# block 1

**Block 1: sequential cells grouped by signal name**

Bar = 50 microns. Other sequential cells in the stronger gray, the rest of the logic in the fainter gray.
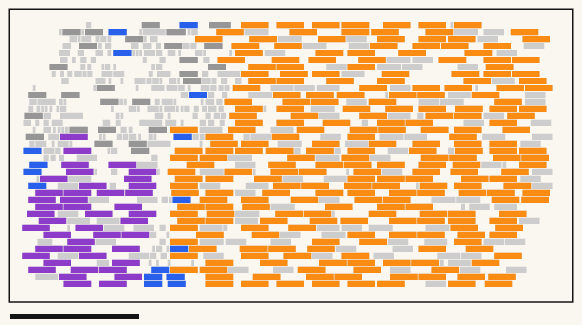

===== src/rtl/ringnode_ff_if.sv =====
// ----------------------------------------------------------------------------
// ringnode_ff_if
// Client-side bundle of one spinet ring node. The node (slave modport) takes
// packets to send from the client and hands it received ring words. The
// client (master modport) sits on the other side.
//   tx_valid/tx_ready/tx_data : client -> TX FIFO, valid/ready handshake
//   rx_valid/rx_ready/rx_data : RX FIFO head -> client, valid/ready handshake
//   busy                      : one of our packets is on the ring, not yet acked
//   tx_level/rx_level         : FIFO occupancies (depth when full)
// ----------------------------------------------------------------------------
interface ringnode_ff_if #(
    parameter int WIDTH   = 16,
    parameter int TXDEPTH = 4,
    parameter int RXDEPTH = 16
);
    logic                       tx_valid;
    logic                       tx_ready;
    logic [WIDTH-1:0]           tx_data;
    logic                       rx_valid;
    logic                       rx_ready;
    logic [WIDTH-1:0]           rx_data;
    logic                       busy;
    logic [$clog2(TXDEPTH):0]   tx_level;
    logic [$clog2(RXDEPTH):0]   rx_level;

    modport master (
        output tx_valid, tx_data, rx_ready,
        input  tx_ready, rx_valid, rx_data, busy, tx_level, rx_level
    );

    modport slave (
        input  tx_valid, tx_data, rx_ready,
        output tx_ready, rx_valid, rx_data, busy, tx_level, rx_level
    );
endinterface


===== src/rtl/ringnode_ff.sv =====
// ----------------------------------------------------------------------------
// ringnode_ff
// One node of the spinet slotted ring. Words arrive on fromring and leave one
// cycle later on toring. Word layout (MSB first):
//   FULL | ACK | DST[ABITS] | SRC[ABITS] | payload
// The node seizes free slots for the head of its TX FIFO (one packet in
// flight at a time), accepts payloads addressed to it into its RX FIFO and
// turns them into acks, and frees the slot when its own ack comes back. The
// TX head is popped only on ack, so packet order is preserved.
//
// Ports:
//   clk      : sole clock
//   rst      : synchronous active-high reset
//   fromring : slot word from the upstream node
//   toring   : registered slot word to the downstream node
//   cli      : client bundle (ringnode_ff_if.slave)
//
// Build option RINGNODE_BCAST_EN: when defined, DST all-ones is a broadcast.
// Every other node copies it (if its RX has room) and passes it on; the
// source removes it when it comes back. Broadcasts are never acked. When not
// defined, all-ones is an ordinary unicast address.
// ----------------------------------------------------------------------------
module ringnode_ff #(
    parameter int WIDTH   = 16,
    parameter int ABITS   = 3,
    parameter int ADDRESS = 0,
    parameter int TXDEPTH = 4,
    parameter int RXDEPTH = 16
) (
    input  logic             clk,
    input  logic             rst,
    input  logic [WIDTH-1:0] fromring,
    output logic [WIDTH-1:0] toring,
    ringnode_ff_if.slave     cli
);
    localparam int TPW    = $clog2(TXDEPTH);
    localparam int RPW    = $clog2(RXDEPTH);
    localparam int FULL_B = WIDTH - 1;
    localparam int ACK_B  = WIDTH - 2;
    localparam int DST_HI = WIDTH - 3;
    localparam int SRC_HI = WIDTH - 3 - ABITS;

    localparam logic [ABITS-1:0] MY_ADDR  = ABITS'(ADDRESS);
`ifdef RINGNODE_BCAST_EN
    localparam logic [ABITS-1:0] ALL_ONES = {ABITS{1'b1}};
`endif
    localparam logic [TPW-1:0] TXP_ONE = TPW'(1);
    localparam logic [TPW:0]   TXL_ONE = (TPW+1)'(1);
    localparam logic [RPW-1:0] RXP_ONE = RPW'(1);
    localparam logic [RPW:0]   RXL_ONE = (RPW+1)'(1);

    // Field helpers
    function automatic logic [ABITS-1:0] f_dst(input logic [WIDTH-1:0] w);
        return w[DST_HI -: ABITS];
    endfunction

    function automatic logic [ABITS-1:0] f_src(input logic [WIDTH-1:0] w);
        return w[SRC_HI -: ABITS];
    endfunction

    // Word put on the ring when seizing: client DST/payload, our SRC, FULL=1
    function automatic logic [WIDTH-1:0] f_seize(input logic [WIDTH-1:0] head);
        logic [WIDTH-1:0] w;
        w                 = head;
        w[FULL_B]         = 1'b1;
        w[ACK_B]          = 1'b0;
        w[SRC_HI -: ABITS] = MY_ADDR;
        return w;
    endfunction

    // Storage and state
    logic [WIDTH-1:0] r_tx_mem [TXDEPTH];
    logic [TPW-1:0]   r_tx_wp;
    logic [TPW-1:0]   r_tx_rp;
    logic [TPW:0]     r_tx_level;
    logic [WIDTH-1:0] r_rx_mem [RXDEPTH];
    logic [RPW-1:0]   r_rx_wp;
    logic [RPW-1:0]   r_rx_rp;
    logic [RPW:0]     r_rx_level;
    logic             r_busy;
    logic [WIDTH-1:0] r_toring;

    // Combinational control
    logic             w_tx_full;
    logic             w_tx_empty;
    logic             w_rx_full;
    logic             w_rx_empty;
    logic             w_tx_push;
    logic             w_tx_pop;
    logic             w_rx_push;
    logic             w_rx_pop;
    logic             w_seize;
    logic             w_release;
    logic [WIDTH-1:0] w_tx_head;
    logic [WIDTH-1:0] w_outpkt;

    assign w_tx_full  = (r_tx_level == TXDEPTH[TPW:0]);
    assign w_tx_empty = (r_tx_level == '0);
    assign w_rx_full  = (r_rx_level == RXDEPTH[RPW:0]);
    assign w_rx_empty = (r_rx_level == '0);
    assign w_tx_head  = r_tx_mem[r_tx_rp];

    assign w_tx_push  = cli.tx_valid & ~w_tx_full;
    assign w_rx_pop   = cli.rx_ready & ~w_rx_empty;
    // A stale ack must never underflow the TX FIFO
    assign w_tx_pop   = w_release & ~w_tx_empty;

    // Slot decode: at most one action per cycle, default is pass-through
    always_comb begin
        w_outpkt  = fromring;
        w_seize   = 1'b0;
        w_release = 1'b0;
        w_rx_push = 1'b0;
        case (fromring[FULL_B:ACK_B])
            2'b00: begin
                if (!w_tx_empty && !r_busy) begin
                    w_seize  = 1'b1;
                    w_outpkt = f_seize(w_tx_head);
                end else begin
                    w_outpkt = fromring;
                end
            end
            2'b10, 2'b11: begin
`ifdef RINGNODE_BCAST_EN
                if (f_dst(fromring) == ALL_ONES) begin
                    if (f_src(fromring) == MY_ADDR) begin
                        // broadcast back at its source: remove it
                        w_outpkt  = '0;
                        w_release = 1'b1;
                    end else if (!w_rx_full) begin
                        w_rx_push = 1'b1;
                        w_outpkt  = fromring;
                    end else begin
                        w_outpkt  = fromring;
                    end
                end else if (f_dst(fromring) == MY_ADDR) begin
                    if (!w_rx_full) begin
                        w_rx_push              = 1'b1;
                        w_outpkt[FULL_B:ACK_B] = 2'b01;
                    end else begin
                        w_outpkt = fromring;
                    end
                end else begin
                    w_outpkt = fromring;
                end
`else
                if (f_dst(fromring) == MY_ADDR) begin
                    if (!w_rx_full) begin
                        w_rx_push              = 1'b1;
                        w_outpkt[FULL_B:ACK_B] = 2'b01;
                    end else begin
                        // RX full: leave it on the ring to retry next lap
                        w_outpkt = fromring;
                    end
                end else begin
                    w_outpkt = fromring;
                end
`endif
            end
            2'b01: begin
                if (f_src(fromring) == MY_ADDR) begin
                    w_outpkt  = '0;
                    w_release = 1'b1;
                end else begin
                    w_outpkt = fromring;
                end
            end
            default: begin
                w_outpkt = fromring;
            end
        endcase
    end

    // Ring output register
    always_ff @(posedge clk) begin
        if (rst) begin
            r_toring <= '0;
        end else begin
            r_toring <= w_outpkt;
        end
    end

    // In-flight flag: set on seize, cleared when our packet is retired
    always_ff @(posedge clk) begin
        if (rst) begin
            r_busy <= 1'b0;
        end else if (w_seize) begin
            r_busy <= 1'b1;
        end else if (w_release) begin
            r_busy <= 1'b0;
        end else begin
            r_busy <= r_busy;
        end
    end

    // TX FIFO storage
    always_ff @(posedge clk) begin
        if (w_tx_push) begin
            r_tx_mem[r_tx_wp] <= cli.tx_data;
        end
    end

    // TX FIFO pointers and occupancy
    always_ff @(posedge clk) begin
        if (rst) begin
            r_tx_wp    <= '0;
            r_tx_rp    <= '0;
            r_tx_level <= '0;
        end else begin
            if (w_tx_push) begin
                r_tx_wp <= r_tx_wp + TXP_ONE;
            end
            if (w_tx_pop) begin
                r_tx_rp <= r_tx_rp + TXP_ONE;
            end
            case ({w_tx_push, w_tx_pop})
                2'b10:   r_tx_level <= r_tx_level + TXL_ONE;
                2'b01:   r_tx_level <= r_tx_level - TXL_ONE;
                default: r_tx_level <= r_tx_level;
            endcase
        end
    end

    // RX FIFO storage
    always_ff @(posedge clk) begin
        if (w_rx_push) begin
            r_rx_mem[r_rx_wp] <= fromring;
        end
    end

    // RX FIFO pointers and occupancy
    always_ff @(posedge clk) begin
        if (rst) begin
            r_rx_wp    <= '0;
            r_rx_rp    <= '0;
            r_rx_level <= '0;
        end else begin
            if (w_rx_push) begin
                r_rx_wp <= r_rx_wp + RXP_ONE;
            end
            if (w_rx_pop) begin
                r_rx_rp <= r_rx_rp + RXP_ONE;
            end
            case ({w_rx_push, w_rx_pop})
                2'b10:   r_rx_level <= r_rx_level + RXL_ONE;
                2'b01:   r_rx_level <= r_rx_level - RXL_ONE;
                default: r_rx_level <= r_rx_level;
            endcase
        end
    end

    // Outputs are decoded straight from registered state
    assign toring       = r_toring;
    assign cli.tx_ready = ~w_tx_full;
    assign cli.rx_valid = ~w_rx_empty;
    assign cli.rx_data  = r_rx_mem[r_rx_rp];
    assign cli.busy     = r_busy;
    assign cli.tx_level = r_tx_level;
    assign cli.rx_level = r_rx_level;

endmodule

===== src/flat_wrapper.sv =====
// flat-port wrapper written by rule: the top's interface ports become plain ports
module ringnode_ff_flat 
#(
    parameter int WIDTH   = 16,
    parameter int ABITS   = 3,
    parameter int ADDRESS = 0,
    parameter int TXDEPTH = 4,
    parameter int RXDEPTH = 16
)
  (clk, rst, fromring, toring, cli_tx_valid, cli_tx_data, cli_rx_ready, cli_tx_ready, cli_rx_valid, cli_rx_data, cli_busy, cli_tx_level, cli_rx_level);
  ringnode_ff_if #(.WIDTH(WIDTH), .TXDEPTH(TXDEPTH), .RXDEPTH(RXDEPTH)) cli_i ();
  input  logic clk;
  input  logic rst;
  input  logic [WIDTH-1:0] fromring;
  output logic [WIDTH-1:0] toring;
  input wire logic [$bits(cli_i.tx_valid)-1:0] cli_tx_valid;
  input wire logic [$bits(cli_i.tx_data)-1:0] cli_tx_data;
  input wire logic [$bits(cli_i.rx_ready)-1:0] cli_rx_ready;
  output wire logic [$bits(cli_i.tx_ready)-1:0] cli_tx_ready;
  output wire logic [$bits(cli_i.rx_valid)-1:0] cli_rx_valid;
  output wire logic [$bits(cli_i.rx_data)-1:0] cli_rx_data;
  output wire logic [$bits(cli_i.busy)-1:0] cli_busy;
  output wire logic [$bits(cli_i.tx_level)-1:0] cli_tx_level;
  output wire logic [$bits(cli_i.rx_level)-1:0] cli_rx_level;
  assign cli_i.tx_valid = cli_tx_valid;
  assign cli_i.tx_data = cli_tx_data;
  assign cli_i.rx_ready = cli_rx_ready;
  assign cli_tx_ready = cli_i.tx_ready;
  assign cli_rx_valid = cli_i.rx_valid;
  assign cli_rx_data = cli_i.rx_data;
  assign cli_busy = cli_i.busy;
  assign cli_tx_level = cli_i.tx_level;
  assign cli_rx_level = cli_i.rx_level;
  ringnode_ff #(.WIDTH(WIDTH), .ABITS(ABITS), .ADDRESS(ADDRESS), .TXDEPTH(TXDEPTH), .RXDEPTH(RXDEPTH)) u_core (.clk(clk), .rst(rst), .fromring(fromring), .toring(toring), .cli(cli_i));
endmodule

===== config.mk =====
export PLATFORM = sky130hd
export DESIGN_NAME = ringnode_ff_flat
export DESIGN_NICKNAME = d
export VERILOG_FILES = /design/src/rtl/ringnode_ff_if.sv /design/src/rtl/ringnode_ff.sv /design/src/flat_wrapper.sv
export SDC_FILE = /design/constraint.sdc
export NUM_CORES = 1
export LEC_CHECK = 0
export CELL_PAD_IN_SITES_DETAIL_PLACEMENT = 0
export CELL_PAD_IN_SITES_GLOBAL_PLACEMENT = 1
export CORE_ASPECT_RATIO = 0.5
export CORE_MARGIN = 4
export CORE_UTILIZATION = 60
export DETAILED_ROUTE_END_ITERATION = 12
export DONT_BUFFER_PORTS = 1
export GPL_ROUTABILITY_DRIVEN = 0
export PLACE_DENSITY_LB_ADDON = 0.1
export SYNTH_ARGS = -nofsm -noshare
export SYNTH_HDL_FRONTEND = slang
export SYNTH_SLANG_ARGS = --single-unit

===== constraint.sdc =====
create_clock -name clk -period 7.5 [get_ports clk]
set_input_delay 1.125 -clock clk [delete_from_list [all_inputs] [get_ports clk]]
set_output_delay 1.125 -clock clk [all_outputs]
set_load 0.01 [all_outputs]

# block 2

### src/rtl/temp_avg_ram_ctl.sv
// temp_avg_ram_ctl
// Read-side sequencer for the temperature FIFO. It pops four temperature
// bytes (one packet) and accumulates them. It then writes the truncated
// average to the display RAM. Successive packets go to successive RAM
// locations, counting down from RAM_TOP and wrapping back to RAM_TOP after
// address zero.
module temp_avg_ram_ctl #(
  parameter int                 DATA_W  = 8,
  parameter int                 ADDR_W  = 11,
  parameter logic [ADDR_W-1:0]  RAM_TOP = 11'h7FF
) (
  input  logic              clk_50,
  input  logic              reset_n,
  input  logic              fifo_empty,
  output logic              fifo_rd,
  input  logic [DATA_W-1:0] fifo_data,
  output logic              ram_wr,
  output logic [ADDR_W-1:0] ram_addr,
  output logic [DATA_W-1:0] ram_data,
  output logic              busy
);

  typedef enum logic [1:0] {
    ST_IDLE = 2'd0,
    ST_RD   = 2'd1,
    ST_ACC  = 2'd2,
    ST_WR   = 2'd3
  } state_t;

  state_t              state_r;
  logic [DATA_W+1:0]   acc_r;
  logic [1:0]          byte_cnt_r;
  logic [DATA_W+1:0]   sum_s;
  logic [ADDR_W-1:0]   addr_next_s;

  // Running sum including the byte currently presented by the FIFO; four
  // full-scale bytes still fit in DATA_W+2 bits, so this never overflows.
  always_comb begin
    sum_s = acc_r + {2'b00, fifo_data};
  end

  // Next write address: count down, and restart at RAM_TOP after address zero.
  always_comb begin
    addr_next_s = ram_addr - {{(ADDR_W-1){1'b0}}, 1'b1};
    if (ram_addr == {ADDR_W{1'b0}}) begin
      addr_next_s = RAM_TOP;
    end else begin
      addr_next_s = ram_addr - {{(ADDR_W-1){1'b0}}, 1'b1};
    end
  end

  // Packet sequencer. The strobes are registered together with the state,
  // so fifo_rd is high exactly in RD and ram_wr exactly in WR.
  always_ff @(posedge clk_50 or negedge reset_n) begin
    if (!reset_n) begin
      state_r    <= ST_IDLE;
      acc_r      <= '0;
      byte_cnt_r <= 2'd0;
      fifo_rd    <= 1'b0;
      ram_wr     <= 1'b0;
      ram_data   <= '0;
      ram_addr   <= RAM_TOP;
      busy       <= 1'b0;
    end else begin
      case (state_r)
        ST_IDLE: begin
          ram_wr <= 1'b0;
          if (!fifo_empty) begin
            state_r <= ST_RD;
            fifo_rd <= 1'b1;
          end else begin
            state_r <= ST_IDLE;
            fifo_rd <= 1'b0;
          end
        end
        ST_RD: begin
          // The popped byte appears on fifo_data during ACC.
          state_r <= ST_ACC;
          fifo_rd <= 1'b0;
          ram_wr  <= 1'b0;
        end
        ST_ACC: begin
          acc_r      <= sum_s;
          byte_cnt_r <= byte_cnt_r + 2'd1;
          fifo_rd    <= 1'b0;
          busy       <= 1'b1;
          if (byte_cnt_r == 2'd3) begin
            // Fourth byte: floor(sum/4) is the sum with the low two bits dropped.
            state_r  <= ST_WR;
            ram_wr   <= 1'b1;
            ram_data <= sum_s[DATA_W+1:2];
          end else begin
            state_r <= ST_IDLE;
            ram_wr  <= 1'b0;
          end
        end
        ST_WR: begin
          state_r    <= ST_IDLE;
          acc_r      <= '0;
          byte_cnt_r <= 2'd0;
          fifo_rd    <= 1'b0;
          ram_wr     <= 1'b0;
          ram_addr   <= addr_next_s;
          busy       <= 1'b0;
        end
        default: begin
          state_r <= ST_IDLE;
          fifo_rd <= 1'b0;
          ram_wr  <= 1'b0;
          busy    <= (byte_cnt_r != 2'd0);
        end
      endcase
    end
  end

endmodule

### config.mk
export PLATFORM = sky130hd
export DESIGN_NAME = temp_avg_ram_ctl
export DESIGN_NICKNAME = d
export VERILOG_FILES = /design/src/rtl/temp_avg_ram_ctl.sv
export SDC_FILE = /design/constraint.sdc
export NUM_CORES = 1
export LEC_CHECK = 0
export CAP_MARGIN = 20
export CORE_ASPECT_RATIO = 0.5
export CORE_MARGIN = 3
export CORE_UTILIZATION = 48
export CTS_BUF_LIST = sky130_fd_sc_hd__clkbuf_2
export DETAILED_ROUTE_END_ITERATION = 8
export PLACE_DENSITY = 0.77
export SKIP_LAST_GASP = 1
export SLEW_MARGIN = 25
export SYNTH_ARGS = -nofsm -noshare
export SYNTH_HDL_FRONTEND = slang
export SYNTH_SLANG_ARGS = --single-unit
export TNS_END_PERCENT = 10
### constraint.sdc
create_clock -name clk_50 -period 1.8 [get_ports clk_50]
set_input_delay 0.27 -clock clk_50 [delete_from_list [all_inputs] [get_ports clk_50]]
set_output_delay 0.27 -clock clk_50 [all_outputs]
set_load 0.03 [all_outputs]
# block 3

### src/rtl/uart_pkg.sv
// Shared UART definitions: baud divider presets, frame length, receiver states
// and a constant-foldable ceil(log2) used to size counters.
package uart_pkg;

   localparam int unsigned BAUD_9600_50M   = 5208;
   localparam int unsigned BAUD_115200_50M = 434;
   localparam int unsigned FRAME_BITS      = 10;

   typedef enum logic {
      IDLE = 1'b0,
      RECV = 1'b1
   } rx_state_e;

   // Bits needed to hold values 0..value-1
   function automatic int unsigned clog2(input int unsigned value);
      int unsigned r;
      r = 0;
      for (int unsigned w = value - 1; w != 0; w = w >> 1) begin
         r = r + 1;
      end
      return r;
   endfunction

endpackage

### src/rtl/uart_rx_sync.sv
// Three-flop synchronizer for an asynchronous serial line with falling-edge
// detect; flops reset to the idle (high) level so release never looks like a start.
module uart_rx_sync (
   input  logic clk,
   input  logic rst,
   input  logic rx,
   output logic level,
   output logic fall
);

   logic r1;
   logic r2;
   logic r3;

   always_ff @(posedge clk or posedge rst) begin
      if (rst) begin
         r1 <= 1'b1;
         r2 <= 1'b1;
         r3 <= 1'b1;
      end else begin
         r1 <= rx;
         r2 <= r1;
         r3 <= r2;
      end
   end

   assign level = r2;
   assign fall  = !r2 && r3;

endmodule

### src/rtl/uart_rx_byte.sv
// 8N1 UART receiver: mid-bit sampling from a baud counter, one-cycle strobes
// for a good byte (flag_rx_end) or a bad stop bit (frame_err).
module uart_rx_byte
   import uart_pkg::*;
#(
   parameter int unsigned BAUD_END = BAUD_9600_50M,
   parameter int unsigned HALF_END = BAUD_END / 2 - 1
) (
   input  logic       clk,
   input  logic       rst,
   input  logic       rs232_rx,
   output logic [7:0] rx_data,
   output logic       flag_rx_end,
   output logic       frame_err,
   output logic       rx_busy
);

   localparam int unsigned CNT_W = clog2(BAUD_END);
   localparam int unsigned BIT_W = clog2(FRAME_BITS);

   rx_state_e        state;
   logic [CNT_W-1:0] cnt_baud;
   logic [BIT_W-1:0] bit_cnt;
   logic [7:0]       shift;
   logic             line;
   logic             fall;
   logic             sample;

   uart_rx_sync u_sync (
      .clk   (clk),
      .rst   (rst),
      .rx    (rs232_rx),
      .level (line),
      .fall  (fall)
   );

   assign sample  = (state == RECV) && (cnt_baud == CNT_W'(HALF_END));
   assign rx_busy = (state == RECV);

   // Returning to IDLE right after the stop sample leaves half a bit to catch
   // the next start edge, so back-to-back frames need no idle gap.
   always_ff @(posedge clk or posedge rst) begin
      if (rst) begin
         state       <= IDLE;
         cnt_baud    <= '0;
         bit_cnt     <= '0;
         shift       <= '0;
         rx_data     <= '0;
         flag_rx_end <= 1'b0;
         frame_err   <= 1'b0;
      end else begin
         flag_rx_end <= 1'b0;
         frame_err   <= 1'b0;
         case (state)
            IDLE: begin
               cnt_baud <= '0;
               bit_cnt  <= '0;
               if (fall) begin
                  state <= RECV;
               end
            end
            RECV: begin
               cnt_baud <= (cnt_baud == CNT_W'(BAUD_END - 1)) ? '0 : cnt_baud + CNT_W'(1);
               if (sample) begin
                  bit_cnt <= bit_cnt + BIT_W'(1);
                  if (bit_cnt == '0) begin
                     // High start sample means a glitch, not a frame
                     if (line) begin
                        state    <= IDLE;
                        bit_cnt  <= '0;
                        cnt_baud <= '0;
                     end
                  end else if (bit_cnt == BIT_W'(FRAME_BITS - 1)) begin
                     state    <= IDLE;
                     bit_cnt  <= '0;
                     cnt_baud <= '0;
                     if (line) begin
                        rx_data     <= shift;
                        flag_rx_end <= 1'b1;
                     end else begin
                        frame_err <= 1'b1;
                     end
                  end else begin
                     shift <= {line, shift[7:1]};
                  end
               end
            end
            default: state <= IDLE;
         endcase
      end
   end

endmodule

### config.mk
export PLATFORM = sky130hd
export DESIGN_NAME = uart_rx_byte
export DESIGN_NICKNAME = d
export VERILOG_FILES = /design/src/rtl/uart_pkg.sv /design/src/rtl/uart_rx_sync.sv /design/src/rtl/uart_rx_byte.sv
export SDC_FILE = /design/constraint.sdc
export NUM_CORES = 1
export LEC_CHECK = 0
export ABC_CLOCK_PERIOD_IN_PS = 5600
export CAP_MARGIN = 20
export CORE_MARGIN = 3
export CORE_UTILIZATION = 45
export DETAILED_ROUTE_END_ITERATION = 16
export HOLD_SLACK_MARGIN = 0.15
export PLACE_DENSITY_LB_ADDON = 0.1
export SLEW_MARGIN = 20
export SYNTH_ARGS = -nofsm -noshare
export SYNTH_HDL_FRONTEND = slang
export SYNTH_SLANG_ARGS = --single-unit
### constraint.sdc
create_clock -name clk -period 5.6 [get_ports clk]
set_input_delay 1.12 -clock clk [delete_from_list [all_inputs] [get_ports clk]]
set_output_delay 1.12 -clock clk [all_outputs]
set_load 0.02 [all_outputs]
# block 4

### src/rtl/glitch_sequencer.sv
// Glitch shot sequencer: arm, wait for target trigger, delay, then fire the pattern engine N times with gaps.
// Optional arm timeout enabled by defining GLITCH_SEQ_TIMEOUT_EN.
module glitch_sequencer #(
    parameter int DLY_W = 32,
    parameter int GAP_W = 16,
    parameter int TMO_W = 32
) (
    input  logic             clk,
    input  logic             rst,
    input  logic             arm,
    input  logic             abort,
    input  logic             trig_in,
    input  logic             trig_pol,
    input  logic [DLY_W-1:0] cfg_delay,
    input  logic [GAP_W-1:0] cfg_gap,
    input  logic [7:0]       cfg_shots,
    input  logic [7:0]       cfg_pattern,
    input  logic [7:0]       cfg_pattern_cnt,
    input  logic [TMO_W-1:0] cfg_timeout,
    output logic             pat_en,
    output logic [7:0]       pat_data,
    output logic [7:0]       pat_cnt,
    input  logic             pat_rdy,
    output logic             busy,
    output logic             done,
    output logic             timeout
);

    typedef enum logic [2:0] {S_IDLE, S_ARMED, S_DELAY, S_FIRE, S_WAIT, S_GAP} state_t;

    state_t           state_q, state_d;
    logic             sync1_q, sync1_d, sync2_q, sync2_d, hist_q, hist_d;
    logic             trig_edge_q, trig_edge_d;
    logic             pol_q, pol_d;
    logic [DLY_W-1:0] delay_q, delay_d, dly_cnt_q, dly_cnt_d;
    logic [GAP_W-1:0] gap_q, gap_d, gap_cnt_q, gap_cnt_d;
    logic [7:0]       shots_left_q, shots_left_d;
    logic [7:0]       pat_data_q, pat_data_d, pat_cnt_q, pat_cnt_d;
    logic             holdoff_q, holdoff_d;
    logic             done_q, done_d;
    logic             edge_raw;

`ifdef GLITCH_SEQ_TIMEOUT_EN
    logic [TMO_W-1:0] tmo_cfg_q, tmo_cfg_d, tmo_cnt_q, tmo_cnt_d;
    logic             timeout_q, timeout_d;
    assign timeout = timeout_q;
`else
    logic unused_tmo;
    assign unused_tmo = ^cfg_timeout;
    assign timeout    = 1'b0;
`endif

    assign edge_raw = pol_q ? (sync2_q & ~hist_q) : (~sync2_q & hist_q);
    assign pat_data = pat_data_q;
    assign pat_cnt  = pat_cnt_q;
    assign busy     = (state_q != S_IDLE);
    assign done     = done_q;

    always_comb begin
        state_d      = state_q;
        sync1_d      = trig_in;
        sync2_d      = sync1_q;
        hist_d       = sync2_q;
        // Edges seen outside ARMED never reach the FSM.
        trig_edge_d  = (state_q == S_ARMED) && edge_raw;
        pol_d        = pol_q;
        delay_d      = delay_q;
        dly_cnt_d    = dly_cnt_q;
        gap_d        = gap_q;
        gap_cnt_d    = gap_cnt_q;
        shots_left_d = shots_left_q;
        pat_data_d   = pat_data_q;
        pat_cnt_d    = pat_cnt_q;
        holdoff_d    = 1'b0;
        done_d       = 1'b0;
        pat_en       = 1'b0;
`ifdef GLITCH_SEQ_TIMEOUT_EN
        tmo_cfg_d    = tmo_cfg_q;
        tmo_cnt_d    = tmo_cnt_q;
        timeout_d    = 1'b0;
`endif
        if (abort) begin
            state_d      = S_IDLE;
            trig_edge_d  = 1'b0;
            dly_cnt_d    = '0;
            gap_cnt_d    = '0;
            shots_left_d = '0;
`ifdef GLITCH_SEQ_TIMEOUT_EN
            tmo_cnt_d    = '0;
`endif
        end else begin
            case (state_q)
                S_IDLE: begin
                    if (arm) begin
                        pol_d        = trig_pol;
                        delay_d      = cfg_delay;
                        gap_d        = cfg_gap;
                        pat_data_d   = cfg_pattern;
                        pat_cnt_d    = cfg_pattern_cnt;
                        shots_left_d = (cfg_shots == 8'd0) ? 8'd1 : cfg_shots;
`ifdef GLITCH_SEQ_TIMEOUT_EN
                        tmo_cfg_d    = cfg_timeout;
                        tmo_cnt_d    = '0;
`endif
                        state_d      = S_ARMED;
                    end
                end
                S_ARMED: begin
`ifdef GLITCH_SEQ_TIMEOUT_EN
                    if (tmo_cnt_q != '1) tmo_cnt_d = tmo_cnt_q + TMO_W'(1);
`endif
                    if (trig_edge_q) begin
                        if (delay_q == '0) begin
                            state_d = S_FIRE;
                        end else begin
                            dly_cnt_d = delay_q;
                            state_d   = S_DELAY;
                        end
                    end
`ifdef GLITCH_SEQ_TIMEOUT_EN
                    else if (tmo_cfg_q != '0 && tmo_cnt_q == tmo_cfg_q - TMO_W'(1)) begin
                        timeout_d = 1'b1;
                        tmo_cnt_d = '0;
                        state_d   = S_IDLE;
                    end
`endif
                end
                S_DELAY: begin
                    dly_cnt_d = dly_cnt_q - DLY_W'(1);
                    if (dly_cnt_q == DLY_W'(1)) state_d = S_FIRE;
                end
                S_FIRE: begin
                    // A stall simply waits here; the trigger delay is not replayed.
                    if (pat_rdy) begin
                        pat_en       = 1'b1;
                        shots_left_d = shots_left_q - 8'd1;
                        holdoff_d    = 1'b1;
                        state_d      = S_WAIT;
                    end
                end
                S_WAIT: begin
                    if (!holdoff_q && pat_rdy) begin
                        if (shots_left_q == 8'd0) begin
                            done_d  = 1'b1;
                            state_d = S_IDLE;
                        end else if (gap_q == '0) begin
                            state_d = S_FIRE;
                        end else begin
                            gap_cnt_d = gap_q;
                            state_d   = S_GAP;
                        end
                    end
                end
                S_GAP: begin
                    gap_cnt_d = gap_cnt_q - GAP_W'(1);
                    if (gap_cnt_q == GAP_W'(1)) state_d = S_FIRE;
                end
                default: state_d = S_IDLE;
            endcase
        end
    end

    always_ff @(posedge clk or posedge rst) begin
        if (rst) begin
            state_q      <= S_IDLE;
            sync1_q      <= 1'b0;
            sync2_q      <= 1'b0;
            hist_q       <= 1'b0;
            trig_edge_q  <= 1'b0;
            pol_q        <= 1'b0;
            delay_q      <= '0;
            dly_cnt_q    <= '0;
            gap_q        <= '0;
            gap_cnt_q    <= '0;
            shots_left_q <= '0;
            pat_data_q   <= '0;
            pat_cnt_q    <= '0;
            holdoff_q    <= 1'b0;
            done_q       <= 1'b0;
`ifdef GLITCH_SEQ_TIMEOUT_EN
            tmo_cfg_q    <= '0;
            tmo_cnt_q    <= '0;
            timeout_q    <= 1'b0;
`endif
        end else begin
            state_q      <= state_d;
            sync1_q      <= sync1_d;
            sync2_q      <= sync2_d;
            hist_q       <= hist_d;
            trig_edge_q  <= trig_edge_d;
            pol_q        <= pol_d;
            delay_q      <= delay_d;
            dly_cnt_q    <= dly_cnt_d;
            gap_q        <= gap_d;
            gap_cnt_q    <= gap_cnt_d;
            shots_left_q <= shots_left_d;
            pat_data_q   <= pat_data_d;
            pat_cnt_q    <= pat_cnt_d;
            holdoff_q    <= holdoff_d;
            done_q       <= done_d;
`ifdef GLITCH_SEQ_TIMEOUT_EN
            tmo_cfg_q    <= tmo_cfg_d;
            tmo_cnt_q    <= tmo_cnt_d;
            timeout_q    <= timeout_d;
`endif
        end
    end

endmodule

### config.mk
export PLATFORM = sky130hd
export DESIGN_NAME = glitch_sequencer
export DESIGN_NICKNAME = d
export VERILOG_FILES = /design/src/rtl/glitch_sequencer.sv
export SDC_FILE = /design/constraint.sdc
export NUM_CORES = 1
export LEC_CHECK = 0
export CORE_MARGIN = 4
export CORE_UTILIZATION = 55
export CTS_CLUSTER_SIZE = 30
export DETAILED_ROUTE_END_ITERATION = 10
export PLACE_DENSITY_LB_ADDON = 0.05
export SLEW_MARGIN = 15
export SYNTH_ARGS = -nofsm -noshare
export SYNTH_HDL_FRONTEND = slang
export SYNTH_SLANG_ARGS = --single-unit
export TNS_END_PERCENT = 10
### constraint.sdc
create_clock -name clk -period 11.2 [get_ports clk]
set_input_delay 1.68 -clock clk [delete_from_list [all_inputs] [get_ports clk]]
set_output_delay 1.68 -clock clk [all_outputs]
set_load 0.005 [all_outputs]

==> notes/layouts.md <==
Pictures saved along the way, in no particular order.

Routing congestion.
panel A
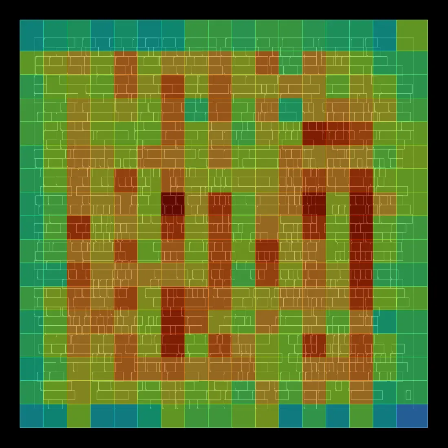
panel B
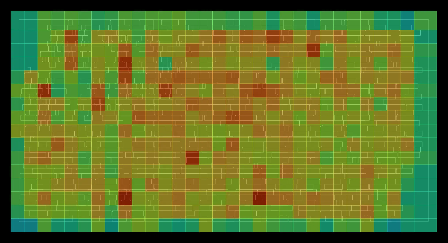
panel C
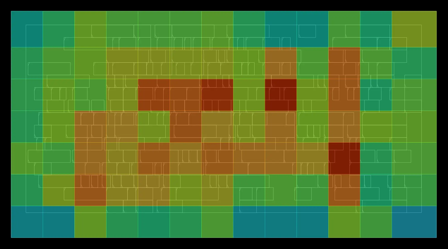
Of these, least wire per cell: panel C
Of these, most wire per cell: panel B
- panel A = block 4
- panel C = block 2
- panel B = block 1

**Block 1: gate families picked out**

Bar = 50 microns.
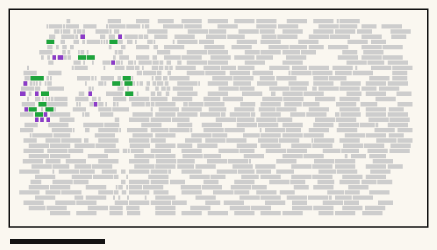
- green: fa/ha/maj cells (cells 14)
- purple: and/or cells (cells 15)
combinational share of cell area: 22.4%
Commonest Layout Cell: edfxtp_1
Post-Layout Cell Count: 978

Notes on 'sequential cells grouped by signal name' of block 1 above:
- blue: `u_core.toring` (sequential cells 16)
- purple: `u_core.r_tx_mem` (sequential cells 44)
- orange: `u_core.r_rx_mem` (sequential cells 256)
- not colored: 27
fin util: 66.8%
Power Sequential: 2.17 mW
Seq. cell area: 0.00987 sq mm
Seq/total area: 68.0%

==> impl_metrics.toml, block 1 <==
# flow metrics
[min_path]
min_from = "u_core.r_tx_wp[1]"
hold_class = "reg -> reg"
hold_path_depth = 2

[final_layout]
largest-register = "u_core.r_rx_mem"
finalNetCount = 709
inv_count = 13
drive_gt1_share_pct = 21.7
mostFrequentLayoutCells = "edfxtp_1, mux4_2, dfxtp_1"

[setup_path]
rr_endpoint = "u_core.cli.rx_level[4]"
worstPathMaxFanout = 46
crit_family = "multiplexers"

[routing]
via_per_inst = 6.21
drcViolationCount = 0
ant_nets = 0

[yosys]
top_area_share_pct = 67.7
xor_share_pct = 0.922
simple_gate_share_pct = 3.40

[grt]
grt_pass1_wl_microns = 39500

[floorplan]
ios = 79
nWellTaps = 300

[status]
status = "complete, no violations"

[final_timing]
fin_tns_setup_ns = 0

[clock_network]
insertion_delay_ns = 0.54
cts_root_buffer = "clkbuf_16"
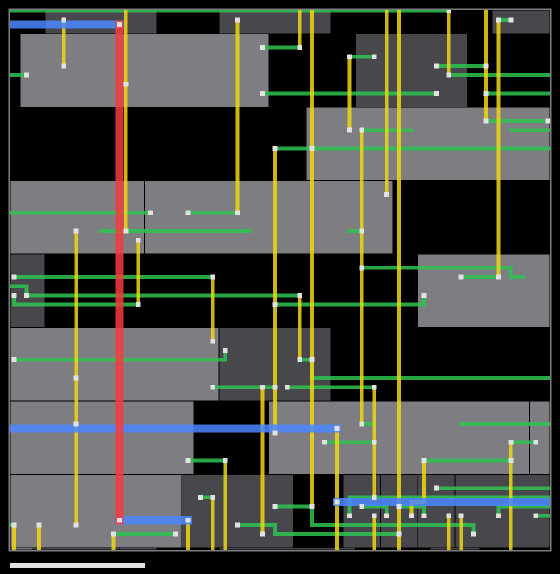
**Above:** block 3 (layout detail).
Bar = 5 microns. Region (24, 38) to (44, 58) microns. Cells in gray, sequential cells in the stronger gray; small squares are vias.
- blue: metal 3
- yellow: metal 2
- green: metal 1
- red: metal 4
- netlist names of flops here include: `shift` (4), `cnt_baud` (2), `rx_data` (2)
- most frequent: dfrtp_1 (8), nand2_1 (2), mux2_2 (2)
- cells with their middle in the window: 16
- sequential cells in the window: 9

==> impl_metrics.toml, block 3 <==
# flow metrics
[status]
status = "complete, no violations"

[clock_network]
cts_resized = 0
numCtsBuffers = 5

[setup_path]
cpPeakStageDelay_ns = 0.77
reg2regPathDepth = 4

[yosys]
top_cells_by_count = "dfrtp_1, nor2_1, mux2_2"
topCombFamilyByArea = "simple AND/OR/NAND/NOR gates"
synth_flops = 39

[floorplan]
fp.dieH_microns = 68.4

[final_timing]
final.min_clock_period_ns = 2.66

[final_layout]
largestClassByArea = "registers"
mostFrequentLayoutCells = "dfrtp_1, nor2_1, mux2_2"

[place]
dp.cells = 208

[min_path]
hold_class = "reg -> reg"

[grt]
overflow = 0
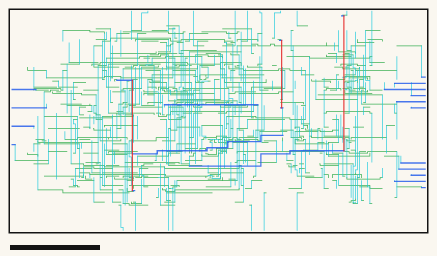
**Above:** block 2 (signal wires by layer).
Bar = 20 microns.
- green: metal 1 (wire length 1790 microns)
- cyan: metal 2 (wire length 1820 microns)
- red: metal 4 (wire length 69.4 microns)
- blue: metal 3 (wire length 170 microns)
vias: 1440
Tot GR Track Use: 19.0%

==> impl_metrics.toml, block 2 <==
# flow metrics
[setup_path]
cp.depth = 8
worstSetupPathType = "reg -> reg"
reg2regPathDepth = 8
rr_endpoint = "ram_data[6]"
cp_num_buf_inv = 1

[power]
p_seq_mw = 1.57
power_mw = 4.70
p_leak_nw = 1.13
power-top-group = "combinational logic"

[status]
violations = "setup timing"
status = "finished with violations"

[final_layout]
comb_area_share_pct = 36.0
fillCellCount = 271

[yosys]
synth_area_sq_mm = 0.00180
synth_flops = 36
top_area_share_pct = 34.8
fa_ha_area_share_pct = 8.08
yosys-top-cells-area = "dfrtp_1, dfstp_2, ha_1"

[final_timing]
fin_tns_setup_ns = -1.87
tightestPinTransition_ns = 0.444
layout_setup_ws_ns = -0.211
setup_viol = 15
slew_headroom_pct = 70.1
finalClockSkew_ns = 0.0202

[place]
io_buffers = 32

[grt]
first_global_vias = 1403

[floorplan]
chipArea_sq_mm = 0.00455

[clock_network]
numCtsBuffers = 5
postCtsHoldBufs = 0

[routing]
wl_met1_microns = 1790
**Block 4: gate families picked out**

Bar = 20 microns.
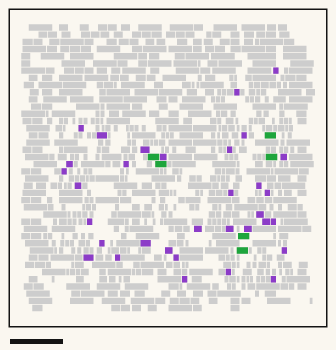
- purple: and/or cells (cells 33)
- green: fa/ha/maj cells (cells 6)
Post-Layout Cell Count: 941
combinational share of cell area: 39.9%

**Block 4: layout detail**

Bar = 5 microns. Region (50, 74) to (70, 94) microns. Cells in gray, sequential cells in the stronger gray; small squares are vias.
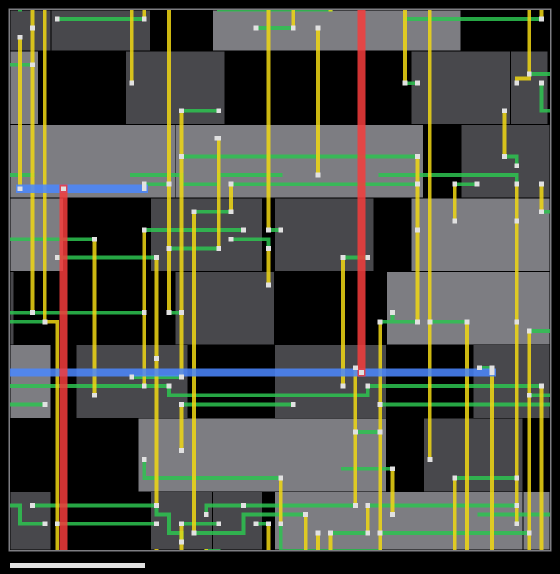
- green: metal 1
- yellow: metal 2
- red: metal 4
- blue: metal 3
- most frequent: dfrtp_1 (7), clkdlybuf4s50_1 (6), mux2_2 (4)
- cells with their middle in the window: 21
- netlist names of flops here include: `delay_q` (3), `gap_q` (2)
- sequential cells in the window: 7

==> impl_metrics.toml, block 4 <==
# flow metrics
[status]
status = "complete, no violations"

[final_layout]
buf_share_pct = 12.1
final-clk-cell-share_pct = 6.21

[yosys]
async_reset_ff_share_pct = 100
top_cell = "dfrtp_1"
ys_chip_area_sq_mm = 0.00684

[floorplan]
fp.dieH_microns = 119
nWellTaps = 168

[final_timing]
finalMaxSlewViolations = 0
setup_viol = 0

[routing]
via_per_inst = 6.17
ant_nets = 0
num_vias = 5807

[setup_path]
cp_slowest_cell = "clkdlybuf4s50_1"
crit_start = "abort"

[clock_network]
cts_tree = "done"
cts_setup_buffers = 0
clk_pin_slew_ns = 0.05
postCtsHoldBufs = 0

[place]
post-place-ws_ns = 4.99

[grt]
grt.busiest_layer = "met2"

[flow_run]
stage_log_warnings = 61

[min_path]
min_to = "hist_d"

[power]
comb_power_uw = 803

# block 5

**Block 5: gate families picked out**

Bar = 10 microns.
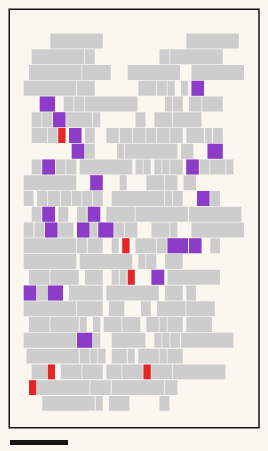

===== config.mk =====
export PLATFORM = sky130hd
export DESIGN_NAME = clk_switch_ctrl
export DESIGN_NICKNAME = d
export VERILOG_FILES = /design/src/rtl/clk_switch_ctrl_pkg.sv /design/src/rtl/clk_switch_ctrl_sync_2ff.sv /design/src/rtl/clk_switch_ctrl.sv
export SDC_FILE = /design/constraint.sdc
export NUM_CORES = 1
export LEC_CHECK = 0
export CAP_MARGIN = 20
export CORE_ASPECT_RATIO = 1.75
export CORE_MARGIN = 2
export CORE_UTILIZATION = 60
export DETAILED_ROUTE_END_ITERATION = 10
export PLACE_DENSITY = 0.92
export SLEW_MARGIN = 20
export SYNTH_ARGS = -nofsm -noshare
export SYNTH_HDL_FRONTEND = slang
export SYNTH_HIERARCHICAL = 1
export SYNTH_SLANG_ARGS = --single-unit
export TNS_END_PERCENT = 1

===== constraint.sdc =====
create_clock -name clk -period 2.79 [get_ports clk]
set_input_delay 0.558 -clock clk [delete_from_list [all_inputs] [get_ports clk]]
set_output_delay 0.558 -clock clk [all_outputs]
set_load 0.005 [all_outputs]

===== src/rtl/clk_switch_ctrl_pkg.sv =====
// rtl/clk_switch_ctrl_pkg.sv - state encodings and default parameters for the clock switch controller
package clk_switch_ctrl_pkg;

    typedef enum logic [1:0] {
        ST_IDLE     = 2'd0,
        ST_WAIT_ACK = 2'd1,
        ST_SETTLE   = 2'd2
    } state_t;

    localparam logic DEF_RESET_SEL      = 1'b0;
    localparam int   DEF_SETTLE_CYCLES  = 8;
    localparam int   DEF_TIMEOUT_CYCLES = 1024;
    localparam int   DEF_CNT_W          = 11;

endpackage


===== src/rtl/clk_switch_ctrl_sync_2ff.sv =====
// rtl/clk_switch_ctrl_sync_2ff.sv - 1-bit two-flop synchronizer with parameterised reset value
module sync_2ff #(
    parameter logic RESET_VAL = 1'b0
) (
    input  logic clk,
    input  logic rst,
    input  logic d,
    output logic q
);

    logic meta;

    always_ff @(posedge clk or posedge rst) begin
        if (rst) begin
            meta <= RESET_VAL;
            q    <= RESET_VAL;
        end else begin
            meta <= d;
            q    <= meta;
        end
    end

endmodule


===== src/rtl/clk_switch_ctrl.sv =====
// rtl/clk_switch_ctrl.sv - clock mux select controller with feedback confirmation and timeout
module clk_switch_ctrl
    import clk_switch_ctrl_pkg::*;
#(
    parameter logic RESET_SEL      = DEF_RESET_SEL,
    parameter int   SETTLE_CYCLES  = DEF_SETTLE_CYCLES,
    parameter int   TIMEOUT_CYCLES = DEF_TIMEOUT_CYCLES,
    parameter int   CNT_W          = DEF_CNT_W
) (
    input  logic clk,
    input  logic rst,
    input  logic req_valid,
    input  logic req_sel,
    output logic req_ready,
    output logic sel,
    input  logic fb_sel,
    output logic busy,
    output logic done,
    output logic err
);

    localparam logic [CNT_W-1:0] TO_LAST = CNT_W'(TIMEOUT_CYCLES - 1);
    localparam logic [CNT_W-1:0] ST_LAST = CNT_W'(SETTLE_CYCLES - 1);
    localparam logic [CNT_W-1:0] CNT_ONE = CNT_W'(1);

    state_t           state, state_nxt;
    logic             sel_nxt, done_nxt, err_nxt;
    logic [CNT_W-1:0] to_cnt, to_cnt_nxt;
    logic [CNT_W-1:0] st_cnt, st_cnt_nxt;
    logic             fb_s;
    logic             accept;

    sync_2ff #(.RESET_VAL(RESET_SEL)) u_fb_sync (
        .clk (clk),
        .rst (rst),
        .d   (fb_sel),
        .q   (fb_s)
    );

    assign req_ready = (state == ST_IDLE);
    assign busy      = ~req_ready;
    assign accept    = req_valid & req_ready;

    always_ff @(posedge clk or posedge rst) begin
        if (rst) begin
            state  <= ST_IDLE;
            sel    <= RESET_SEL;
            done   <= 1'b0;
            err    <= 1'b0;
            to_cnt <= '0;
            st_cnt <= '0;
        end else begin
            state  <= state_nxt;
            sel    <= sel_nxt;
            done   <= done_nxt;
            err    <= err_nxt;
            to_cnt <= to_cnt_nxt;
            st_cnt <= st_cnt_nxt;
        end
    end

    always_comb begin
        state_nxt  = state;
        sel_nxt    = sel;
        done_nxt   = 1'b0;
        err_nxt    = err;
        to_cnt_nxt = to_cnt;
        st_cnt_nxt = st_cnt;
        case (state)
            ST_IDLE: begin
                if (accept) begin
                    err_nxt = 1'b0;
                    if (req_sel == sel) begin
                        done_nxt = 1'b1;
                    end else begin
                        sel_nxt    = req_sel;
                        to_cnt_nxt = '0;
                        state_nxt  = ST_WAIT_ACK;
                    end
                end
            end
            ST_WAIT_ACK: begin
                to_cnt_nxt = to_cnt + CNT_ONE;
                // A feedback match on the timeout edge still counts as success.
                if (fb_s == sel) begin
                    st_cnt_nxt = '0;
                    state_nxt  = ST_SETTLE;
                end else if (to_cnt == TO_LAST) begin
                    err_nxt   = 1'b1;
                    state_nxt = ST_IDLE;
                end
            end
            ST_SETTLE: begin
                // to_cnt is held here so a glitch resumes the original timeout budget.
                if (fb_s != sel) begin
                    state_nxt = ST_WAIT_ACK;
                end else if (st_cnt == ST_LAST) begin
                    done_nxt  = 1'b1;
                    state_nxt = ST_IDLE;
                end else begin
                    st_cnt_nxt = st_cnt + CNT_ONE;
                end
            end
            default: begin
                state_nxt = ST_IDLE;
            end
        endcase
    end

endmodule


# block 6

### src/rtl/chess_pkg.sv
// Shared definitions for the legal-move-generator datapath: piece codes,
// board/move-list layout constants and the scheduler state encoding.
package chess_pkg;

    // Piece type codes held in bits 2:0 of a board nibble
    localparam logic [2:0] PIECE_EMPTY   = 3'd0;
    localparam logic [2:0] PIECE_PAWN    = 3'd1;
    localparam logic [2:0] PIECE_KNIGHT  = 3'd2;
    localparam logic [2:0] PIECE_BISHOP  = 3'd3;
    localparam logic [2:0] PIECE_ROOK    = 3'd4;
    localparam logic [2:0] PIECE_QUEEN   = 3'd5;
    localparam logic [2:0] PIECE_KING    = 3'd6;
    localparam logic [2:0] PIECE_INVALID = 3'd7;

    // Bit 3 of a nibble is the color, 1 = black
    localparam int COLOR_BIT = 3;

    // Slave word holding board row 0; row r lives at BOARD_BASE + r
    localparam int BOARD_BASE = 2;

    // Slave word of the first move-list entry
    localparam int MOVE_BASE_DEFAULT = 16;

    typedef enum logic [2:0] {
        ST_IDLE,
        ST_FETCH,
        ST_WAIT,
        ST_SCAN,
        ST_DISPATCH,
        ST_COLLECT,
        ST_DONE
    } lmg_state_t;

    // True for a real piece (not empty, not the unused type 7) of the side to move
    function automatic logic is_own_piece(input logic [3:0] nibble, input logic side);
        logic [2:0] kind;
        kind = nibble[2:0];
        return (nibble[COLOR_BIT] == side) && (kind != PIECE_EMPTY) && (kind != PIECE_INVALID);
    endfunction

endpackage

### src/rtl/move_list_writer.sv
// Move-list write port: turns accepted move beats into registered RAM writes,
// tracks how many moves were stored and flags drops once the list is full.
module move_list_writer
    import chess_pkg::*;
#(
    parameter int DATA_WIDTH = 32,
    parameter int ADDR_WIDTH = 13,
    parameter int MOVE_BASE  = MOVE_BASE_DEFAULT,
    parameter int MAX_MOVES  = 256
) (
    input  logic                  clk,
    input  logic                  reset,
    input  logic                  clear,
    input  logic                  beat_valid,
    input  logic [15:0]           beat_move,
    output logic                  ml_we,
    output logic [ADDR_WIDTH-1:0] ml_addr,
    output logic [DATA_WIDTH-1:0] ml_wdata,
    output logic [8:0]            move_count,
    output logic                  overflow
);

    localparam logic [8:0] CAPACITY = 9'(MAX_MOVES);

    // Register one write per stored move; beyond capacity the move is dropped and flagged
    always_ff @(posedge clk) begin
        if (reset || clear) begin
            ml_we      <= 1'b0;
            ml_addr    <= '0;
            ml_wdata   <= '0;
            move_count <= '0;
            overflow   <= 1'b0;
        end else begin
            ml_we <= 1'b0;
            if (beat_valid) begin
                if (move_count < CAPACITY) begin
                    ml_we      <= 1'b1;
                    ml_addr    <= ADDR_WIDTH'(MOVE_BASE) + ADDR_WIDTH'(move_count);
                    ml_wdata   <= DATA_WIDTH'(beat_move);
                    move_count <= move_count + 9'd1;
                end else begin
                    overflow <= 1'b1;
                end
            end
        end
    end

endmodule

### src/rtl/lmg_scheduler.sv
// LMG sequencer: walks the eight board rows square by square, hands every
// piece of the side to move to the move generator and streams the returned
// moves into the move list through move_list_writer.
module lmg_scheduler
    import chess_pkg::*;
#(
    parameter int DATA_WIDTH = 32,
    parameter int ADDR_WIDTH = 13,
    parameter int MOVE_BASE  = MOVE_BASE_DEFAULT,
    parameter int MAX_MOVES  = 256
) (
    input  logic                  clk,
    input  logic                  reset,
    input  logic                  start,
    input  logic                  side,
    output logic [2:0]            board_addr,
    input  logic [DATA_WIDTH-1:0] board_rdata,
    output logic                  gen_valid,
    input  logic                  gen_ready,
    output logic [5:0]            gen_square,
    output logic [3:0]            gen_piece,
    input  logic                  mv_valid,
    output logic                  mv_ready,
    input  logic [15:0]           mv_data,
    input  logic                  mv_none,
    input  logic                  mv_last,
    output logic                  ml_we,
    output logic [ADDR_WIDTH-1:0] ml_addr,
    output logic [DATA_WIDTH-1:0] ml_wdata,
    output logic                  busy,
    output logic                  done,
    output logic [8:0]            move_count,
    output logic                  overflow
);

    lmg_state_t  state, state_n, adv_state;
    logic [2:0]  row, row_n, col, col_n, adv_row, adv_col;
    logic [31:0] row_word, row_word_n;
    logic [3:0]  cur_piece;
    logic        start_q, run_start, beat_accept, last_col, last_square;

    assign cur_piece   = row_word[{col, 2'b00} +: 4];
    assign run_start   = (state == ST_IDLE) && start && !start_q;
    assign beat_accept = (state == ST_COLLECT) && mv_valid && !mv_none;
    assign board_addr  = row;

    // Where the scan goes after finishing the current square
    assign last_col    = (col == 3'd7);
    assign last_square = last_col && (row == 3'd7);
    assign adv_state   = last_square ? ST_DONE : (last_col ? ST_FETCH : ST_SCAN);
    assign adv_row     = last_col ? row + 3'd1 : row;
    assign adv_col     = col + 3'd1;

    // Start history keeps sampling through reset so a start held high across reset is not an edge
    always_ff @(posedge clk) begin
        start_q <= start;
    end

    // Scheduler state and scan position registers
    always_ff @(posedge clk) begin
        if (reset) begin
            state    <= ST_IDLE;
            row      <= '0;
            col      <= '0;
            row_word <= '0;
        end else begin
            state    <= state_n;
            row      <= row_n;
            col      <= col_n;
            row_word <= row_word_n;
        end
    end

    // Next-state, scan position and handshake outputs
    always_comb begin
        state_n    = state;
        row_n      = row;
        col_n      = col;
        row_word_n = row_word;
        gen_valid  = 1'b0;
        gen_square = '0;
        gen_piece  = '0;
        mv_ready   = 1'b0;
        busy       = 1'b0;
        done       = 1'b0;
        unique case (state)
            ST_IDLE: begin
                if (run_start) begin
                    row_n   = '0;
                    col_n   = '0;
                    state_n = ST_FETCH;
                end
            end
            ST_FETCH: begin
                busy    = 1'b1;
                state_n = ST_WAIT;
            end
            ST_WAIT: begin
                busy       = 1'b1;
                row_word_n = board_rdata[31:0];
                col_n      = '0;
                state_n    = ST_SCAN;
            end
            ST_SCAN: begin
                busy = 1'b1;
                if (is_own_piece(cur_piece, side)) begin
                    state_n = ST_DISPATCH;
                end else begin
                    state_n = adv_state;
                    row_n   = adv_row;
                    col_n   = adv_col;
                end
            end
            ST_DISPATCH: begin
                busy       = 1'b1;
                gen_valid  = 1'b1;
                gen_square = {row, col};
                gen_piece  = cur_piece;
                if (gen_ready) begin
                    state_n = ST_COLLECT;
                end
            end
            ST_COLLECT: begin
                busy     = 1'b1;
                mv_ready = 1'b1;
                if (mv_valid && mv_last) begin
                    state_n = adv_state;
                    row_n   = adv_row;
                    col_n   = adv_col;
                end
            end
            ST_DONE: begin
                done = 1'b1;
                if (!start) begin
                    state_n = ST_IDLE;
                end
            end
            default: begin
                state_n = ST_IDLE;
            end
        endcase
    end

    move_list_writer #(
        .DATA_WIDTH (DATA_WIDTH),
        .ADDR_WIDTH (ADDR_WIDTH),
        .MOVE_BASE  (MOVE_BASE),
        .MAX_MOVES  (MAX_MOVES)
    ) u_writer (
        .clk        (clk),
        .reset      (reset),
        .clear      (run_start),
        .beat_valid (beat_accept),
        .beat_move  (mv_data),
        .ml_we      (ml_we),
        .ml_addr    (ml_addr),
        .ml_wdata   (ml_wdata),
        .move_count (move_count),
        .overflow   (overflow)
    );

endmodule
### config.mk
export PLATFORM = sky130hd
export DESIGN_NAME = lmg_scheduler
export DESIGN_NICKNAME = d
export VERILOG_FILES = /design/src/rtl/chess_pkg.sv /design/src/rtl/move_list_writer.sv /design/src/rtl/lmg_scheduler.sv
export SDC_FILE = /design/constraint.sdc
export NUM_CORES = 1
export LEC_CHECK = 0
export CORE_UTILIZATION = 37
export DETAILED_ROUTE_END_ITERATION = 6
export DONT_BUFFER_PORTS = 1
export PLACE_DENSITY = 0.55
export SYNTH_ARGS = -nofsm -noshare
export SYNTH_HDL_FRONTEND = slang
export SYNTH_HIERARCHICAL = 1
export SYNTH_SLANG_ARGS = --single-unit
### constraint.sdc
create_clock -name clk -period 2.4 [get_ports clk]
set_input_delay 0.48 -clock clk [delete_from_list [all_inputs] [get_ports clk]]
set_output_delay 0.48 -clock clk [all_outputs]
set_load 0.005 [all_outputs]
# block 7

`src/rtl/cnn_pkg.sv`:
```
// cnn_pkg: shared widths, memory select codes, word counts and scheduler states
package cnn_pkg;
    localparam int DATA_WIDTH = 20;
    localparam int ADDR_WIDTH = 12;
    localparam logic [2:0] NONE = 3'b000;
    localparam logic [2:0] L0_SEL = 3'b001;
    localparam logic [2:0] L1_SEL = 3'b011;
    localparam int CONV_WORDS = 4096;
    localparam int POOL_WORDS = 1024;
    typedef enum logic [2:0] {IDLE, C_START, C_RUN, P_START, P_RUN, FINISH} state_t;
endpackage

```
`src/rtl/layer_sched_if.sv`:
```
// layer_sched_if: host handshake, engine control/request and shared result-memory port
interface layer_sched_if;
    import cnn_pkg::*;
    logic ready, busy, err;
    logic conv_start, conv_done, conv_wreq, conv_gnt;
    logic [ADDR_WIDTH-1:0] conv_waddr;
    logic [DATA_WIDTH-1:0] conv_wdata;
    logic pool_start, pool_done, pool_rreq, pool_wreq, pool_gnt, pool_rvalid;
    logic [ADDR_WIDTH-1:0] pool_addr;
    logic [DATA_WIDTH-1:0] pool_wdata, pool_rdata;
    logic crd, cwr;
    logic [ADDR_WIDTH-1:0] caddr_rd, caddr_wr;
    logic [DATA_WIDTH-1:0] cdata_wr, cdata_rd;
    logic [2:0] csel;
    modport master (
        input  ready, conv_done, conv_wreq, conv_waddr, conv_wdata,
               pool_done, pool_rreq, pool_wreq, pool_addr, pool_wdata, cdata_rd,
        output busy, err, conv_start, conv_gnt, pool_start, pool_gnt, pool_rvalid,
               pool_rdata, crd, cwr, caddr_rd, caddr_wr, cdata_wr, csel
    );
    modport slave (
        output ready, conv_done, conv_wreq, conv_waddr, conv_wdata,
               pool_done, pool_rreq, pool_wreq, pool_addr, pool_wdata, cdata_rd,
        input  busy, err, conv_start, conv_gnt, pool_start, pool_gnt, pool_rvalid,
               pool_rdata, crd, cwr, caddr_rd, caddr_wr, cdata_wr, csel
    );
endinterface

```
`src/rtl/mem_port_mux.sv`:
```
// mem_port_mux: grants the shared result-memory port to the active engine and registers the port
module mem_port_mux
    import cnn_pkg::*;
(
    input  logic                  clk,
    input  logic                  reset,
    input  logic                  conv_act,
    input  logic                  pool_act,
    input  logic                  conv_wreq,
    input  logic [ADDR_WIDTH-1:0] conv_waddr,
    input  logic [DATA_WIDTH-1:0] conv_wdata,
    input  logic                  pool_rreq,
    input  logic                  pool_wreq,
    input  logic [ADDR_WIDTH-1:0] pool_addr,
    input  logic [DATA_WIDTH-1:0] pool_wdata,
    input  logic [DATA_WIDTH-1:0] cdata_rd,
    output logic                  conv_gnt,
    output logic                  pool_gnt,
    output logic                  pool_rvalid,
    output logic [DATA_WIDTH-1:0] pool_rdata,
    output logic                  crd,
    output logic                  cwr,
    output logic [ADDR_WIDTH-1:0] caddr_rd,
    output logic [ADDR_WIDTH-1:0] caddr_wr,
    output logic [DATA_WIDTH-1:0] cdata_wr,
    output logic [2:0]            csel
);
    logic pool_wgnt, pool_rgnt;
    // Grants: conv owns the port in its run phase; in the pool phase a write wins and a read waits
    always_comb begin
        conv_gnt = conv_act & conv_wreq;
        pool_wgnt = pool_act & pool_wreq;
        pool_rgnt = pool_act & pool_rreq & ~pool_wreq;
        pool_gnt = pool_wgnt | pool_rgnt;
    end
    // Output stage: strobes and select follow this cycle's grant, addresses and data hold when idle
    always_ff @(posedge clk) begin
        if (reset) begin
            cwr <= 1'b0;
            crd <= 1'b0;
            csel <= NONE;
            caddr_wr <= '0;
            caddr_rd <= '0;
            cdata_wr <= '0;
        end else begin
            cwr <= conv_gnt | pool_wgnt;
            crd <= pool_rgnt;
            csel <= (conv_gnt | pool_rgnt) ? L0_SEL : pool_wgnt ? L1_SEL : NONE;
            caddr_wr <= conv_gnt ? conv_waddr : pool_wgnt ? pool_addr : caddr_wr;
            cdata_wr <= conv_gnt ? conv_wdata : pool_wgnt ? pool_wdata : cdata_wr;
            caddr_rd <= pool_rgnt ? pool_addr : caddr_rd;
        end
    end
    // Read return: memory data arrives during the strobe cycle and is presented one cycle later
    always_ff @(posedge clk) begin
        if (reset) begin
            pool_rvalid <= 1'b0;
            pool_rdata <= '0;
        end else begin
            pool_rvalid <= crd;
            pool_rdata <= crd ? cdata_rd : pool_rdata;
        end
    end
endmodule

```
`src/rtl/layer_sched.sv`:
```
// layer_sched: conv-then-pool phase sequencer owning the shared result-memory port
// Optional write-count check enabled by defining LAYER_SCHED_WRCNT_CHECK_EN.
module layer_sched
    import cnn_pkg::*;
(
    input logic           clk,
    input logic           reset,
    layer_sched_if.master bus
);
    state_t state, state_nx;
    // State register
    always_ff @(posedge clk) begin
        state <= reset ? IDLE : state_nx;
    end
    // Next state and phase outputs
    always_comb begin
        state_nx = state;
        bus.busy = (state != IDLE) && (state != FINISH);
        bus.conv_start = (state == C_START);
        bus.pool_start = (state == P_START);
        case (state)
            IDLE:    state_nx = bus.ready ? C_START : IDLE;
            C_START: state_nx = C_RUN;
            C_RUN:   state_nx = bus.conv_done ? P_START : C_RUN;
            P_START: state_nx = P_RUN;
            P_RUN:   state_nx = bus.pool_done ? FINISH : P_RUN;
            default: state_nx = IDLE;
        endcase
    end
    mem_port_mux u_mux (
        .clk        (clk),
        .reset      (reset),
        .conv_act   (state == C_RUN),
        .pool_act   (state == P_RUN),
        .conv_wreq  (bus.conv_wreq),
        .conv_waddr (bus.conv_waddr),
        .conv_wdata (bus.conv_wdata),
        .pool_rreq  (bus.pool_rreq),
        .pool_wreq  (bus.pool_wreq),
        .pool_addr  (bus.pool_addr),
        .pool_wdata (bus.pool_wdata),
        .cdata_rd   (bus.cdata_rd),
        .conv_gnt   (bus.conv_gnt),
        .pool_gnt   (bus.pool_gnt),
        .pool_rvalid(bus.pool_rvalid),
        .pool_rdata (bus.pool_rdata),
        .crd        (bus.crd),
        .cwr        (bus.cwr),
        .caddr_rd   (bus.caddr_rd),
        .caddr_wr   (bus.caddr_wr),
        .cdata_wr   (bus.cdata_wr),
        .csel       (bus.csel)
    );
`ifdef LAYER_SCHED_WRCNT_CHECK_EN
    logic wr_gnt, err_q;
    logic [ADDR_WIDTH:0] wcnt, wcnt_nx;
    assign wr_gnt = bus.conv_gnt | (bus.pool_gnt & bus.pool_wreq);
    assign wcnt_nx = wcnt + {{ADDR_WIDTH{1'b0}}, wr_gnt};
    assign bus.err = err_q;
    // Count granted writes per phase (including one granted alongside done) and flag a wrong total
    always_ff @(posedge clk) begin
        if (reset) begin
            wcnt <= '0;
            err_q <= 1'b0;
        end else begin
            wcnt <= (state == C_START || state == P_START) ? '0 : wcnt_nx;
            err_q <= err_q
                | (state == C_RUN && bus.conv_done && wcnt_nx != (ADDR_WIDTH+1)'(CONV_WORDS))
                | (state == P_RUN && bus.pool_done && wcnt_nx != (ADDR_WIDTH+1)'(POOL_WORDS));
        end
    end
`else
    assign bus.err = 1'b0;
`endif
endmodule

```
`src/flat_wrapper.sv`:
```
// flat-port wrapper written by rule: the top's interface ports become plain ports
module layer_sched_flat import cnn_pkg::*;
  (clk, reset, bus_ready, bus_conv_done, bus_conv_wreq, bus_conv_waddr, bus_conv_wdata, bus_pool_done, bus_pool_rreq, bus_pool_wreq, bus_pool_addr, bus_pool_wdata, bus_cdata_rd, bus_busy, bus_err, bus_conv_start, bus_conv_gnt, bus_pool_start, bus_pool_gnt, bus_pool_rvalid, bus_pool_rdata, bus_crd, bus_cwr, bus_caddr_rd, bus_caddr_wr, bus_cdata_wr, bus_csel);
  layer_sched_if bus_i ();
  input logic clk;
  input logic reset;
  input wire logic [$bits(bus_i.ready)-1:0] bus_ready;
  input wire logic [$bits(bus_i.conv_done)-1:0] bus_conv_done;
  input wire logic [$bits(bus_i.conv_wreq)-1:0] bus_conv_wreq;
  input wire logic [$bits(bus_i.conv_waddr)-1:0] bus_conv_waddr;
  input wire logic [$bits(bus_i.conv_wdata)-1:0] bus_conv_wdata;
  input wire logic [$bits(bus_i.pool_done)-1:0] bus_pool_done;
  input wire logic [$bits(bus_i.pool_rreq)-1:0] bus_pool_rreq;
  input wire logic [$bits(bus_i.pool_wreq)-1:0] bus_pool_wreq;
  input wire logic [$bits(bus_i.pool_addr)-1:0] bus_pool_addr;
  input wire logic [$bits(bus_i.pool_wdata)-1:0] bus_pool_wdata;
  input wire logic [$bits(bus_i.cdata_rd)-1:0] bus_cdata_rd;
  output wire logic [$bits(bus_i.busy)-1:0] bus_busy;
  output wire logic [$bits(bus_i.err)-1:0] bus_err;
  output wire logic [$bits(bus_i.conv_start)-1:0] bus_conv_start;
  output wire logic [$bits(bus_i.conv_gnt)-1:0] bus_conv_gnt;
  output wire logic [$bits(bus_i.pool_start)-1:0] bus_pool_start;
  output wire logic [$bits(bus_i.pool_gnt)-1:0] bus_pool_gnt;
  output wire logic [$bits(bus_i.pool_rvalid)-1:0] bus_pool_rvalid;
  output wire logic [$bits(bus_i.pool_rdata)-1:0] bus_pool_rdata;
  output wire logic [$bits(bus_i.crd)-1:0] bus_crd;
  output wire logic [$bits(bus_i.cwr)-1:0] bus_cwr;
  output wire logic [$bits(bus_i.caddr_rd)-1:0] bus_caddr_rd;
  output wire logic [$bits(bus_i.caddr_wr)-1:0] bus_caddr_wr;
  output wire logic [$bits(bus_i.cdata_wr)-1:0] bus_cdata_wr;
  output wire logic [$bits(bus_i.csel)-1:0] bus_csel;
  assign bus_i.ready = bus_ready;
  assign bus_i.conv_done = bus_conv_done;
  assign bus_i.conv_wreq = bus_conv_wreq;
  assign bus_i.conv_waddr = bus_conv_waddr;
  assign bus_i.conv_wdata = bus_conv_wdata;
  assign bus_i.pool_done = bus_pool_done;
  assign bus_i.pool_rreq = bus_pool_rreq;
  assign bus_i.pool_wreq = bus_pool_wreq;
  assign bus_i.pool_addr = bus_pool_addr;
  assign bus_i.pool_wdata = bus_pool_wdata;
  assign bus_i.cdata_rd = bus_cdata_rd;
  assign bus_busy = bus_i.busy;
  assign bus_err = bus_i.err;
  assign bus_conv_start = bus_i.conv_start;
  assign bus_conv_gnt = bus_i.conv_gnt;
  assign bus_pool_start = bus_i.pool_start;
  assign bus_pool_gnt = bus_i.pool_gnt;
  assign bus_pool_rvalid = bus_i.pool_rvalid;
  assign bus_pool_rdata = bus_i.pool_rdata;
  assign bus_crd = bus_i.crd;
  assign bus_cwr = bus_i.cwr;
  assign bus_caddr_rd = bus_i.caddr_rd;
  assign bus_caddr_wr = bus_i.caddr_wr;
  assign bus_cdata_wr = bus_i.cdata_wr;
  assign bus_csel = bus_i.csel;
  layer_sched u_core (.clk(clk), .reset(reset), .bus(bus_i));
endmodule
```
`config.mk`:
```
export PLATFORM = sky130hd
export DESIGN_NAME = layer_sched_flat
export DESIGN_NICKNAME = d
export VERILOG_FILES = /design/src/rtl/cnn_pkg.sv /design/src/rtl/layer_sched_if.sv /design/src/rtl/mem_port_mux.sv /design/src/rtl/layer_sched.sv /design/src/flat_wrapper.sv
export SDC_FILE = /design/constraint.sdc
export NUM_CORES = 1
export LEC_CHECK = 0
export CAP_MARGIN = 20
export CORE_AREA = 2 2 88 90
export DETAILED_ROUTE_END_ITERATION = 7
export DIE_AREA = 0 0 90 92
export PLACE_DENSITY = 0.84
export REMOVE_ABC_BUFFERS = 1
export SETUP_SLACK_MARGIN = 0.3
export SLEW_MARGIN = 25
export SYNTH_ARGS = -nofsm -noshare
export SYNTH_HDL_FRONTEND = slang
export SYNTH_HIERARCHICAL = 1
export SYNTH_SLANG_ARGS = --single-unit
```
`constraint.sdc`:
```
create_clock -name clk -period 2.9 [get_ports clk]
set_input_delay 0.87 -clock clk [delete_from_list [all_inputs] [get_ports clk]]
set_output_delay 0.87 -clock clk [all_outputs]
set_load 0.01 [all_outputs]
```
# block 8

`src/rtl/add_share_arb_pkg.sv`:
```
// Shared definitions for the add_share_arb slice.
//   ADD_WIDTH / ADD_NREQ : default operand width and requester count.
//   pick_t               : result of a round-robin scan (found flag + index).
//   rr_pick()            : round-robin scan over up to 8 requesters, starting
//                          at ptr and wrapping modulo nreq.
package add_share_arb_pkg;

    localparam int ADD_WIDTH = 32;
    localparam int ADD_NREQ  = 4;
    localparam int MAX_NREQ  = 8;

    typedef struct packed {
        logic       found;
        logic [2:0] idx;
    } pick_t;

    // Requests and pointer are zero-extended to MAX_NREQ by the caller;
    // nreq bounds the scan so the wrap happens at the real requester count.
    function automatic pick_t rr_pick(input logic [MAX_NREQ-1:0] valid,
                                      input logic [2:0]          ptr,
                                      input int unsigned         nreq);
        pick_t       r;
        int unsigned j;
        r = '0;
        j = 0;
        for (int unsigned k = 0; k < MAX_NREQ; k++) begin
            if (k < nreq && !r.found) begin
                j = (int'(ptr) + k) % nreq;
                if (valid[j]) begin
                    r.found = 1'b1;
                    r.idx   = j[2:0];
                end
            end
        end
        return r;
    endfunction

endpackage

```
`src/rtl/add_share_arb_picker.sv`:
```
// rr_picker: purely combinational round-robin grant generator.
//   valid      in  NREQ  candidate requests (already qualified by the caller)
//   ptr        in  IDW   highest-priority requester index
//   gnt_onehot out NREQ  one-hot grant
//   gnt_idx    out IDW   index of the granted requester
//   any        out 1     a grant was issued
module rr_picker
    import add_share_arb_pkg::*;
#(
    parameter  int NREQ = ADD_NREQ,
    localparam int IDW  = $clog2(NREQ)
) (
    input  logic [NREQ-1:0] valid,
    input  logic [IDW-1:0]  ptr,
    output logic [NREQ-1:0] gnt_onehot,
    output logic [IDW-1:0]  gnt_idx,
    output logic            any
);

    logic [MAX_NREQ-1:0] vpad;
    logic [2:0]          ppad;
    pick_t               p;

    always_comb begin
        vpad            = '0;
        vpad[NREQ-1:0]  = valid;
        ppad            = '0;
        ppad[IDW-1:0]   = ptr;
        p               = rr_pick(vpad, ppad, NREQ);
    end

    assign any     = p.found;
    assign gnt_idx = p.idx[IDW-1:0];

    always_comb begin
        gnt_onehot = '0;
        for (int unsigned i = 0; i < NREQ; i++) begin
            gnt_onehot[i] = p.found && (p.idx == 3'(i));
        end
    end

endmodule

```
`src/rtl/add_share_arb.sv`:
```
// add_share_arb: round-robin sharing of one external WIDTH-bit adder among
// NREQ requesters, with a single registered response slot.
//   clk, rst           clock / async active-high reset
//   req_valid/req_a/b  per-requester request and flattened operands
//   req_ready          one-hot grant (accept = valid && ready)
//   add_a/add_b        operands to the shared adder, add_sum its result
//   rsp_valid/ready    response slot handshake
//   rsp_id/data/ovf    owner, truncated sum and signed-overflow flag
module add_share_arb
    import add_share_arb_pkg::*;
#(
    parameter  int NREQ  = ADD_NREQ,
    parameter  int WIDTH = ADD_WIDTH,
    localparam int IDW   = $clog2(NREQ)
) (
    input  logic                  clk,
    input  logic                  rst,
    input  logic [NREQ-1:0]       req_valid,
    input  logic [NREQ*WIDTH-1:0] req_a,
    input  logic [NREQ*WIDTH-1:0] req_b,
    output logic [NREQ-1:0]       req_ready,
    output logic [WIDTH-1:0]      add_a,
    output logic [WIDTH-1:0]      add_b,
    input  logic [WIDTH-1:0]      add_sum,
    output logic                  rsp_valid,
    input  logic                  rsp_ready,
    output logic [IDW-1:0]        rsp_id,
    output logic [WIDTH-1:0]      rsp_data,
    output logic                  rsp_ovf
);

    logic [IDW-1:0]  ptr;
    logic            slot_free;
    logic [NREQ-1:0] cand;
    logic [NREQ-1:0] gnt_onehot;
    logic [IDW-1:0]  gnt_idx;
    logic            any;
    logic [IDW-1:0]  sel;
    logic            ovf;

    assign slot_free = !rsp_valid || rsp_ready;
    // Gating candidates (not the grant) keeps req_ready, any and the
    // register updates consistent, including the all-zero grant during reset.
    assign cand      = (slot_free && !rst) ? req_valid : '0;

    rr_picker #(.NREQ(NREQ)) u_picker (
        .valid      (cand),
        .ptr        (ptr),
        .gnt_onehot (gnt_onehot),
        .gnt_idx    (gnt_idx),
        .any        (any)
    );

    assign req_ready = gnt_onehot;
    assign sel       = any ? gnt_idx : ptr;

    always_comb begin
        add_a = '0;
        add_b = '0;
        for (int unsigned i = 0; i < NREQ; i++) begin
            if (sel == IDW'(i)) begin
                add_a = req_a[i*WIDTH +: WIDTH];
                add_b = req_b[i*WIDTH +: WIDTH];
            end
        end
    end

    assign ovf = (add_a[WIDTH-1] == add_b[WIDTH-1]) &&
                 (add_sum[WIDTH-1] != add_a[WIDTH-1]);

    always_ff @(posedge clk or posedge rst) begin
        if (rst) begin
            rsp_valid <= 1'b0;
            rsp_id    <= '0;
            rsp_data  <= '0;
            rsp_ovf   <= 1'b0;
            ptr       <= '0;
        end else if (any) begin
            rsp_valid <= 1'b1;
            rsp_id    <= gnt_idx;
            rsp_data  <= add_sum;
            rsp_ovf   <= ovf;
            ptr       <= (gnt_idx == IDW'(NREQ-1)) ? '0 : gnt_idx + 1'b1;
        end else if (rsp_ready) begin
            rsp_valid <= 1'b0;
        end
    end

endmodule
```
`config.mk`:
```
export PLATFORM = sky130hd
export DESIGN_NAME = add_share_arb
export DESIGN_NICKNAME = d
export VERILOG_FILES = /design/src/rtl/add_share_arb_pkg.sv /design/src/rtl/add_share_arb_picker.sv /design/src/rtl/add_share_arb.sv
export SDC_FILE = /design/constraint.sdc
export NUM_CORES = 1
export LEC_CHECK = 0
export ABC_AREA = 0
export CAP_MARGIN = 20
export CORE_AREA = 2 2 154 156
export CTS_BUF_LIST = sky130_fd_sc_hd__clkbuf_4
export DETAILED_ROUTE_END_ITERATION = 7
export DIE_AREA = 0 0 156 158
export PLACE_DENSITY = 0.52
export SLEW_MARGIN = 20
export SYNTH_ARGS = -nofsm -noshare
export SYNTH_HDL_FRONTEND = slang
export SYNTH_SLANG_ARGS = --single-unit
```
`constraint.sdc`:
```
create_clock -name clk -period 3.9 [get_ports clk]
set_input_delay 0.39 -clock clk [delete_from_list [all_inputs] [get_ports clk]]
set_output_delay 0.39 -clock clk [all_outputs]
set_load 0.03 [all_outputs]
```
**Block 6: gate families picked out**

Bar = 20 microns.
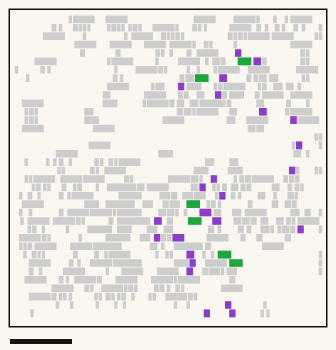
- purple: and/or cells (cells 24)
- green: fa/ha/maj cells (cells 6)
Commonest Layout Cell: nand2_1
Post-Layout Cell Count: 584
combinational share of cell area: 47.5%

**Block 6: sequential cells grouped by signal name**

Bar = 20 microns. Other sequential cells in the stronger gray, the rest of the logic in the fainter gray.
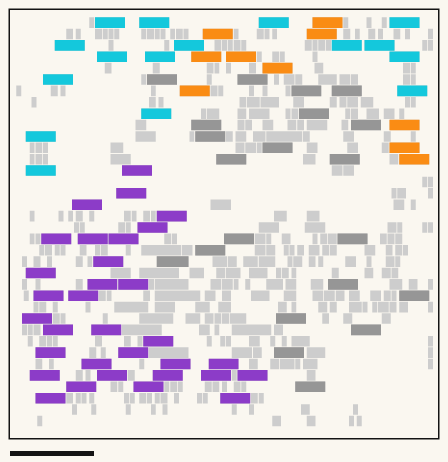
- purple: `row_word` (sequential cells 32)
- cyan: `u_writer/ml_wdata` (sequential cells 16)
- orange: `u_writer/ml_addr` (sequential cells 10)
Seq. cell area: 0.00158 sq mm
fin util: 40.6%
Seq/total area: 39.9%

==> impl_metrics.toml, block 6 <==
# flow metrics
[final_timing]
tightestPinTransition_ns = 0.667

[yosys]
simple_gate_share_pct = 24.2
ys_sh_mux_pct = 7.87
edf_count = 0
synth_area_leader_cell = "dfxtp_1"
synthAoiAreaFrac_pct = 13.2
synth_area_sq_mm = 0.00372

[clock_network]
postCtsHoldBufs = 0
clk_pin_slew_ns = 0.10
cts.sinks = 79

[status]
status = "complete, no violations"

[setup_path]
worstPathMaxFanout = 4
cpPeakStageDelay_ns = 0.56
reg2reg_from = "col[0]"

[power]
power_mw = 2.51

[final_layout]
largest-register = "row_word"

[place]
io_buffers = 0
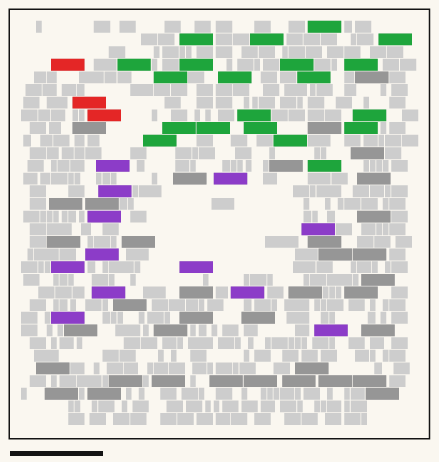
**Above:** block 7 (sequential cells grouped by signal name).
Bar = 20 microns. Other sequential cells in the stronger gray, the rest of the logic in the fainter gray.
- green: `u_core/u_mux/pool_rdata` (sequential cells 20)
- purple: `u_core/u_mux/caddr_rd` (sequential cells 12)
- red: `u_core/state` (sequential cells 3)
fin util: 64.1%
Power Sequential: 1.07 mW

==> impl_metrics.toml, block 7 <==
# flow metrics
[place]
gp_congestion = 0.769
dpl-instance-area_sq_mm = 0.00462

[power]
pwr-share-clk_pct = 31.0
power-top-group = "sequential cells"

[setup_path]
cp.depth = 4
worstPathMaxFanout = 2
cp_num_buf_inv = 3

[clock_network]
cts.sinks = 72
cts_buffer_depth = 2

[grt]
grt_use_met3_pct = 5.51
overflow = 0

[final_timing]
finalMaxSlewViolations = 0

[final_layout]
nNonClkBuffers = 174
numSequentialCells = 72
seqCellArea_sq_mm = 0.00144
layout_top_cell = "clkdlybuf4s50_1"
clkbuf_count = 12
largestClassByArea = "non-clock buffers"
final-clk-cell-share_pct = 3.36

[status]
status = "complete, no violations"

[routing]
via_per_inst = 4.85

[yosys]
yosys-top-cells-area = "dfxtp_1, nand2_1, nor2_1"
netlist_instances = 336

[floorplan]
nWellTaps = 102
**Block 8: sequential cells grouped by signal name**

Bar = 50 microns. Other sequential cells in the stronger gray, the rest of the logic in the fainter gray.
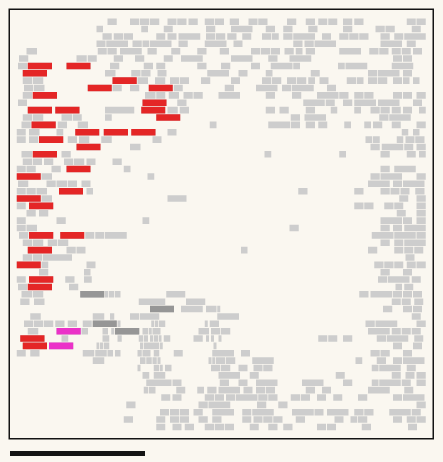
- red: `rsp_data` (sequential cells 32)
- magenta: `rsp_id` (sequential cells 2)
- not colored: 4
Power Sequential: 512 uW
Seq/total area: 12.3%
Seq. cell area: 951 sq um

==> impl_metrics.toml, block 8 <==
# flow metrics
[status]
status = "complete, no violations"

[power]
p_sw_mw = 1.62

[routing]
wirelength_microns = 19400

[final_timing]
rsz0062_at_grt = "no"
finalMaxSlewViolations = 0

[yosys]
synth.distinct_cells = 30
synthAoiAreaFrac_pct = 4.14
fp_nets = 514

[final_layout]
final-clk-cell-share_pct = 1.38
inv_count = 7

[floorplan]
fp.dieH_microns = 158

[clock_network]
clk_pin_slew_ns = 0.12

[place]
io_buffers = 398

[flow_run]
stage_log_warnings = 29

[setup_path]
required_ns = 3.51
**Block 5: layout detail**

Bar = 5 microns. Region (11, 40) to (31, 60) microns. Cells in gray, sequential cells in the stronger gray; small squares are vias.
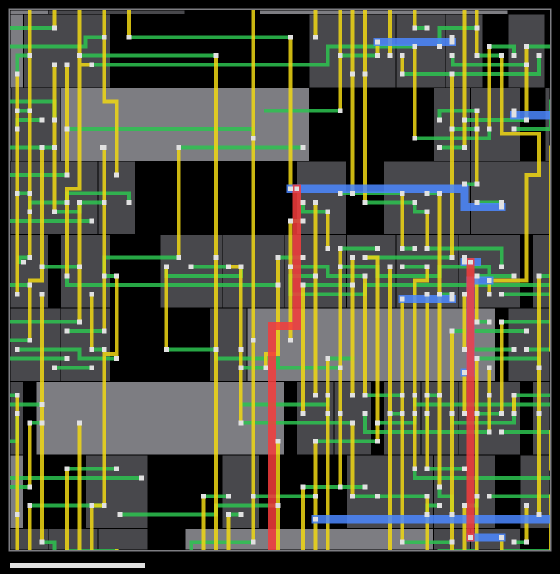
- blue: metal 3
- yellow: metal 2
- red: metal 4
- green: metal 1
- sequential cells in the window: 3
- netlist names of flops here include: `to_cnt` (2), `st_cnt` (1)
- most frequent: nor2_1 (7)
- cells with their middle in the window: 37

## Picture notes: 'gate families picked out' of block 5
- purple: and/or cells (cells 21)
- red: inv cells (cells 6)
combinational share of cell area: 45.0%
Post-Layout Cell Count: 212
Commonest Layout Cell: dfrtp_1

==> impl_metrics.toml, block 5 <==
# flow metrics
[clock_network]
clk_pin_slew_ns = 0.06
cts_tree = "done"
postCtsHoldBufs = 0

[power]
comb_power_uw = 555

[final_timing]
tightestPinTransition_ns = 0.692
rsz0062_at_grt = "no"
finalMaxSlewViolations = 0

[grt]
grt_use_met3_pct = 6.72

[final_layout]
area_delta_synth_final_pct = 12.3
nNonClkBuffers = 10
clkbuf_count = 7

[setup_path]
arrival_ns = 1.80
rr_endpoint = "to_cnt[9]"
reg2regPathDepth = 4
cpPeakStageDelay_ns = 0.58

[floorplan]
nWellTaps = 26
ios = 10
num_rows = 24

[routing]
ant_nets = 0
via_per_inst = 6.71

[yosys]
synth_area_sq_mm = 0.00159
synth_area_per_cell_sq_um = 9.01

[status]
status = "complete, no violations"

## Gallery

Signal wires by layer.
Plate I
Bar = 20 microns.
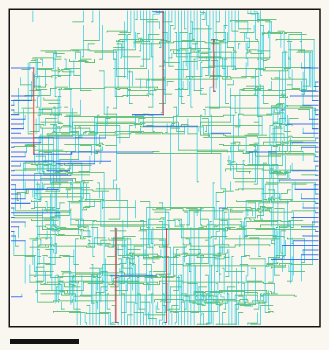
Plate II
Bar = 20 microns.
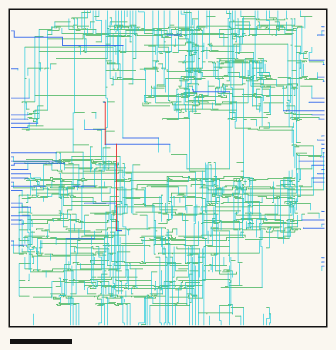
Plate III
Bar = 10 microns.
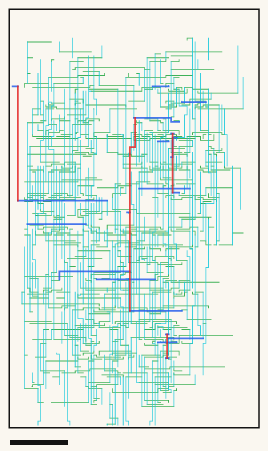
Plate IV
Bar = 50 microns.
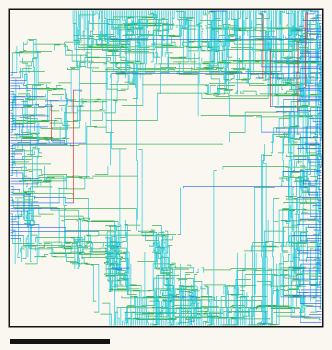
Of these, least wire: Plate III
Of these, largest die: Plate IV
block 8 -> Plate IV
block 7 -> Plate I
block 5 -> Plate III
block 6 -> Plate II

Key to Plate I:
- cyan: metal 2 (wire length 4240 microns)
- blue: metal 3 (wire length 475 microns)
- red: metal 4 (wire length 124 microns)
- green: metal 1 (wire length 3760 microns)


# block 9

**Block 9: routing congestion**

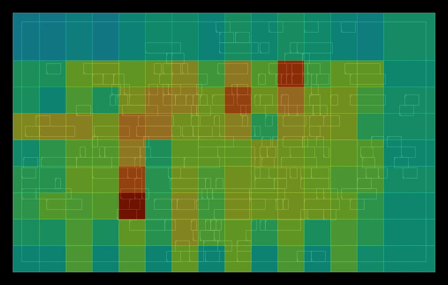

<file path="config.mk">
export PLATFORM = sky130hd
export DESIGN_NAME = quad_cnt_driver
export DESIGN_NICKNAME = d
export VERILOG_FILES = /design/src/rtl/quad_cnt_driver_pkg.sv /design/src/rtl/quad_sync.sv /design/src/rtl/quad_cnt_driver.sv
export SDC_FILE = /design/constraint.sdc
export NUM_CORES = 1
export LEC_CHECK = 0
export CAP_MARGIN = 25
export CORE_ASPECT_RATIO = 0.6
export CORE_MARGIN = 2
export CORE_UTILIZATION = 25
export DETAILED_ROUTE_END_ITERATION = 12
export PLACE_DENSITY_LB_ADDON = 0.2
export SYNTH_ARGS = -nofsm -noshare
export SYNTH_HDL_FRONTEND = slang
export SYNTH_HIERARCHICAL = 1
export SYNTH_SLANG_ARGS = --single-unit
export TNS_END_PERCENT = 10
</file>
<file path="constraint.sdc">
create_clock -name CLK -period 5.2 [get_ports CLK]
set_clock_uncertainty 0.05 [all_clocks]
set_input_delay 1.56 -clock CLK [delete_from_list [all_inputs] [get_ports CLK]]
set_output_delay 1.56 -clock CLK [all_outputs]
set_load 0.05 [all_outputs]
</file>
<file path="src/rtl/quad_cnt_driver_pkg.sv">
// Shared definitions for the quadrature counter driver: quad state encoding,
// direction constants and the (prev,cur) step decoder.
package quad_cnt_driver_pkg;

    // State encoding is the synced {A,B} pair itself
    typedef enum logic [1:0] {
        S00 = 2'b00,
        S01 = 2'b01,
        S11 = 2'b11,
        S10 = 2'b10
    } quad_state_t;

    typedef enum logic [1:0] {
        STEP_NONE,
        STEP_UP,
        STEP_DOWN,
        STEP_ILL
    } step_t;

    localparam logic DIR_UP   = 1'b1;
    localparam logic DIR_DOWN = 1'b0;

    function automatic quad_state_t quad_fwd(input quad_state_t s);
        quad_state_t r;
        case (s)
            S00:     r = S01;
            S01:     r = S11;
            S11:     r = S10;
            default: r = S00;
        endcase
        return r;
    endfunction

    function automatic step_t step_decode(input quad_state_t prev, input quad_state_t cur);
        step_t r;
        if (cur == prev)
            r = STEP_NONE;
        else if (cur == quad_fwd(prev))
            r = STEP_UP;
        else if (prev == quad_fwd(cur))
            r = STEP_DOWN;
        else
            r = STEP_ILL;
        return r;
    endfunction

endpackage

</file>
<file path="src/rtl/quad_sync.sv">
// Purpose: STAGES-deep flop synchroniser for one asynchronous input, resets to 0.
// Latency: STAGES cycles.
// Backpressure: none; free-running sampler.
module quad_sync #(
    parameter int STAGES = 2
) (
    input  logic CLK,
    input  logic RST,
    input  logic d,
    output logic q
);

    logic [STAGES-1:0] sr;

    always_ff @(posedge CLK or posedge RST) begin
        if (RST)
            sr <= '0;
        else
            sr <= {sr[STAGES-2:0], d};
    end

    assign q = sr[STAGES-1];

endmodule

</file>
<file path="src/rtl/quad_cnt_driver.sv">
// Purpose: quadrature/index decoder driving a 4-bit up/down counter, with shadow check and wrap extension.
// Latency: encoder pin edge to ENPB/ENTB or LOADB low is SYNC_STAGES+1 cycles.
// Backpressure: none; counter accepts a step or load every cycle, index load wins over a step.
module quad_cnt_driver
    import quad_cnt_driver_pkg::*;
#(
    parameter int           SYNC_STAGES = 2,
    parameter logic [3:0]   RST_VAL     = 4'h0,
    parameter int           WRAP_W      = 8
) (
    input  logic              CLK,
    input  logic              RST,
    input  logic              PH_A,
    input  logic              PH_B,
    input  logic              INDEX,
    input  logic              DIR_INV,
    input  logic [3:0]        PRESET_VAL,
    input  logic [3:0]        Q_IN,
    input  logic              CLR_ERR,
    output logic [3:0]        A,
    output logic              U_DB,
    output logic              ENPB,
    output logic              ENTB,
    output logic              LOADB,
    output logic [WRAP_W-1:0] WRAP_CNT,
    output logic              QERR,
    output logic              MISMATCH
);

    localparam logic [WRAP_W-1:0] WRAP_ONE = {{(WRAP_W-1){1'b0}}, 1'b1};

    logic ph_a_s, ph_b_s, index_s, index_d, idx_rise;

    quad_sync #(.STAGES(SYNC_STAGES)) u_sync_a   (.CLK(CLK), .RST(RST), .d(PH_A),  .q(ph_a_s));
    quad_sync #(.STAGES(SYNC_STAGES)) u_sync_b   (.CLK(CLK), .RST(RST), .d(PH_B),  .q(ph_b_s));
    quad_sync #(.STAGES(SYNC_STAGES)) u_sync_idx (.CLK(CLK), .RST(RST), .d(INDEX), .q(index_s));

    always_ff @(posedge CLK or posedge RST) begin
        if (RST)
            index_d <= 1'b0;
        else
            index_d <= index_s;
    end

    assign idx_rise = index_s & ~index_d;

    // Quadrature FSM
    quad_state_t state, state_nxt;
    step_t       step;
    logic        step_vld, step_dir, qerr_set;

    always_ff @(posedge CLK or posedge RST) begin
        if (RST)
            state <= S00;
        else
            state <= state_nxt;
    end

    // The state always follows the synced pins, including after an illegal jump
    always_comb begin
        state_nxt = quad_state_t'({ph_a_s, ph_b_s});
    end

    always_comb begin
        step     = step_decode(state, state_nxt);
        step_vld = (step == STEP_UP) || (step == STEP_DOWN);
        step_dir = ((step == STEP_UP) ? DIR_UP : DIR_DOWN) ^ DIR_INV;
        qerr_set = (step == STEP_ILL);
    end

    // Counter control registers
    logic [3:0] a_q;
    logic       u_db_q, enpb_q, loadb_q;

    always_ff @(posedge CLK or posedge RST) begin
        if (RST) begin
            a_q     <= RST_VAL;
            loadb_q <= 1'b0;
            enpb_q  <= 1'b1;
            u_db_q  <= DIR_UP;
        end else if (idx_rise) begin
            a_q     <= PRESET_VAL;
            loadb_q <= 1'b0;
            enpb_q  <= 1'b1;
        end else begin
            loadb_q <= 1'b1;
            enpb_q  <= ~step_vld;
            if (step_vld)
                u_db_q <= step_dir;
        end
    end

    // Shadow tracks what the counter does at the same edge it acts on our controls
    logic [3:0]        shadow, shadow_nxt;
    logic [WRAP_W-1:0] wrap_cnt, wrap_base, wrap_nxt;
    logic              wrap_inc, wrap_dec;

    always_comb begin
        shadow_nxt = shadow;
        wrap_inc   = 1'b0;
        wrap_dec   = 1'b0;
        if (!loadb_q) begin
            shadow_nxt = a_q;
        end else if (!enpb_q) begin
            if (u_db_q) begin
                shadow_nxt = shadow + 4'd1;
                wrap_inc   = (shadow == 4'hF);
            end else begin
                shadow_nxt = shadow - 4'd1;
                wrap_dec   = (shadow == 4'h0);
            end
        end
    end

    // A clear coinciding with a wrap yields +/-1, not 0
    always_comb begin
        wrap_base = (idx_rise || CLR_ERR) ? '0 : wrap_cnt;
        if (wrap_inc)
            wrap_nxt = wrap_base + WRAP_ONE;
        else if (wrap_dec)
            wrap_nxt = wrap_base - WRAP_ONE;
        else
            wrap_nxt = wrap_base;
    end

    logic chk_en, qerr_q, mismatch_q, mis_set;

    assign mis_set = chk_en && (Q_IN != shadow);

    always_ff @(posedge CLK or posedge RST) begin
        if (RST) begin
            shadow     <= RST_VAL;
            wrap_cnt   <= '0;
            chk_en     <= 1'b0;
            qerr_q     <= 1'b0;
            mismatch_q <= 1'b0;
        end else begin
            shadow     <= shadow_nxt;
            wrap_cnt   <= wrap_nxt;
            chk_en     <= 1'b1;
            qerr_q     <= qerr_set | (qerr_q & ~CLR_ERR);
            mismatch_q <= mis_set  | (mismatch_q & ~CLR_ERR);
        end
    end

    assign A        = a_q;
    assign U_DB     = u_db_q;
    assign ENPB     = enpb_q;
    assign ENTB     = enpb_q;
    assign LOADB    = loadb_q;
    assign WRAP_CNT = wrap_cnt;
    assign QERR     = qerr_q;
    assign MISMATCH = mismatch_q;

endmodule

</file>
# block 10

File: src/rtl/arb_pkg.sv
// ---------------------------------------------------------------------------
// arb_pkg
// Shared constants and types for the 8-way round-robin index arbiter and the
// 3-to-8 decode stage that consumes its grant index.
//   N     : number of requesters (only 8 is supported)
//   IDXW  : width of a binary requester index
//   CNTW  : width of the accepted-grant counter
//   state_e : arbiter FSM states (IDLE = no grant offered, OFFER = grant held)
// ---------------------------------------------------------------------------
package arb_pkg;

   localparam int N    = 8;
   localparam int IDXW = 3;
   localparam int CNTW = 8;

   typedef enum logic {
      IDLE  = 1'b0,
      OFFER = 1'b1
   } state_e;

endpackage

File: src/rtl/rr_pick8.sv
// ---------------------------------------------------------------------------
// rr_pick8
// Combinational rotating first-one search. Looks at req starting at index ptr
// and walks upward (wrapping 7 -> 0), returning the first set position.
// Ports:
//   req [7:0] : request vector
//   ptr [2:0] : index searched first
//   idx [2:0] : first set request at or after ptr (0 when nothing is set)
//   any       : at least one request is set
// ---------------------------------------------------------------------------
module rr_pick8
   import arb_pkg::*;
(
   input  logic [N-1:0]    req,
   input  logic [IDXW-1:0] ptr,
   output logic [IDXW-1:0] idx,
   output logic            any
);

   logic [IDXW-1:0] pos;
   logic            found;

   // Walk the eight positions in priority order; the index arithmetic wraps
   // naturally because pos is only IDXW bits wide, so ptr+7 lands on ptr-1.
   always_comb begin
      idx   = '0;
      pos   = '0;
      found = 1'b0;
      for (int k = 0; k < N; k++) begin
         pos = ptr + IDXW'(k);
         if (!found && req[pos]) begin
            idx   = pos;
            found = 1'b1;
         end
      end
   end

   assign any = |req;

endmodule

File: src/rtl/rr_arb8_idx.sv
// ---------------------------------------------------------------------------
// rr_arb8_idx
// Eight-requester round-robin arbiter that offers a binary grant index to a
// downstream decode stage with a valid/ready handshake and counts accepted
// grants.
// Ports:
//   clk       : clock, all state changes on the rising edge
//   rst       : synchronous active-high reset
//   req       : request vector, bit i = requester i wants service
//   gnt_ready : downstream accepts the offered index this cycle
//   lock      : (only with ARB_LOCK_EN) keep priority on the current winner
//   gnt_vld   : registered, gnt_idx holds a valid grant
//   gnt_idx   : registered binary index of the granted requester
//   gnt_cnt   : registered count of accepted grants, wraps 255 -> 0
// Build option:
//   ARB_LOCK_EN : when defined, adds the lock input. Without it the arbiter
//                 always rotates priority past the accepted requester.
// ---------------------------------------------------------------------------
module rr_arb8_idx
   import arb_pkg::*;
#(
   parameter int N    = arb_pkg::N,
   parameter int IDXW = arb_pkg::IDXW
) (
   input  logic            clk,
   input  logic            rst,
   input  logic [N-1:0]    req,
   input  logic            gnt_ready,
`ifdef ARB_LOCK_EN
   input  logic            lock,
`endif
   output logic            gnt_vld,
   output logic [IDXW-1:0] gnt_idx,
   output logic [CNTW-1:0] gnt_cnt
);

   state_e          state_q, state_d;
   logic [IDXW-1:0] ptr_q, ptr_d;
   logic [IDXW-1:0] idx_q, idx_d;
   logic [CNTW-1:0] cnt_q, cnt_d;

   logic            lockEff;
   logic            accept;
   logic [IDXW-1:0] searchPtr;
   logic [IDXW-1:0] pickIdx;
   logic            pickAny;

`ifdef ARB_LOCK_EN
   assign lockEff = lock;
`else
   assign lockEff = 1'b0;
`endif

   assign accept = (state_q == OFFER) && gnt_ready;

   // Where the next search starts. While idle the stored pointer is used.
   // On an accept the search must already see the updated priority so a new
   // grant can be offered without a bubble: normally one past the winner,
   // but with lock held the search starts at the winner itself so the same
   // index is re-offered while its request stays high.
   always_comb begin
      searchPtr = ptr_q;
      if (state_q == OFFER) begin
         searchPtr = lockEff ? idx_q : idx_q + IDXW'(1);
      end
   end

   rr_pick8 u_pick (
      .req (req),
      .ptr (searchPtr),
      .idx (pickIdx),
      .any (pickAny)
   );

   // Next-state logic. An offer is frozen until accepted, regardless of what
   // req does meanwhile. On accept the pointer moves past the winner (unless
   // locked), the counter advances, and either the next winner is offered
   // straight away or the arbiter falls back to idle with gnt_idx untouched.
   always_comb begin
      state_d = state_q;
      ptr_d   = ptr_q;
      idx_d   = idx_q;
      cnt_d   = cnt_q;
      unique case (state_q)
         IDLE: begin
            if (pickAny) begin
               idx_d   = pickIdx;
               state_d = OFFER;
            end
         end
         OFFER: begin
            if (accept) begin
               ptr_d = lockEff ? ptr_q : idx_q + IDXW'(1);
               cnt_d = cnt_q + CNTW'(1);
               if (pickAny) begin
                  idx_d = pickIdx;
               end else begin
                  state_d = IDLE;
               end
            end
         end
         default: state_d = IDLE;
      endcase
   end

   // Single state register for the FSM and its outputs. Reset wins over
   // everything, including a grant being accepted in the same cycle, so a
   // pending offer is dropped without being counted.
   always_ff @(posedge clk) begin
      if (rst) begin
         state_q <= IDLE;
         ptr_q   <= '0;
         idx_q   <= '0;
         cnt_q   <= '0;
      end else begin
         state_q <= state_d;
         ptr_q   <= ptr_d;
         idx_q   <= idx_d;
         cnt_q   <= cnt_d;
      end
   end

   assign gnt_vld = (state_q == OFFER);
   assign gnt_idx = idx_q;
   assign gnt_cnt = cnt_q;

endmodule

File: config.mk
export PLATFORM = sky130hd
export DESIGN_NAME = rr_arb8_idx
export DESIGN_NICKNAME = d
export VERILOG_FILES = /design/src/rtl/arb_pkg.sv /design/src/rtl/rr_pick8.sv /design/src/rtl/rr_arb8_idx.sv
export SDC_FILE = /design/constraint.sdc
export NUM_CORES = 1
export LEC_CHECK = 0
export CORE_ASPECT_RATIO = 2
export CORE_MARGIN = 8
export CORE_UTILIZATION = 39
export DETAILED_ROUTE_END_ITERATION = 6
export GPL_TIMING_DRIVEN = 0
export HOLD_SLACK_MARGIN = 0.1
export PLACE_DENSITY_LB_ADDON = 0.05
export SETUP_SLACK_MARGIN = 0.1
export SYNTH_ARGS = -nofsm -noshare
export SYNTH_HDL_FRONTEND = slang
export SYNTH_SLANG_ARGS = --single-unit
File: constraint.sdc
create_clock -name clk -period 5.4 [get_ports clk]
set_clock_uncertainty 0.2 [all_clocks]
set_input_delay 1.08 -clock clk [delete_from_list [all_inputs] [get_ports clk]]
set_output_delay 1.08 -clock clk [all_outputs]
set_load 0.02 [all_outputs]

==> notes/layouts.md <==
Pictures saved along the way, in no particular order.

Sequential cells grouped by signal name.
Bar = 20 microns. Other sequential cells in the stronger gray, the rest of the logic in the fainter gray.
shot_01.png
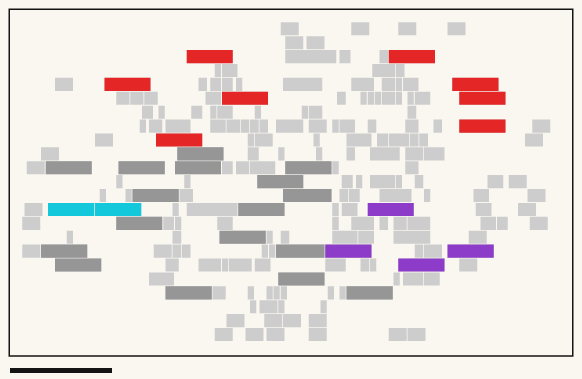
shot_02.png
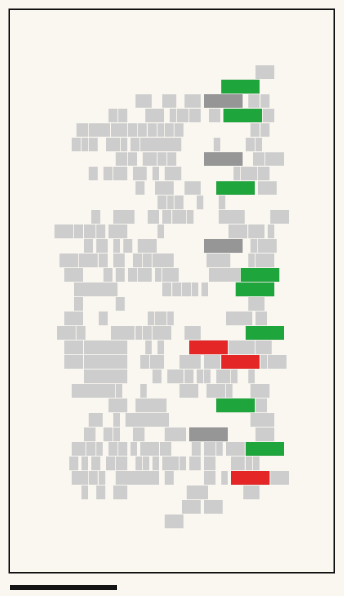
block 9 -> shot_01.png
block 10 -> shot_02.png

**Block 9: layout detail**

Bar = 5 microns. Region (45, 37) to (65, 57) microns. Cells in gray, sequential cells in the stronger gray; small squares are vias.
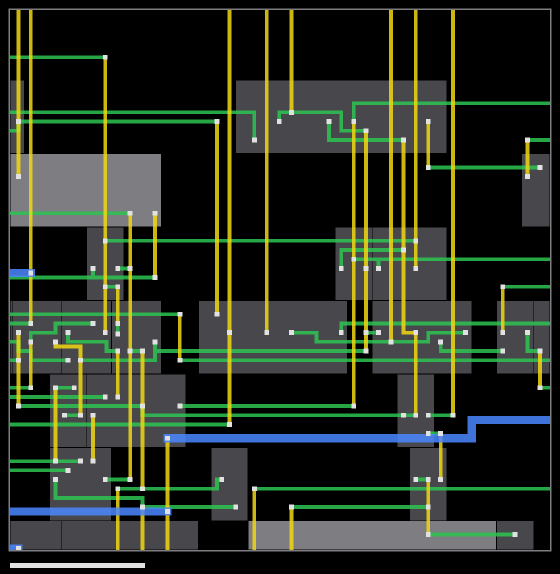
- yellow: metal 2
- green: metal 1
- blue: metal 3
- netlist names of flops here include: `WRAP_CNT` (1)
- sequential cells in the window: 1
- most frequent: nor2_1 (3)
- cells with their middle in the window: 18

About 'routing congestion' of block 9:
routed length per instance: 13.2 microns
met3 Track Usage GR: 3.86%

==> impl_metrics.toml, block 9 <==
# flow metrics
[status]
status = "complete, no violations"

[clock_network]
insertion_delay_ns = 0.28
postCtsHoldBufs = 0

[final_layout]
finalNetCount = 223

[power]
power-top-group = "sequential cells"
power_frac_seq_pct = 40.4

[final_timing]
final.min_clock_period_ns = 3.37
layout_setup_ws_ns = 1.83

[grt]
grt_use_met1_pct = 16.5
grt_pass1_wl_microns = 6030

[yosys]
top_cell = "dfrtp_1"
dominantRegCellSynth = "dfrtp_1"
simple_gate_share_pct = 22.4

[setup_path]
cp_slowest_cell = "clkdlybuf4s50_1"
cp_num_buf_inv = 2

[routing]
drcViolationCount = 0
routed.top_layer = "met4"
firstDrtPassIters = 4

[floorplan]
core_area_sq_mm = 0.00659
**Block 10: gate families picked out**

Bar = 20 microns.
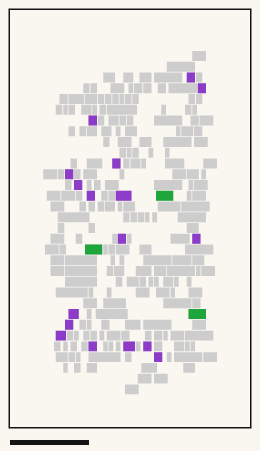
- purple: and/or cells (cells 17)
- green: fa/ha/maj cells (cells 3)
combinational share of cell area: 63.1%
Commonest Layout Cell: clkdlybuf4s50_1

==> impl_metrics.toml, block 10 <==
# flow metrics
[status]
status = "complete, no violations"

[final_layout]
post-route-util_pct = 49.2
inv_count = 4
drive_gt1_share_pct = 11.5
clkbuf_count = 4
final_cells = 277

[power]
pwr-share-clk_pct = 12.6
p_sw_uw = 329

[grt]
grt.busiest_layer = "met2"

[setup_path]
required_ns = 5.35
crit_start = "gnt_idx[0]"
path_cells = "ha_1 > mux2i_1 > inv_2 > buf_1 > ha_1 > xnor2_2 > mux4_2 > or3_4 > nor4_4 > a2111oi_1 > o32ai_1"
cpPeakStageDelay_ns = 0.61
arrival_ns = 4.39
crit_path_frequent_cell = "ha_1"

[place]
post-place-ws_ns = 0.943
gp_congestion = 0.897

[yosys]
fp_nets = 214
xor_share_pct = 6.57
synth_area_leader_cell = "dfxtp_1"
top_cells_by_count = "nor2_1, a21oi_1, dfxtp_1, nand2_1, nand3_1"
topCombFamilyByArea = "simple AND/OR/NAND/NOR gates"

[final_timing]
whs_ns = 0.311
finalHoldViolCount = 0

[routing]
wire_per_inst_microns = 18.3
routed-wl-met3_microns = 225

[clock_network]
cts_buffer_depth = 2
cts_root_buffer = "clkbuf_8"

# block 11

**Block 11: gate families picked out**

Bar = 50 microns.
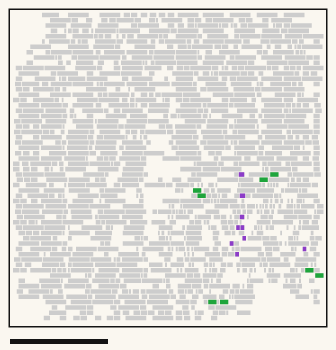

## src/rtl/cdb_arb.sv

```systemverilog
// cdb_arb: per-source completion buffers arbitrated onto one registered CDB broadcast.
// Define CDB_ARB_MUL_PRIO_EN to give source 0 (mul) fixed priority over the round-robin.
module cdb_arb #(
    parameter int NUM_SRC    = 3,
    parameter int FIFO_DEPTH = 2,
    parameter int ROB_BITS   = 5,
    parameter int PREG_BITS  = 6,
    parameter int BR_BITS    = 4
) (
    input  logic                                         clk,
    input  logic                                         rst,
    input  logic [NUM_SRC-1:0]                           src_valid,
    output logic [NUM_SRC-1:0]                           src_ready,
    input  logic [NUM_SRC*32-1:0]                        src_data,
    input  logic [NUM_SRC*ROB_BITS-1:0]                  src_rob,
    input  logic [NUM_SRC*5-1:0]                         src_rd,
    input  logic [NUM_SRC*PREG_BITS-1:0]                 src_pd,
    input  logic [NUM_SRC*BR_BITS-1:0]                   src_mask,
    input  logic                                         br_valid,
    input  logic                                         br_mispred,
    input  logic [$clog2((BR_BITS > 1) ? BR_BITS : 2)-1:0] br_idx,
    output logic                                         cdb_valid,
    output logic [31:0]                                  cdb_data,
    output logic [ROB_BITS-1:0]                          cdb_rob,
    output logic [4:0]                                   cdb_rd,
    output logic [PREG_BITS-1:0]                         cdb_pd
);
    localparam int PW = $clog2((FIFO_DEPTH > 1) ? FIFO_DEPTH : 2);
    localparam int CW = $clog2(FIFO_DEPTH + 1);
    localparam int SW = $clog2((NUM_SRC > 1) ? NUM_SRC : 2);

`ifdef CDB_ARB_MUL_PRIO_EN
    localparam logic MUL_PRIO = 1'b1;
`else
    localparam logic MUL_PRIO = 1'b0;
`endif

    logic                 ent_v_q    [NUM_SRC][FIFO_DEPTH];
    logic [BR_BITS-1:0]   ent_mask_q [NUM_SRC][FIFO_DEPTH];
    logic [31:0]          ent_data_q [NUM_SRC][FIFO_DEPTH];
    logic [ROB_BITS-1:0]  ent_rob_q  [NUM_SRC][FIFO_DEPTH];
    logic [4:0]           ent_rd_q   [NUM_SRC][FIFO_DEPTH];
    logic [PREG_BITS-1:0] ent_pd_q   [NUM_SRC][FIFO_DEPTH];

    logic [PW-1:0] head_q [NUM_SRC];
    logic [PW-1:0] head_d [NUM_SRC];
    logic [PW-1:0] tail_q [NUM_SRC];
    logic [PW-1:0] tail_d [NUM_SRC];
    logic [CW-1:0] occ_q  [NUM_SRC];
    logic [CW-1:0] occ_d  [NUM_SRC];
    logic [SW-1:0] rr_q, rr_d;

    logic                 out_valid_q;
    logic [31:0]          out_data_q;
    logic [ROB_BITS-1:0]  out_rob_q;
    logic [4:0]           out_rd_q;
    logic [PREG_BITS-1:0] out_pd_q;
    logic [BR_BITS-1:0]   out_mask_q;

    logic               flush;
    logic [BR_BITS-1:0] keep_mask;
    logic [BR_BITS-1:0] in_mask [NUM_SRC];
    logic [NUM_SRC-1:0] in_kill, push, pop, cand, drop;
    logic               gnt_any;
    logic [SW-1:0]      gnt_idx;
    logic [PW-1:0]      gnt_head;
    int unsigned        scan;

    function automatic logic [PW-1:0] ptr_inc(input logic [PW-1:0] p);
        return (p == PW'(FIFO_DEPTH - 1)) ? '0 : p + 1'b1;
    endfunction

    assign flush     = br_valid & br_mispred;
    assign keep_mask = br_valid ? ~(BR_BITS'(1) << br_idx) : '1;

    // Heads flushed this cycle are not candidates; already-invalid heads are dropped.
    always_comb begin
        cand      = '0;
        drop      = '0;
        in_kill   = '0;
        src_ready = '0;
        for (int unsigned i = 0; i < NUM_SRC; i++) begin
            in_mask[i]   = src_mask[i*BR_BITS +: BR_BITS];
            in_kill[i]   = flush & in_mask[i][br_idx];
            src_ready[i] = occ_q[i] < CW'(FIFO_DEPTH);
            if (occ_q[i] != '0) begin
                if (ent_v_q[i][head_q[i]]) begin
                    cand[i] = ~(flush & ent_mask_q[i][head_q[i]][br_idx]);
                end else begin
                    drop[i] = 1'b1;
                end
            end
        end
    end

    always_comb begin
        gnt_any = 1'b0;
        gnt_idx = '0;
        rr_d    = rr_q;
        scan    = 0;
        if (MUL_PRIO && cand[0]) begin
            gnt_any = 1'b1;
        end else begin
            for (int unsigned k = 0; k < NUM_SRC; k++) begin
                scan = 32'(rr_q) + k;
                if (scan >= 32'(NUM_SRC)) scan = scan - 32'(NUM_SRC);
                if (!gnt_any && cand[SW'(scan)]) begin
                    gnt_any = 1'b1;
                    gnt_idx = SW'(scan);
                end
            end
            if (gnt_any) rr_d = (gnt_idx == SW'(NUM_SRC - 1)) ? '0 : gnt_idx + 1'b1;
        end
    end

    assign gnt_head = head_q[gnt_idx];

    always_comb begin
        push = src_valid & src_ready;
        pop  = drop;
        if (gnt_any) pop[gnt_idx] = 1'b1;
        for (int unsigned i = 0; i < NUM_SRC; i++) begin
            occ_d[i]  = occ_q[i] + CW'(push[i]) - CW'(pop[i]);
            head_d[i] = pop[i]  ? ptr_inc(head_q[i]) : head_q[i];
            tail_d[i] = push[i] ? ptr_inc(tail_q[i]) : tail_q[i];
        end
    end

    always_ff @(posedge clk) begin
        if (rst) begin
            for (int unsigned i = 0; i < NUM_SRC; i++) begin
                occ_q[i]  <= '0;
                head_q[i] <= '0;
                tail_q[i] <= '0;
                for (int unsigned j = 0; j < FIFO_DEPTH; j++) ent_v_q[i][j] <= 1'b0;
            end
            rr_q        <= '0;
            out_valid_q <= 1'b0;
        end else begin
            for (int unsigned i = 0; i < NUM_SRC; i++) begin
                occ_q[i]  <= occ_d[i];
                head_q[i] <= head_d[i];
                tail_q[i] <= tail_d[i];
                for (int unsigned j = 0; j < FIFO_DEPTH; j++) begin
                    if (flush && ent_mask_q[i][j][br_idx]) ent_v_q[i][j] <= 1'b0;
                end
                if (push[i]) ent_v_q[i][tail_q[i]] <= ~in_kill[i];
            end
            rr_q        <= rr_d;
            out_valid_q <= gnt_any;
        end
    end

    always_ff @(posedge clk) begin
        for (int unsigned i = 0; i < NUM_SRC; i++) begin
            for (int unsigned j = 0; j < FIFO_DEPTH; j++) begin
                ent_mask_q[i][j] <= ent_mask_q[i][j] & keep_mask;
            end
            if (push[i]) begin
                ent_data_q[i][tail_q[i]] <= src_data[i*32 +: 32];
                ent_rob_q[i][tail_q[i]]  <= src_rob[i*ROB_BITS +: ROB_BITS];
                ent_rd_q[i][tail_q[i]]   <= src_rd[i*5 +: 5];
                ent_pd_q[i][tail_q[i]]   <= src_pd[i*PREG_BITS +: PREG_BITS];
                ent_mask_q[i][tail_q[i]] <= in_mask[i] & keep_mask;
            end
        end
        if (gnt_any) begin
            out_data_q <= ent_data_q[gnt_idx][gnt_head];
            out_rob_q  <= ent_rob_q[gnt_idx][gnt_head];
            out_rd_q   <= ent_rd_q[gnt_idx][gnt_head];
            out_pd_q   <= ent_pd_q[gnt_idx][gnt_head];
            out_mask_q <= ent_mask_q[gnt_idx][gnt_head] & keep_mask;
        end
    end

    assign cdb_valid = out_valid_q & ~(flush & out_mask_q[br_idx]);
    assign cdb_data  = out_data_q;
    assign cdb_rob   = out_rob_q;
    assign cdb_rd    = out_rd_q;
    assign cdb_pd    = out_pd_q;
endmodule

```

## config.mk

```make
export PLATFORM = sky130hd
export DESIGN_NAME = cdb_arb
export DESIGN_NICKNAME = d
export VERILOG_FILES = /design/src/rtl/cdb_arb.sv
export SDC_FILE = /design/constraint.sdc
export NUM_CORES = 1
export LEC_CHECK = 0
export CORE_UTILIZATION = 58
export DETAILED_ROUTE_END_ITERATION = 12
export PLACE_DENSITY_LB_ADDON = 0.2
export SYNTH_ARGS = -nofsm -noshare
export SYNTH_HDL_FRONTEND = slang
export SYNTH_SLANG_ARGS = --single-unit
export TNS_END_PERCENT = 30
```

## constraint.sdc

```tcl
create_clock -name clk -period 9.31 [get_ports clk]
set_clock_uncertainty 0.1 [all_clocks]
set_input_delay 2.3275 -clock clk [delete_from_list [all_inputs] [get_ports clk]]
set_output_delay 2.3275 -clock clk [all_outputs]
set_load 0.01 [all_outputs]
```

# block 12

## config.mk

```make
export PLATFORM = sky130hd
export DESIGN_NAME = div_sequencer
export DESIGN_NICKNAME = d
export VERILOG_FILES = /design/src/rtl/div_sequencer.sv
export SDC_FILE = /design/constraint.sdc
export NUM_CORES = 1
export LEC_CHECK = 0
export CAP_MARGIN = 20
export CORE_ASPECT_RATIO = 1.2
export CORE_MARGIN = 2
export CORE_UTILIZATION = 40
export CTS_CLUSTER_DIAMETER = 200
export DETAILED_ROUTE_END_ITERATION = 6
export PLACE_DENSITY_LB_ADDON = 0.3
export SLEW_MARGIN = 20
export SYNTH_ARGS = -nofsm -noshare
export SYNTH_HDL_FRONTEND = slang
export SYNTH_SLANG_ARGS = --single-unit
```

## constraint.sdc

```tcl
create_clock -name CLK -period 4.9 [get_ports CLK]
set_input_delay 1.225 -clock CLK [delete_from_list [all_inputs] [get_ports CLK]]
set_output_delay 1.225 -clock CLK [all_outputs]
set_load 0.01 [all_outputs]
```

## src/rtl/div_sequencer.sv

```systemverilog
// div_sequencer: EX-stage sequencer for RV32M DIV/DIVU/REM/REMU.
// Stalls the pipeline while an external unsigned 32-bit divider works on
// operand magnitudes, then sign-corrects the result and returns it for one
// cycle on div_out/div_done. Divide-by-zero and signed overflow are resolved
// locally without touching the divider.
// Ports:
//   CLK, rst                  clock, asynchronous active-high reset
//   div_valid, div_op         EX request and opcode (0 DIV,1 DIVU,2 REM,3 REMU)
//   opA, opB                  dividend, divisor
//   flush                     EX instruction killed this cycle
//   div_stall                 combinational pipeline hold for this cycle
//   div_out, div_done         result and its one-cycle strobe
//   ip_s_tvalid/tready        operand handshake to the divider
//   ip_dividend, ip_divisor   operand magnitudes to the divider
//   ip_m_tvalid/tready        result handshake from the divider
//   ip_quotient, ip_remainder unsigned divider result
module div_sequencer (
   input  logic        CLK,
   input  logic        rst,
   input  logic        div_valid,
   input  logic [1:0]  div_op,
   input  logic [31:0] opA,
   input  logic [31:0] opB,
   input  logic        flush,
   output logic        div_stall,
   output logic [31:0] div_out,
   output logic        div_done,
   output logic        ip_s_tvalid,
   input  logic        ip_s_tready,
   output logic [31:0] ip_dividend,
   output logic [31:0] ip_divisor,
   input  logic        ip_m_tvalid,
   output logic        ip_m_tready,
   input  logic [31:0] ip_quotient,
   input  logic [31:0] ip_remainder
);

   localparam int unsigned W = 32;
   localparam logic [W-1:0] INT_MIN  = 32'h8000_0000;
   localparam logic [W-1:0] ALL_ONES = 32'hFFFF_FFFF;

   localparam logic [1:0] S_IDLE  = 2'd0;
   localparam logic [1:0] S_ISSUE = 2'd1;
   localparam logic [1:0] S_WAIT  = 2'd2;
   localparam logic [1:0] S_DONE  = 2'd3;

   logic [1:0]   state, state_nxt;
   logic         killed, killed_nxt;
   logic         is_rem, is_rem_nxt;
   logic         neg_q, neg_q_nxt;
   logic         neg_r, neg_r_nxt;
   logic [W-1:0] div_out_nxt, dividend_nxt, divisor_nxt;
   logic         div_done_nxt, s_tvalid_nxt, m_tready_nxt;

   // Request decode: DIV/REM are the signed ops (op[0]=0), REM/REMU select remainder (op[1]=1)
   logic         req_signed, req_rem, div_zero, overflow, accept, busy;
   logic [W-1:0] mag_a, mag_b, special_res, raw_res, fixed_res;

   assign req_signed = ~div_op[0];
   assign req_rem    = div_op[1];
   assign mag_a      = (req_signed && opA[W-1]) ? (~opA + W'(1)) : opA;
   assign mag_b      = (req_signed && opB[W-1]) ? (~opB + W'(1)) : opB;
   assign div_zero   = (opB == '0);
   assign overflow   = req_signed && (opA == INT_MIN) && (opB == ALL_ONES);

   // Divide-by-zero wins over overflow; overflow only exists for signed ops
   assign special_res = div_zero ? (req_rem ? opA : ALL_ONES)
                                 : (req_rem ? '0  : INT_MIN);

   // Sign correction of the unsigned divider result
   assign raw_res   = is_rem ? ip_remainder : ip_quotient;
   assign fixed_res = (is_rem ? neg_r : neg_q) ? (~raw_res + W'(1)) : raw_res;

   assign accept = (state == S_IDLE) && div_valid && !flush;
   assign busy   = (state == S_ISSUE) || (state == S_WAIT);

   // Stall is needed in the same cycle the request appears, so it is combinational
   assign div_stall = !rst && (accept
                               || (busy && !killed && !flush)
                               || (busy && killed && div_valid));

   // Next-state and registered-output logic
   always_comb begin
      state_nxt    = state;
      killed_nxt   = killed;
      is_rem_nxt   = is_rem;
      neg_q_nxt    = neg_q;
      neg_r_nxt    = neg_r;
      dividend_nxt = ip_dividend;
      divisor_nxt  = ip_divisor;
      div_out_nxt  = div_out;

      case (state)
         S_IDLE: begin
            if (div_valid && !flush) begin
               is_rem_nxt   = req_rem;
               neg_q_nxt    = req_signed && (opA[W-1] ^ opB[W-1]);
               neg_r_nxt    = req_signed && opA[W-1];
               dividend_nxt = mag_a;
               divisor_nxt  = mag_b;
               killed_nxt   = 1'b0;
               if (div_zero || overflow) begin
                  div_out_nxt = special_res;
                  state_nxt   = S_DONE;
               end else begin
                  state_nxt = S_ISSUE;
               end
            end
         end
         S_ISSUE: begin
            // Operands stay presented until accepted even if the instruction dies
            killed_nxt = killed || flush;
            if (ip_s_tready) state_nxt = S_WAIT;
         end
         S_WAIT: begin
            killed_nxt = killed || flush;
            if (ip_m_tvalid) begin
               // A flush landing on the result cycle also discards the result
               if (killed || flush) begin
                  state_nxt  = S_IDLE;
                  killed_nxt = 1'b0;
               end else begin
                  div_out_nxt = fixed_res;
                  state_nxt   = S_DONE;
               end
            end
         end
         S_DONE: begin
            state_nxt = S_IDLE;
         end
         default: begin
            state_nxt = S_IDLE;
         end
      endcase

      div_done_nxt = (state_nxt == S_DONE);
      s_tvalid_nxt = (state_nxt == S_ISSUE);
      m_tready_nxt = (state_nxt == S_WAIT);
   end

   // State and output registers
   always_ff @(posedge CLK or posedge rst) begin
      if (rst) begin
         state       <= S_IDLE;
         killed      <= 1'b0;
         is_rem      <= 1'b0;
         neg_q       <= 1'b0;
         neg_r       <= 1'b0;
         div_out     <= '0;
         div_done    <= 1'b0;
         ip_s_tvalid <= 1'b0;
         ip_m_tready <= 1'b0;
         ip_dividend <= '0;
         ip_divisor  <= '0;
      end else begin
         state       <= state_nxt;
         killed      <= killed_nxt;
         is_rem      <= is_rem_nxt;
         neg_q       <= neg_q_nxt;
         neg_r       <= neg_r_nxt;
         div_out     <= div_out_nxt;
         div_done    <= div_done_nxt;
         ip_s_tvalid <= s_tvalid_nxt;
         ip_m_tready <= m_tready_nxt;
         ip_dividend <= dividend_nxt;
         ip_divisor  <= divisor_nxt;
      end
   end

endmodule

```


==> screenshots <==
Routing congestion.
image #1
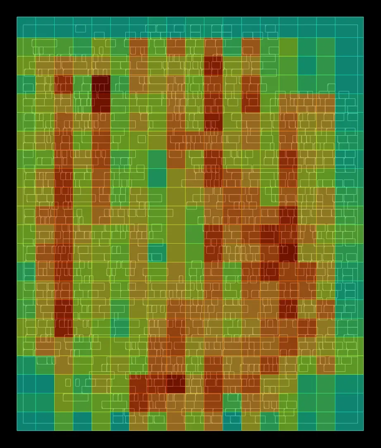
image #2
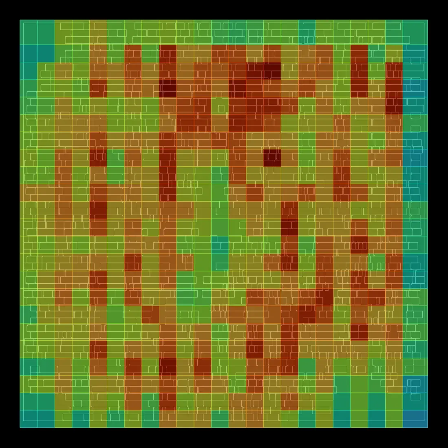
For block 12, see image #1.
For block 11, see image #2.

**Block 11: sequential cells grouped by signal name**

Bar = 50 microns. Other sequential cells in the stronger gray, the rest of the logic in the fainter gray.
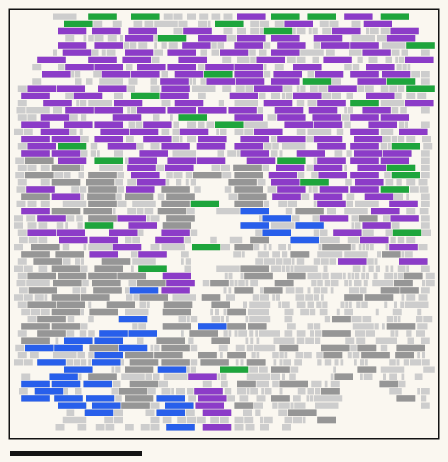
- blue: `ent_pd_q` (sequential cells 36)
- green: `cdb_data` (sequential cells 32)
- purple: `ent_data_q` (sequential cells 192)
- not colored: 125
Power Sequential: 2.58 mW
Seq/total area: 60.6%
fin util: 73.4%
Seq. cell area: 0.0112 sq mm

Notes on 'gate families picked out' of block 11 above:
- green: fa/ha/maj cells (cells 8)
- purple: and/or cells (cells 9)
combinational share of cell area: 18.0%
Post-Layout Cell Count: 1503
Commonest Layout Cell: edfxtp_1

==> impl_metrics.toml, block 11 <==
# flow metrics
[final_layout]
fillCellCount = 1612
num-multi-input-gates = 465
largestClassByArea = "registers"
inv_count = 20
nNonClkBuffers = 228

[yosys]
edf_count = 346
fa_ha_area_share_pct = 0.677
synthAoiAreaFrac_pct = 13.2
synth_area_leader_cell = "edfxtp_1"
top_cells_by_count = "edfxtp_1, nand2_1, a22o_1"
xor_share_pct = 0.711
ys_cells = 932
synth_flops = 385

[routing]
wl_met1_microns = 13300
ant_nets = 0
routed.top_layer = "met4"

[grt]
grt.busiest_layer = "met2"
grt_use_met3_pct = 4.80

[power]
p_clk_mw = 1.44

[place]
gp_congestion = 0.879
post-place-ws_ns = 2.14

[floorplan]
chipArea_sq_mm = 0.0261
fp.dieH_microns = 162

[final_timing]
fin_tns_setup_ns = 0
rsz0062_at_grt = "no"

[clock_network]
cts.sinks = 385
postCtsHoldBufs = 0
clk_pin_slew_ns = 0.05

[status]
status = "complete, no violations"
**Block 12: signal wires by layer**

Bar = 50 microns.
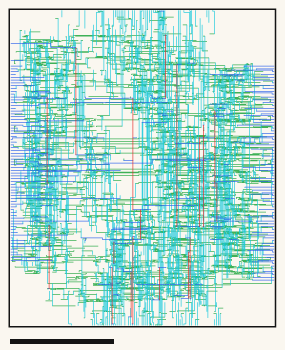
- green: metal 1 (wire length 10200 microns)
- blue: metal 3 (wire length 2160 microns)
- red: metal 4 (wire length 617 microns)
- cyan: metal 2 (wire length 12100 microns)
Tot GR Track Use: 25.2%
vias: 7430
routed length per instance: 19.1 microns
total wire length: 25100 microns

==> impl_metrics.toml, block 12 <==
# flow metrics
[status]
status = "complete, no violations"

[power]
power_frac_seq_pct = 29.8
p_sw_mw = 2.12
pwr-share-clk_pct = 13.6

[routing]
firstDrtPassIters = 5
wl_met2_microns = 12100
routed-wl-met3_microns = 2160

[clock_network]
cts_resized = 0
cts_root_buffer = "clkbuf_16"
insertion_delay_ns = 0.34

[setup_path]
rr_endpoint = "div_out[22]"
reg2regPathDepth = 8
worstSetupEndpointType = "primary output"

[yosys]
synth_area_sq_mm = 0.00735
topCombFamilyByArea = "simple AND/OR/NAND/NOR gates"
top_area_share_pct = 35.8
synth_area_leader_cell = "dfrtp_1"
top_cells_by_count = "o21ai_0, dfrtp_1, nand2_1"
ys_cells = 862

[final_timing]
layout_setup_ws_ns = 0.739
rsz0062_at_grt = "no"

[place]
post-place-ws_ns = 0.481

[final_layout]
num-multi-input-gates = 696
final_cells = 1313
clkbuf_count = 10
largestClassByArea = "combinational gates"
fillCellCount = 1651
final-clk-cell-share_pct = 2.77

[flow_run]
stage_log_warnings = 31


==> layout pictures side by side <==
Routing congestion.
picture 1
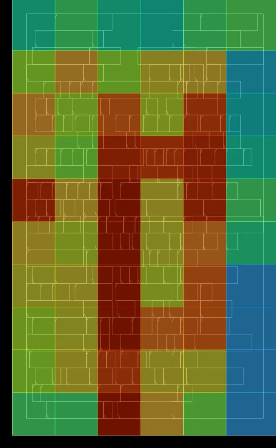
picture 2
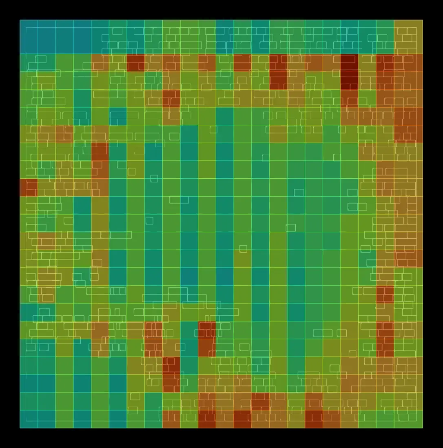
picture 3
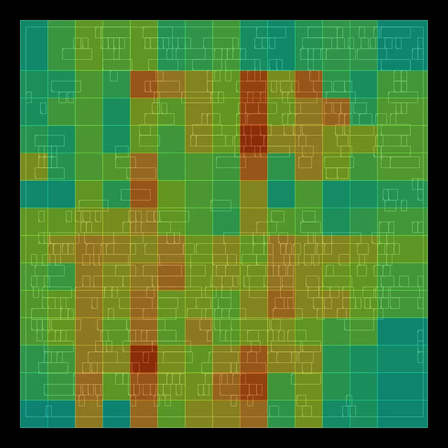
picture 4
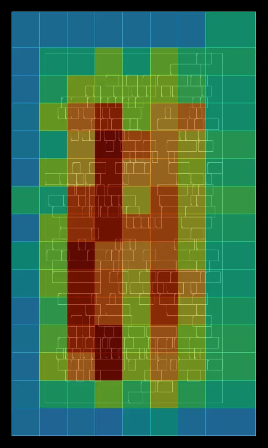
picture 5
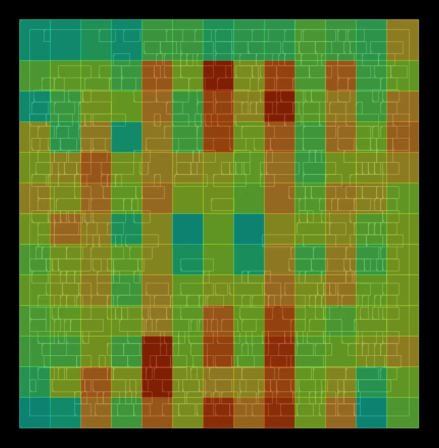
- block 5 = picture 1
- block 8 = picture 2
- block 6 = picture 3
- block 10 = picture 4
- block 7 = picture 5
- lowest utilization: picture 2
- most wire per cell: picture 2


==> screenshots <==
Layout detail.
(a)
Bar = 5 microns. Region (71, 103) to (91, 123) microns. Cells in gray, sequential cells in the stronger gray; small squares are vias.
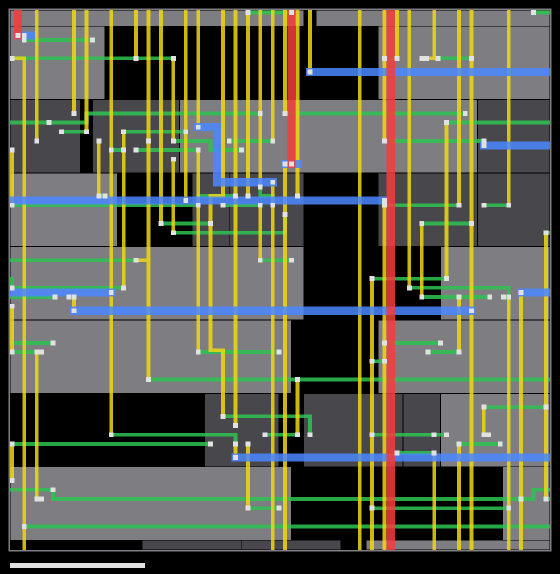
(b)
Bar = 5 microns. Region (36, 24) to (56, 44) microns. Cells in gray, sequential cells in the stronger gray; small squares are vias.
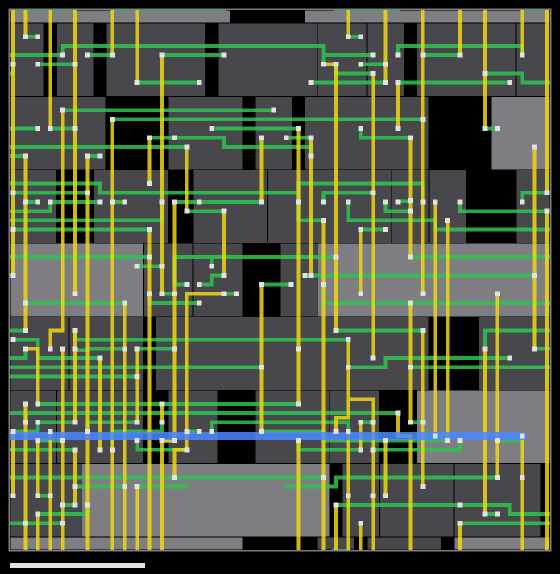
(c)
Bar = 5 microns. Region (99, 69) to (119, 89) microns. Cells in gray, sequential cells in the stronger gray; small squares are vias.
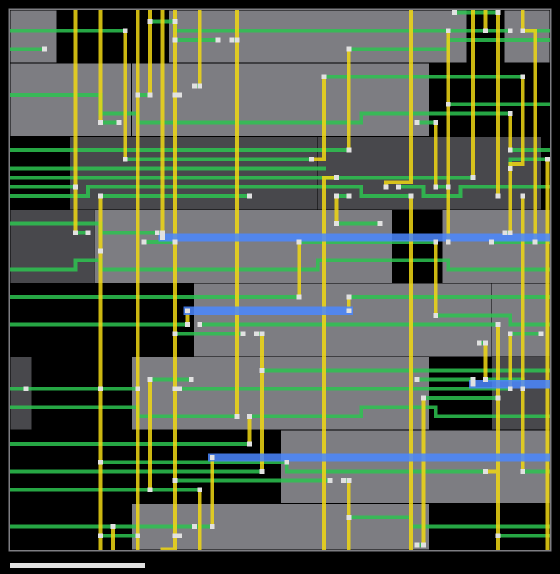
(d)
Bar = 5 microns. Region (20, 64) to (40, 84) microns. Cells in gray, sequential cells in the stronger gray; small squares are vias.
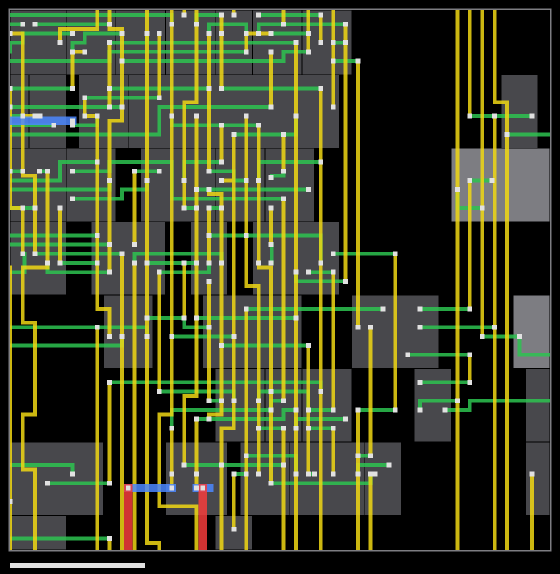
(e)
Bar = 5 microns. Region (54, 97) to (74, 117) microns. Cells in gray, sequential cells in the stronger gray; small squares are vias.
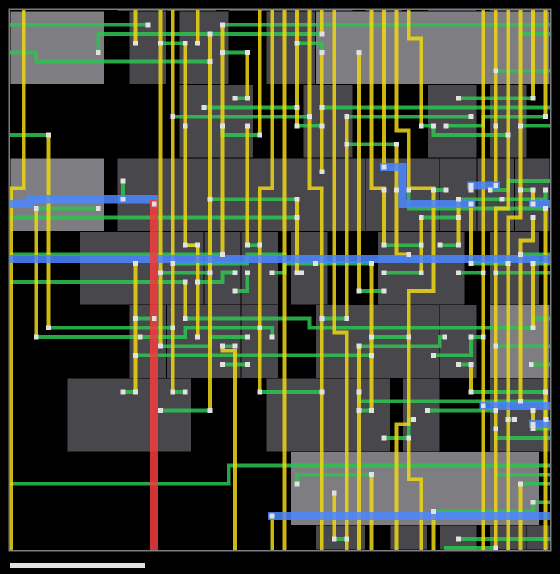
(f)
Bar = 5 microns. Region (35, 54) to (55, 74) microns. Cells in gray, sequential cells in the stronger gray; small squares are vias.
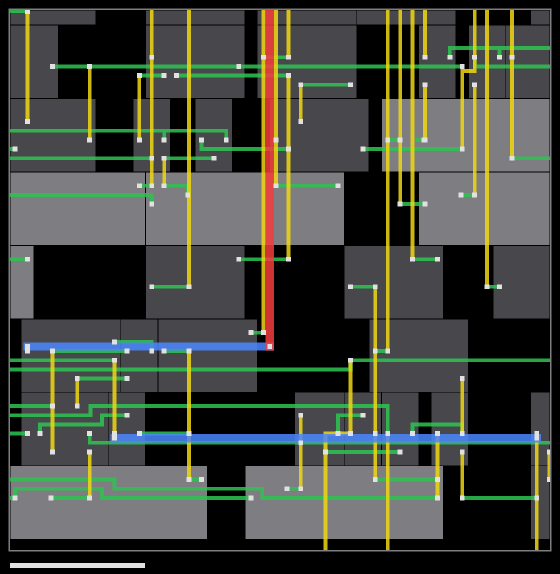
| picture | from |
|---|---|
| (f) | block 7 |
| (a) | block 11 |
| (d) | block 10 |
| (b) | block 2 |
| (c) | block 1 |
| (e) | block 12 |
The one with the smallest die is (b).

Key to (c):
- yellow: metal 2
- blue: metal 3
- green: metal 1
- sequential cells in the window: 7
- netlist names of flops here include: `u_core.r_rx_mem` (7)
- cells with their middle in the window: 10
- most frequent: edfxtp_1 (7)

Power figures rest on the tool's default switching activity, not on a simulated workload.
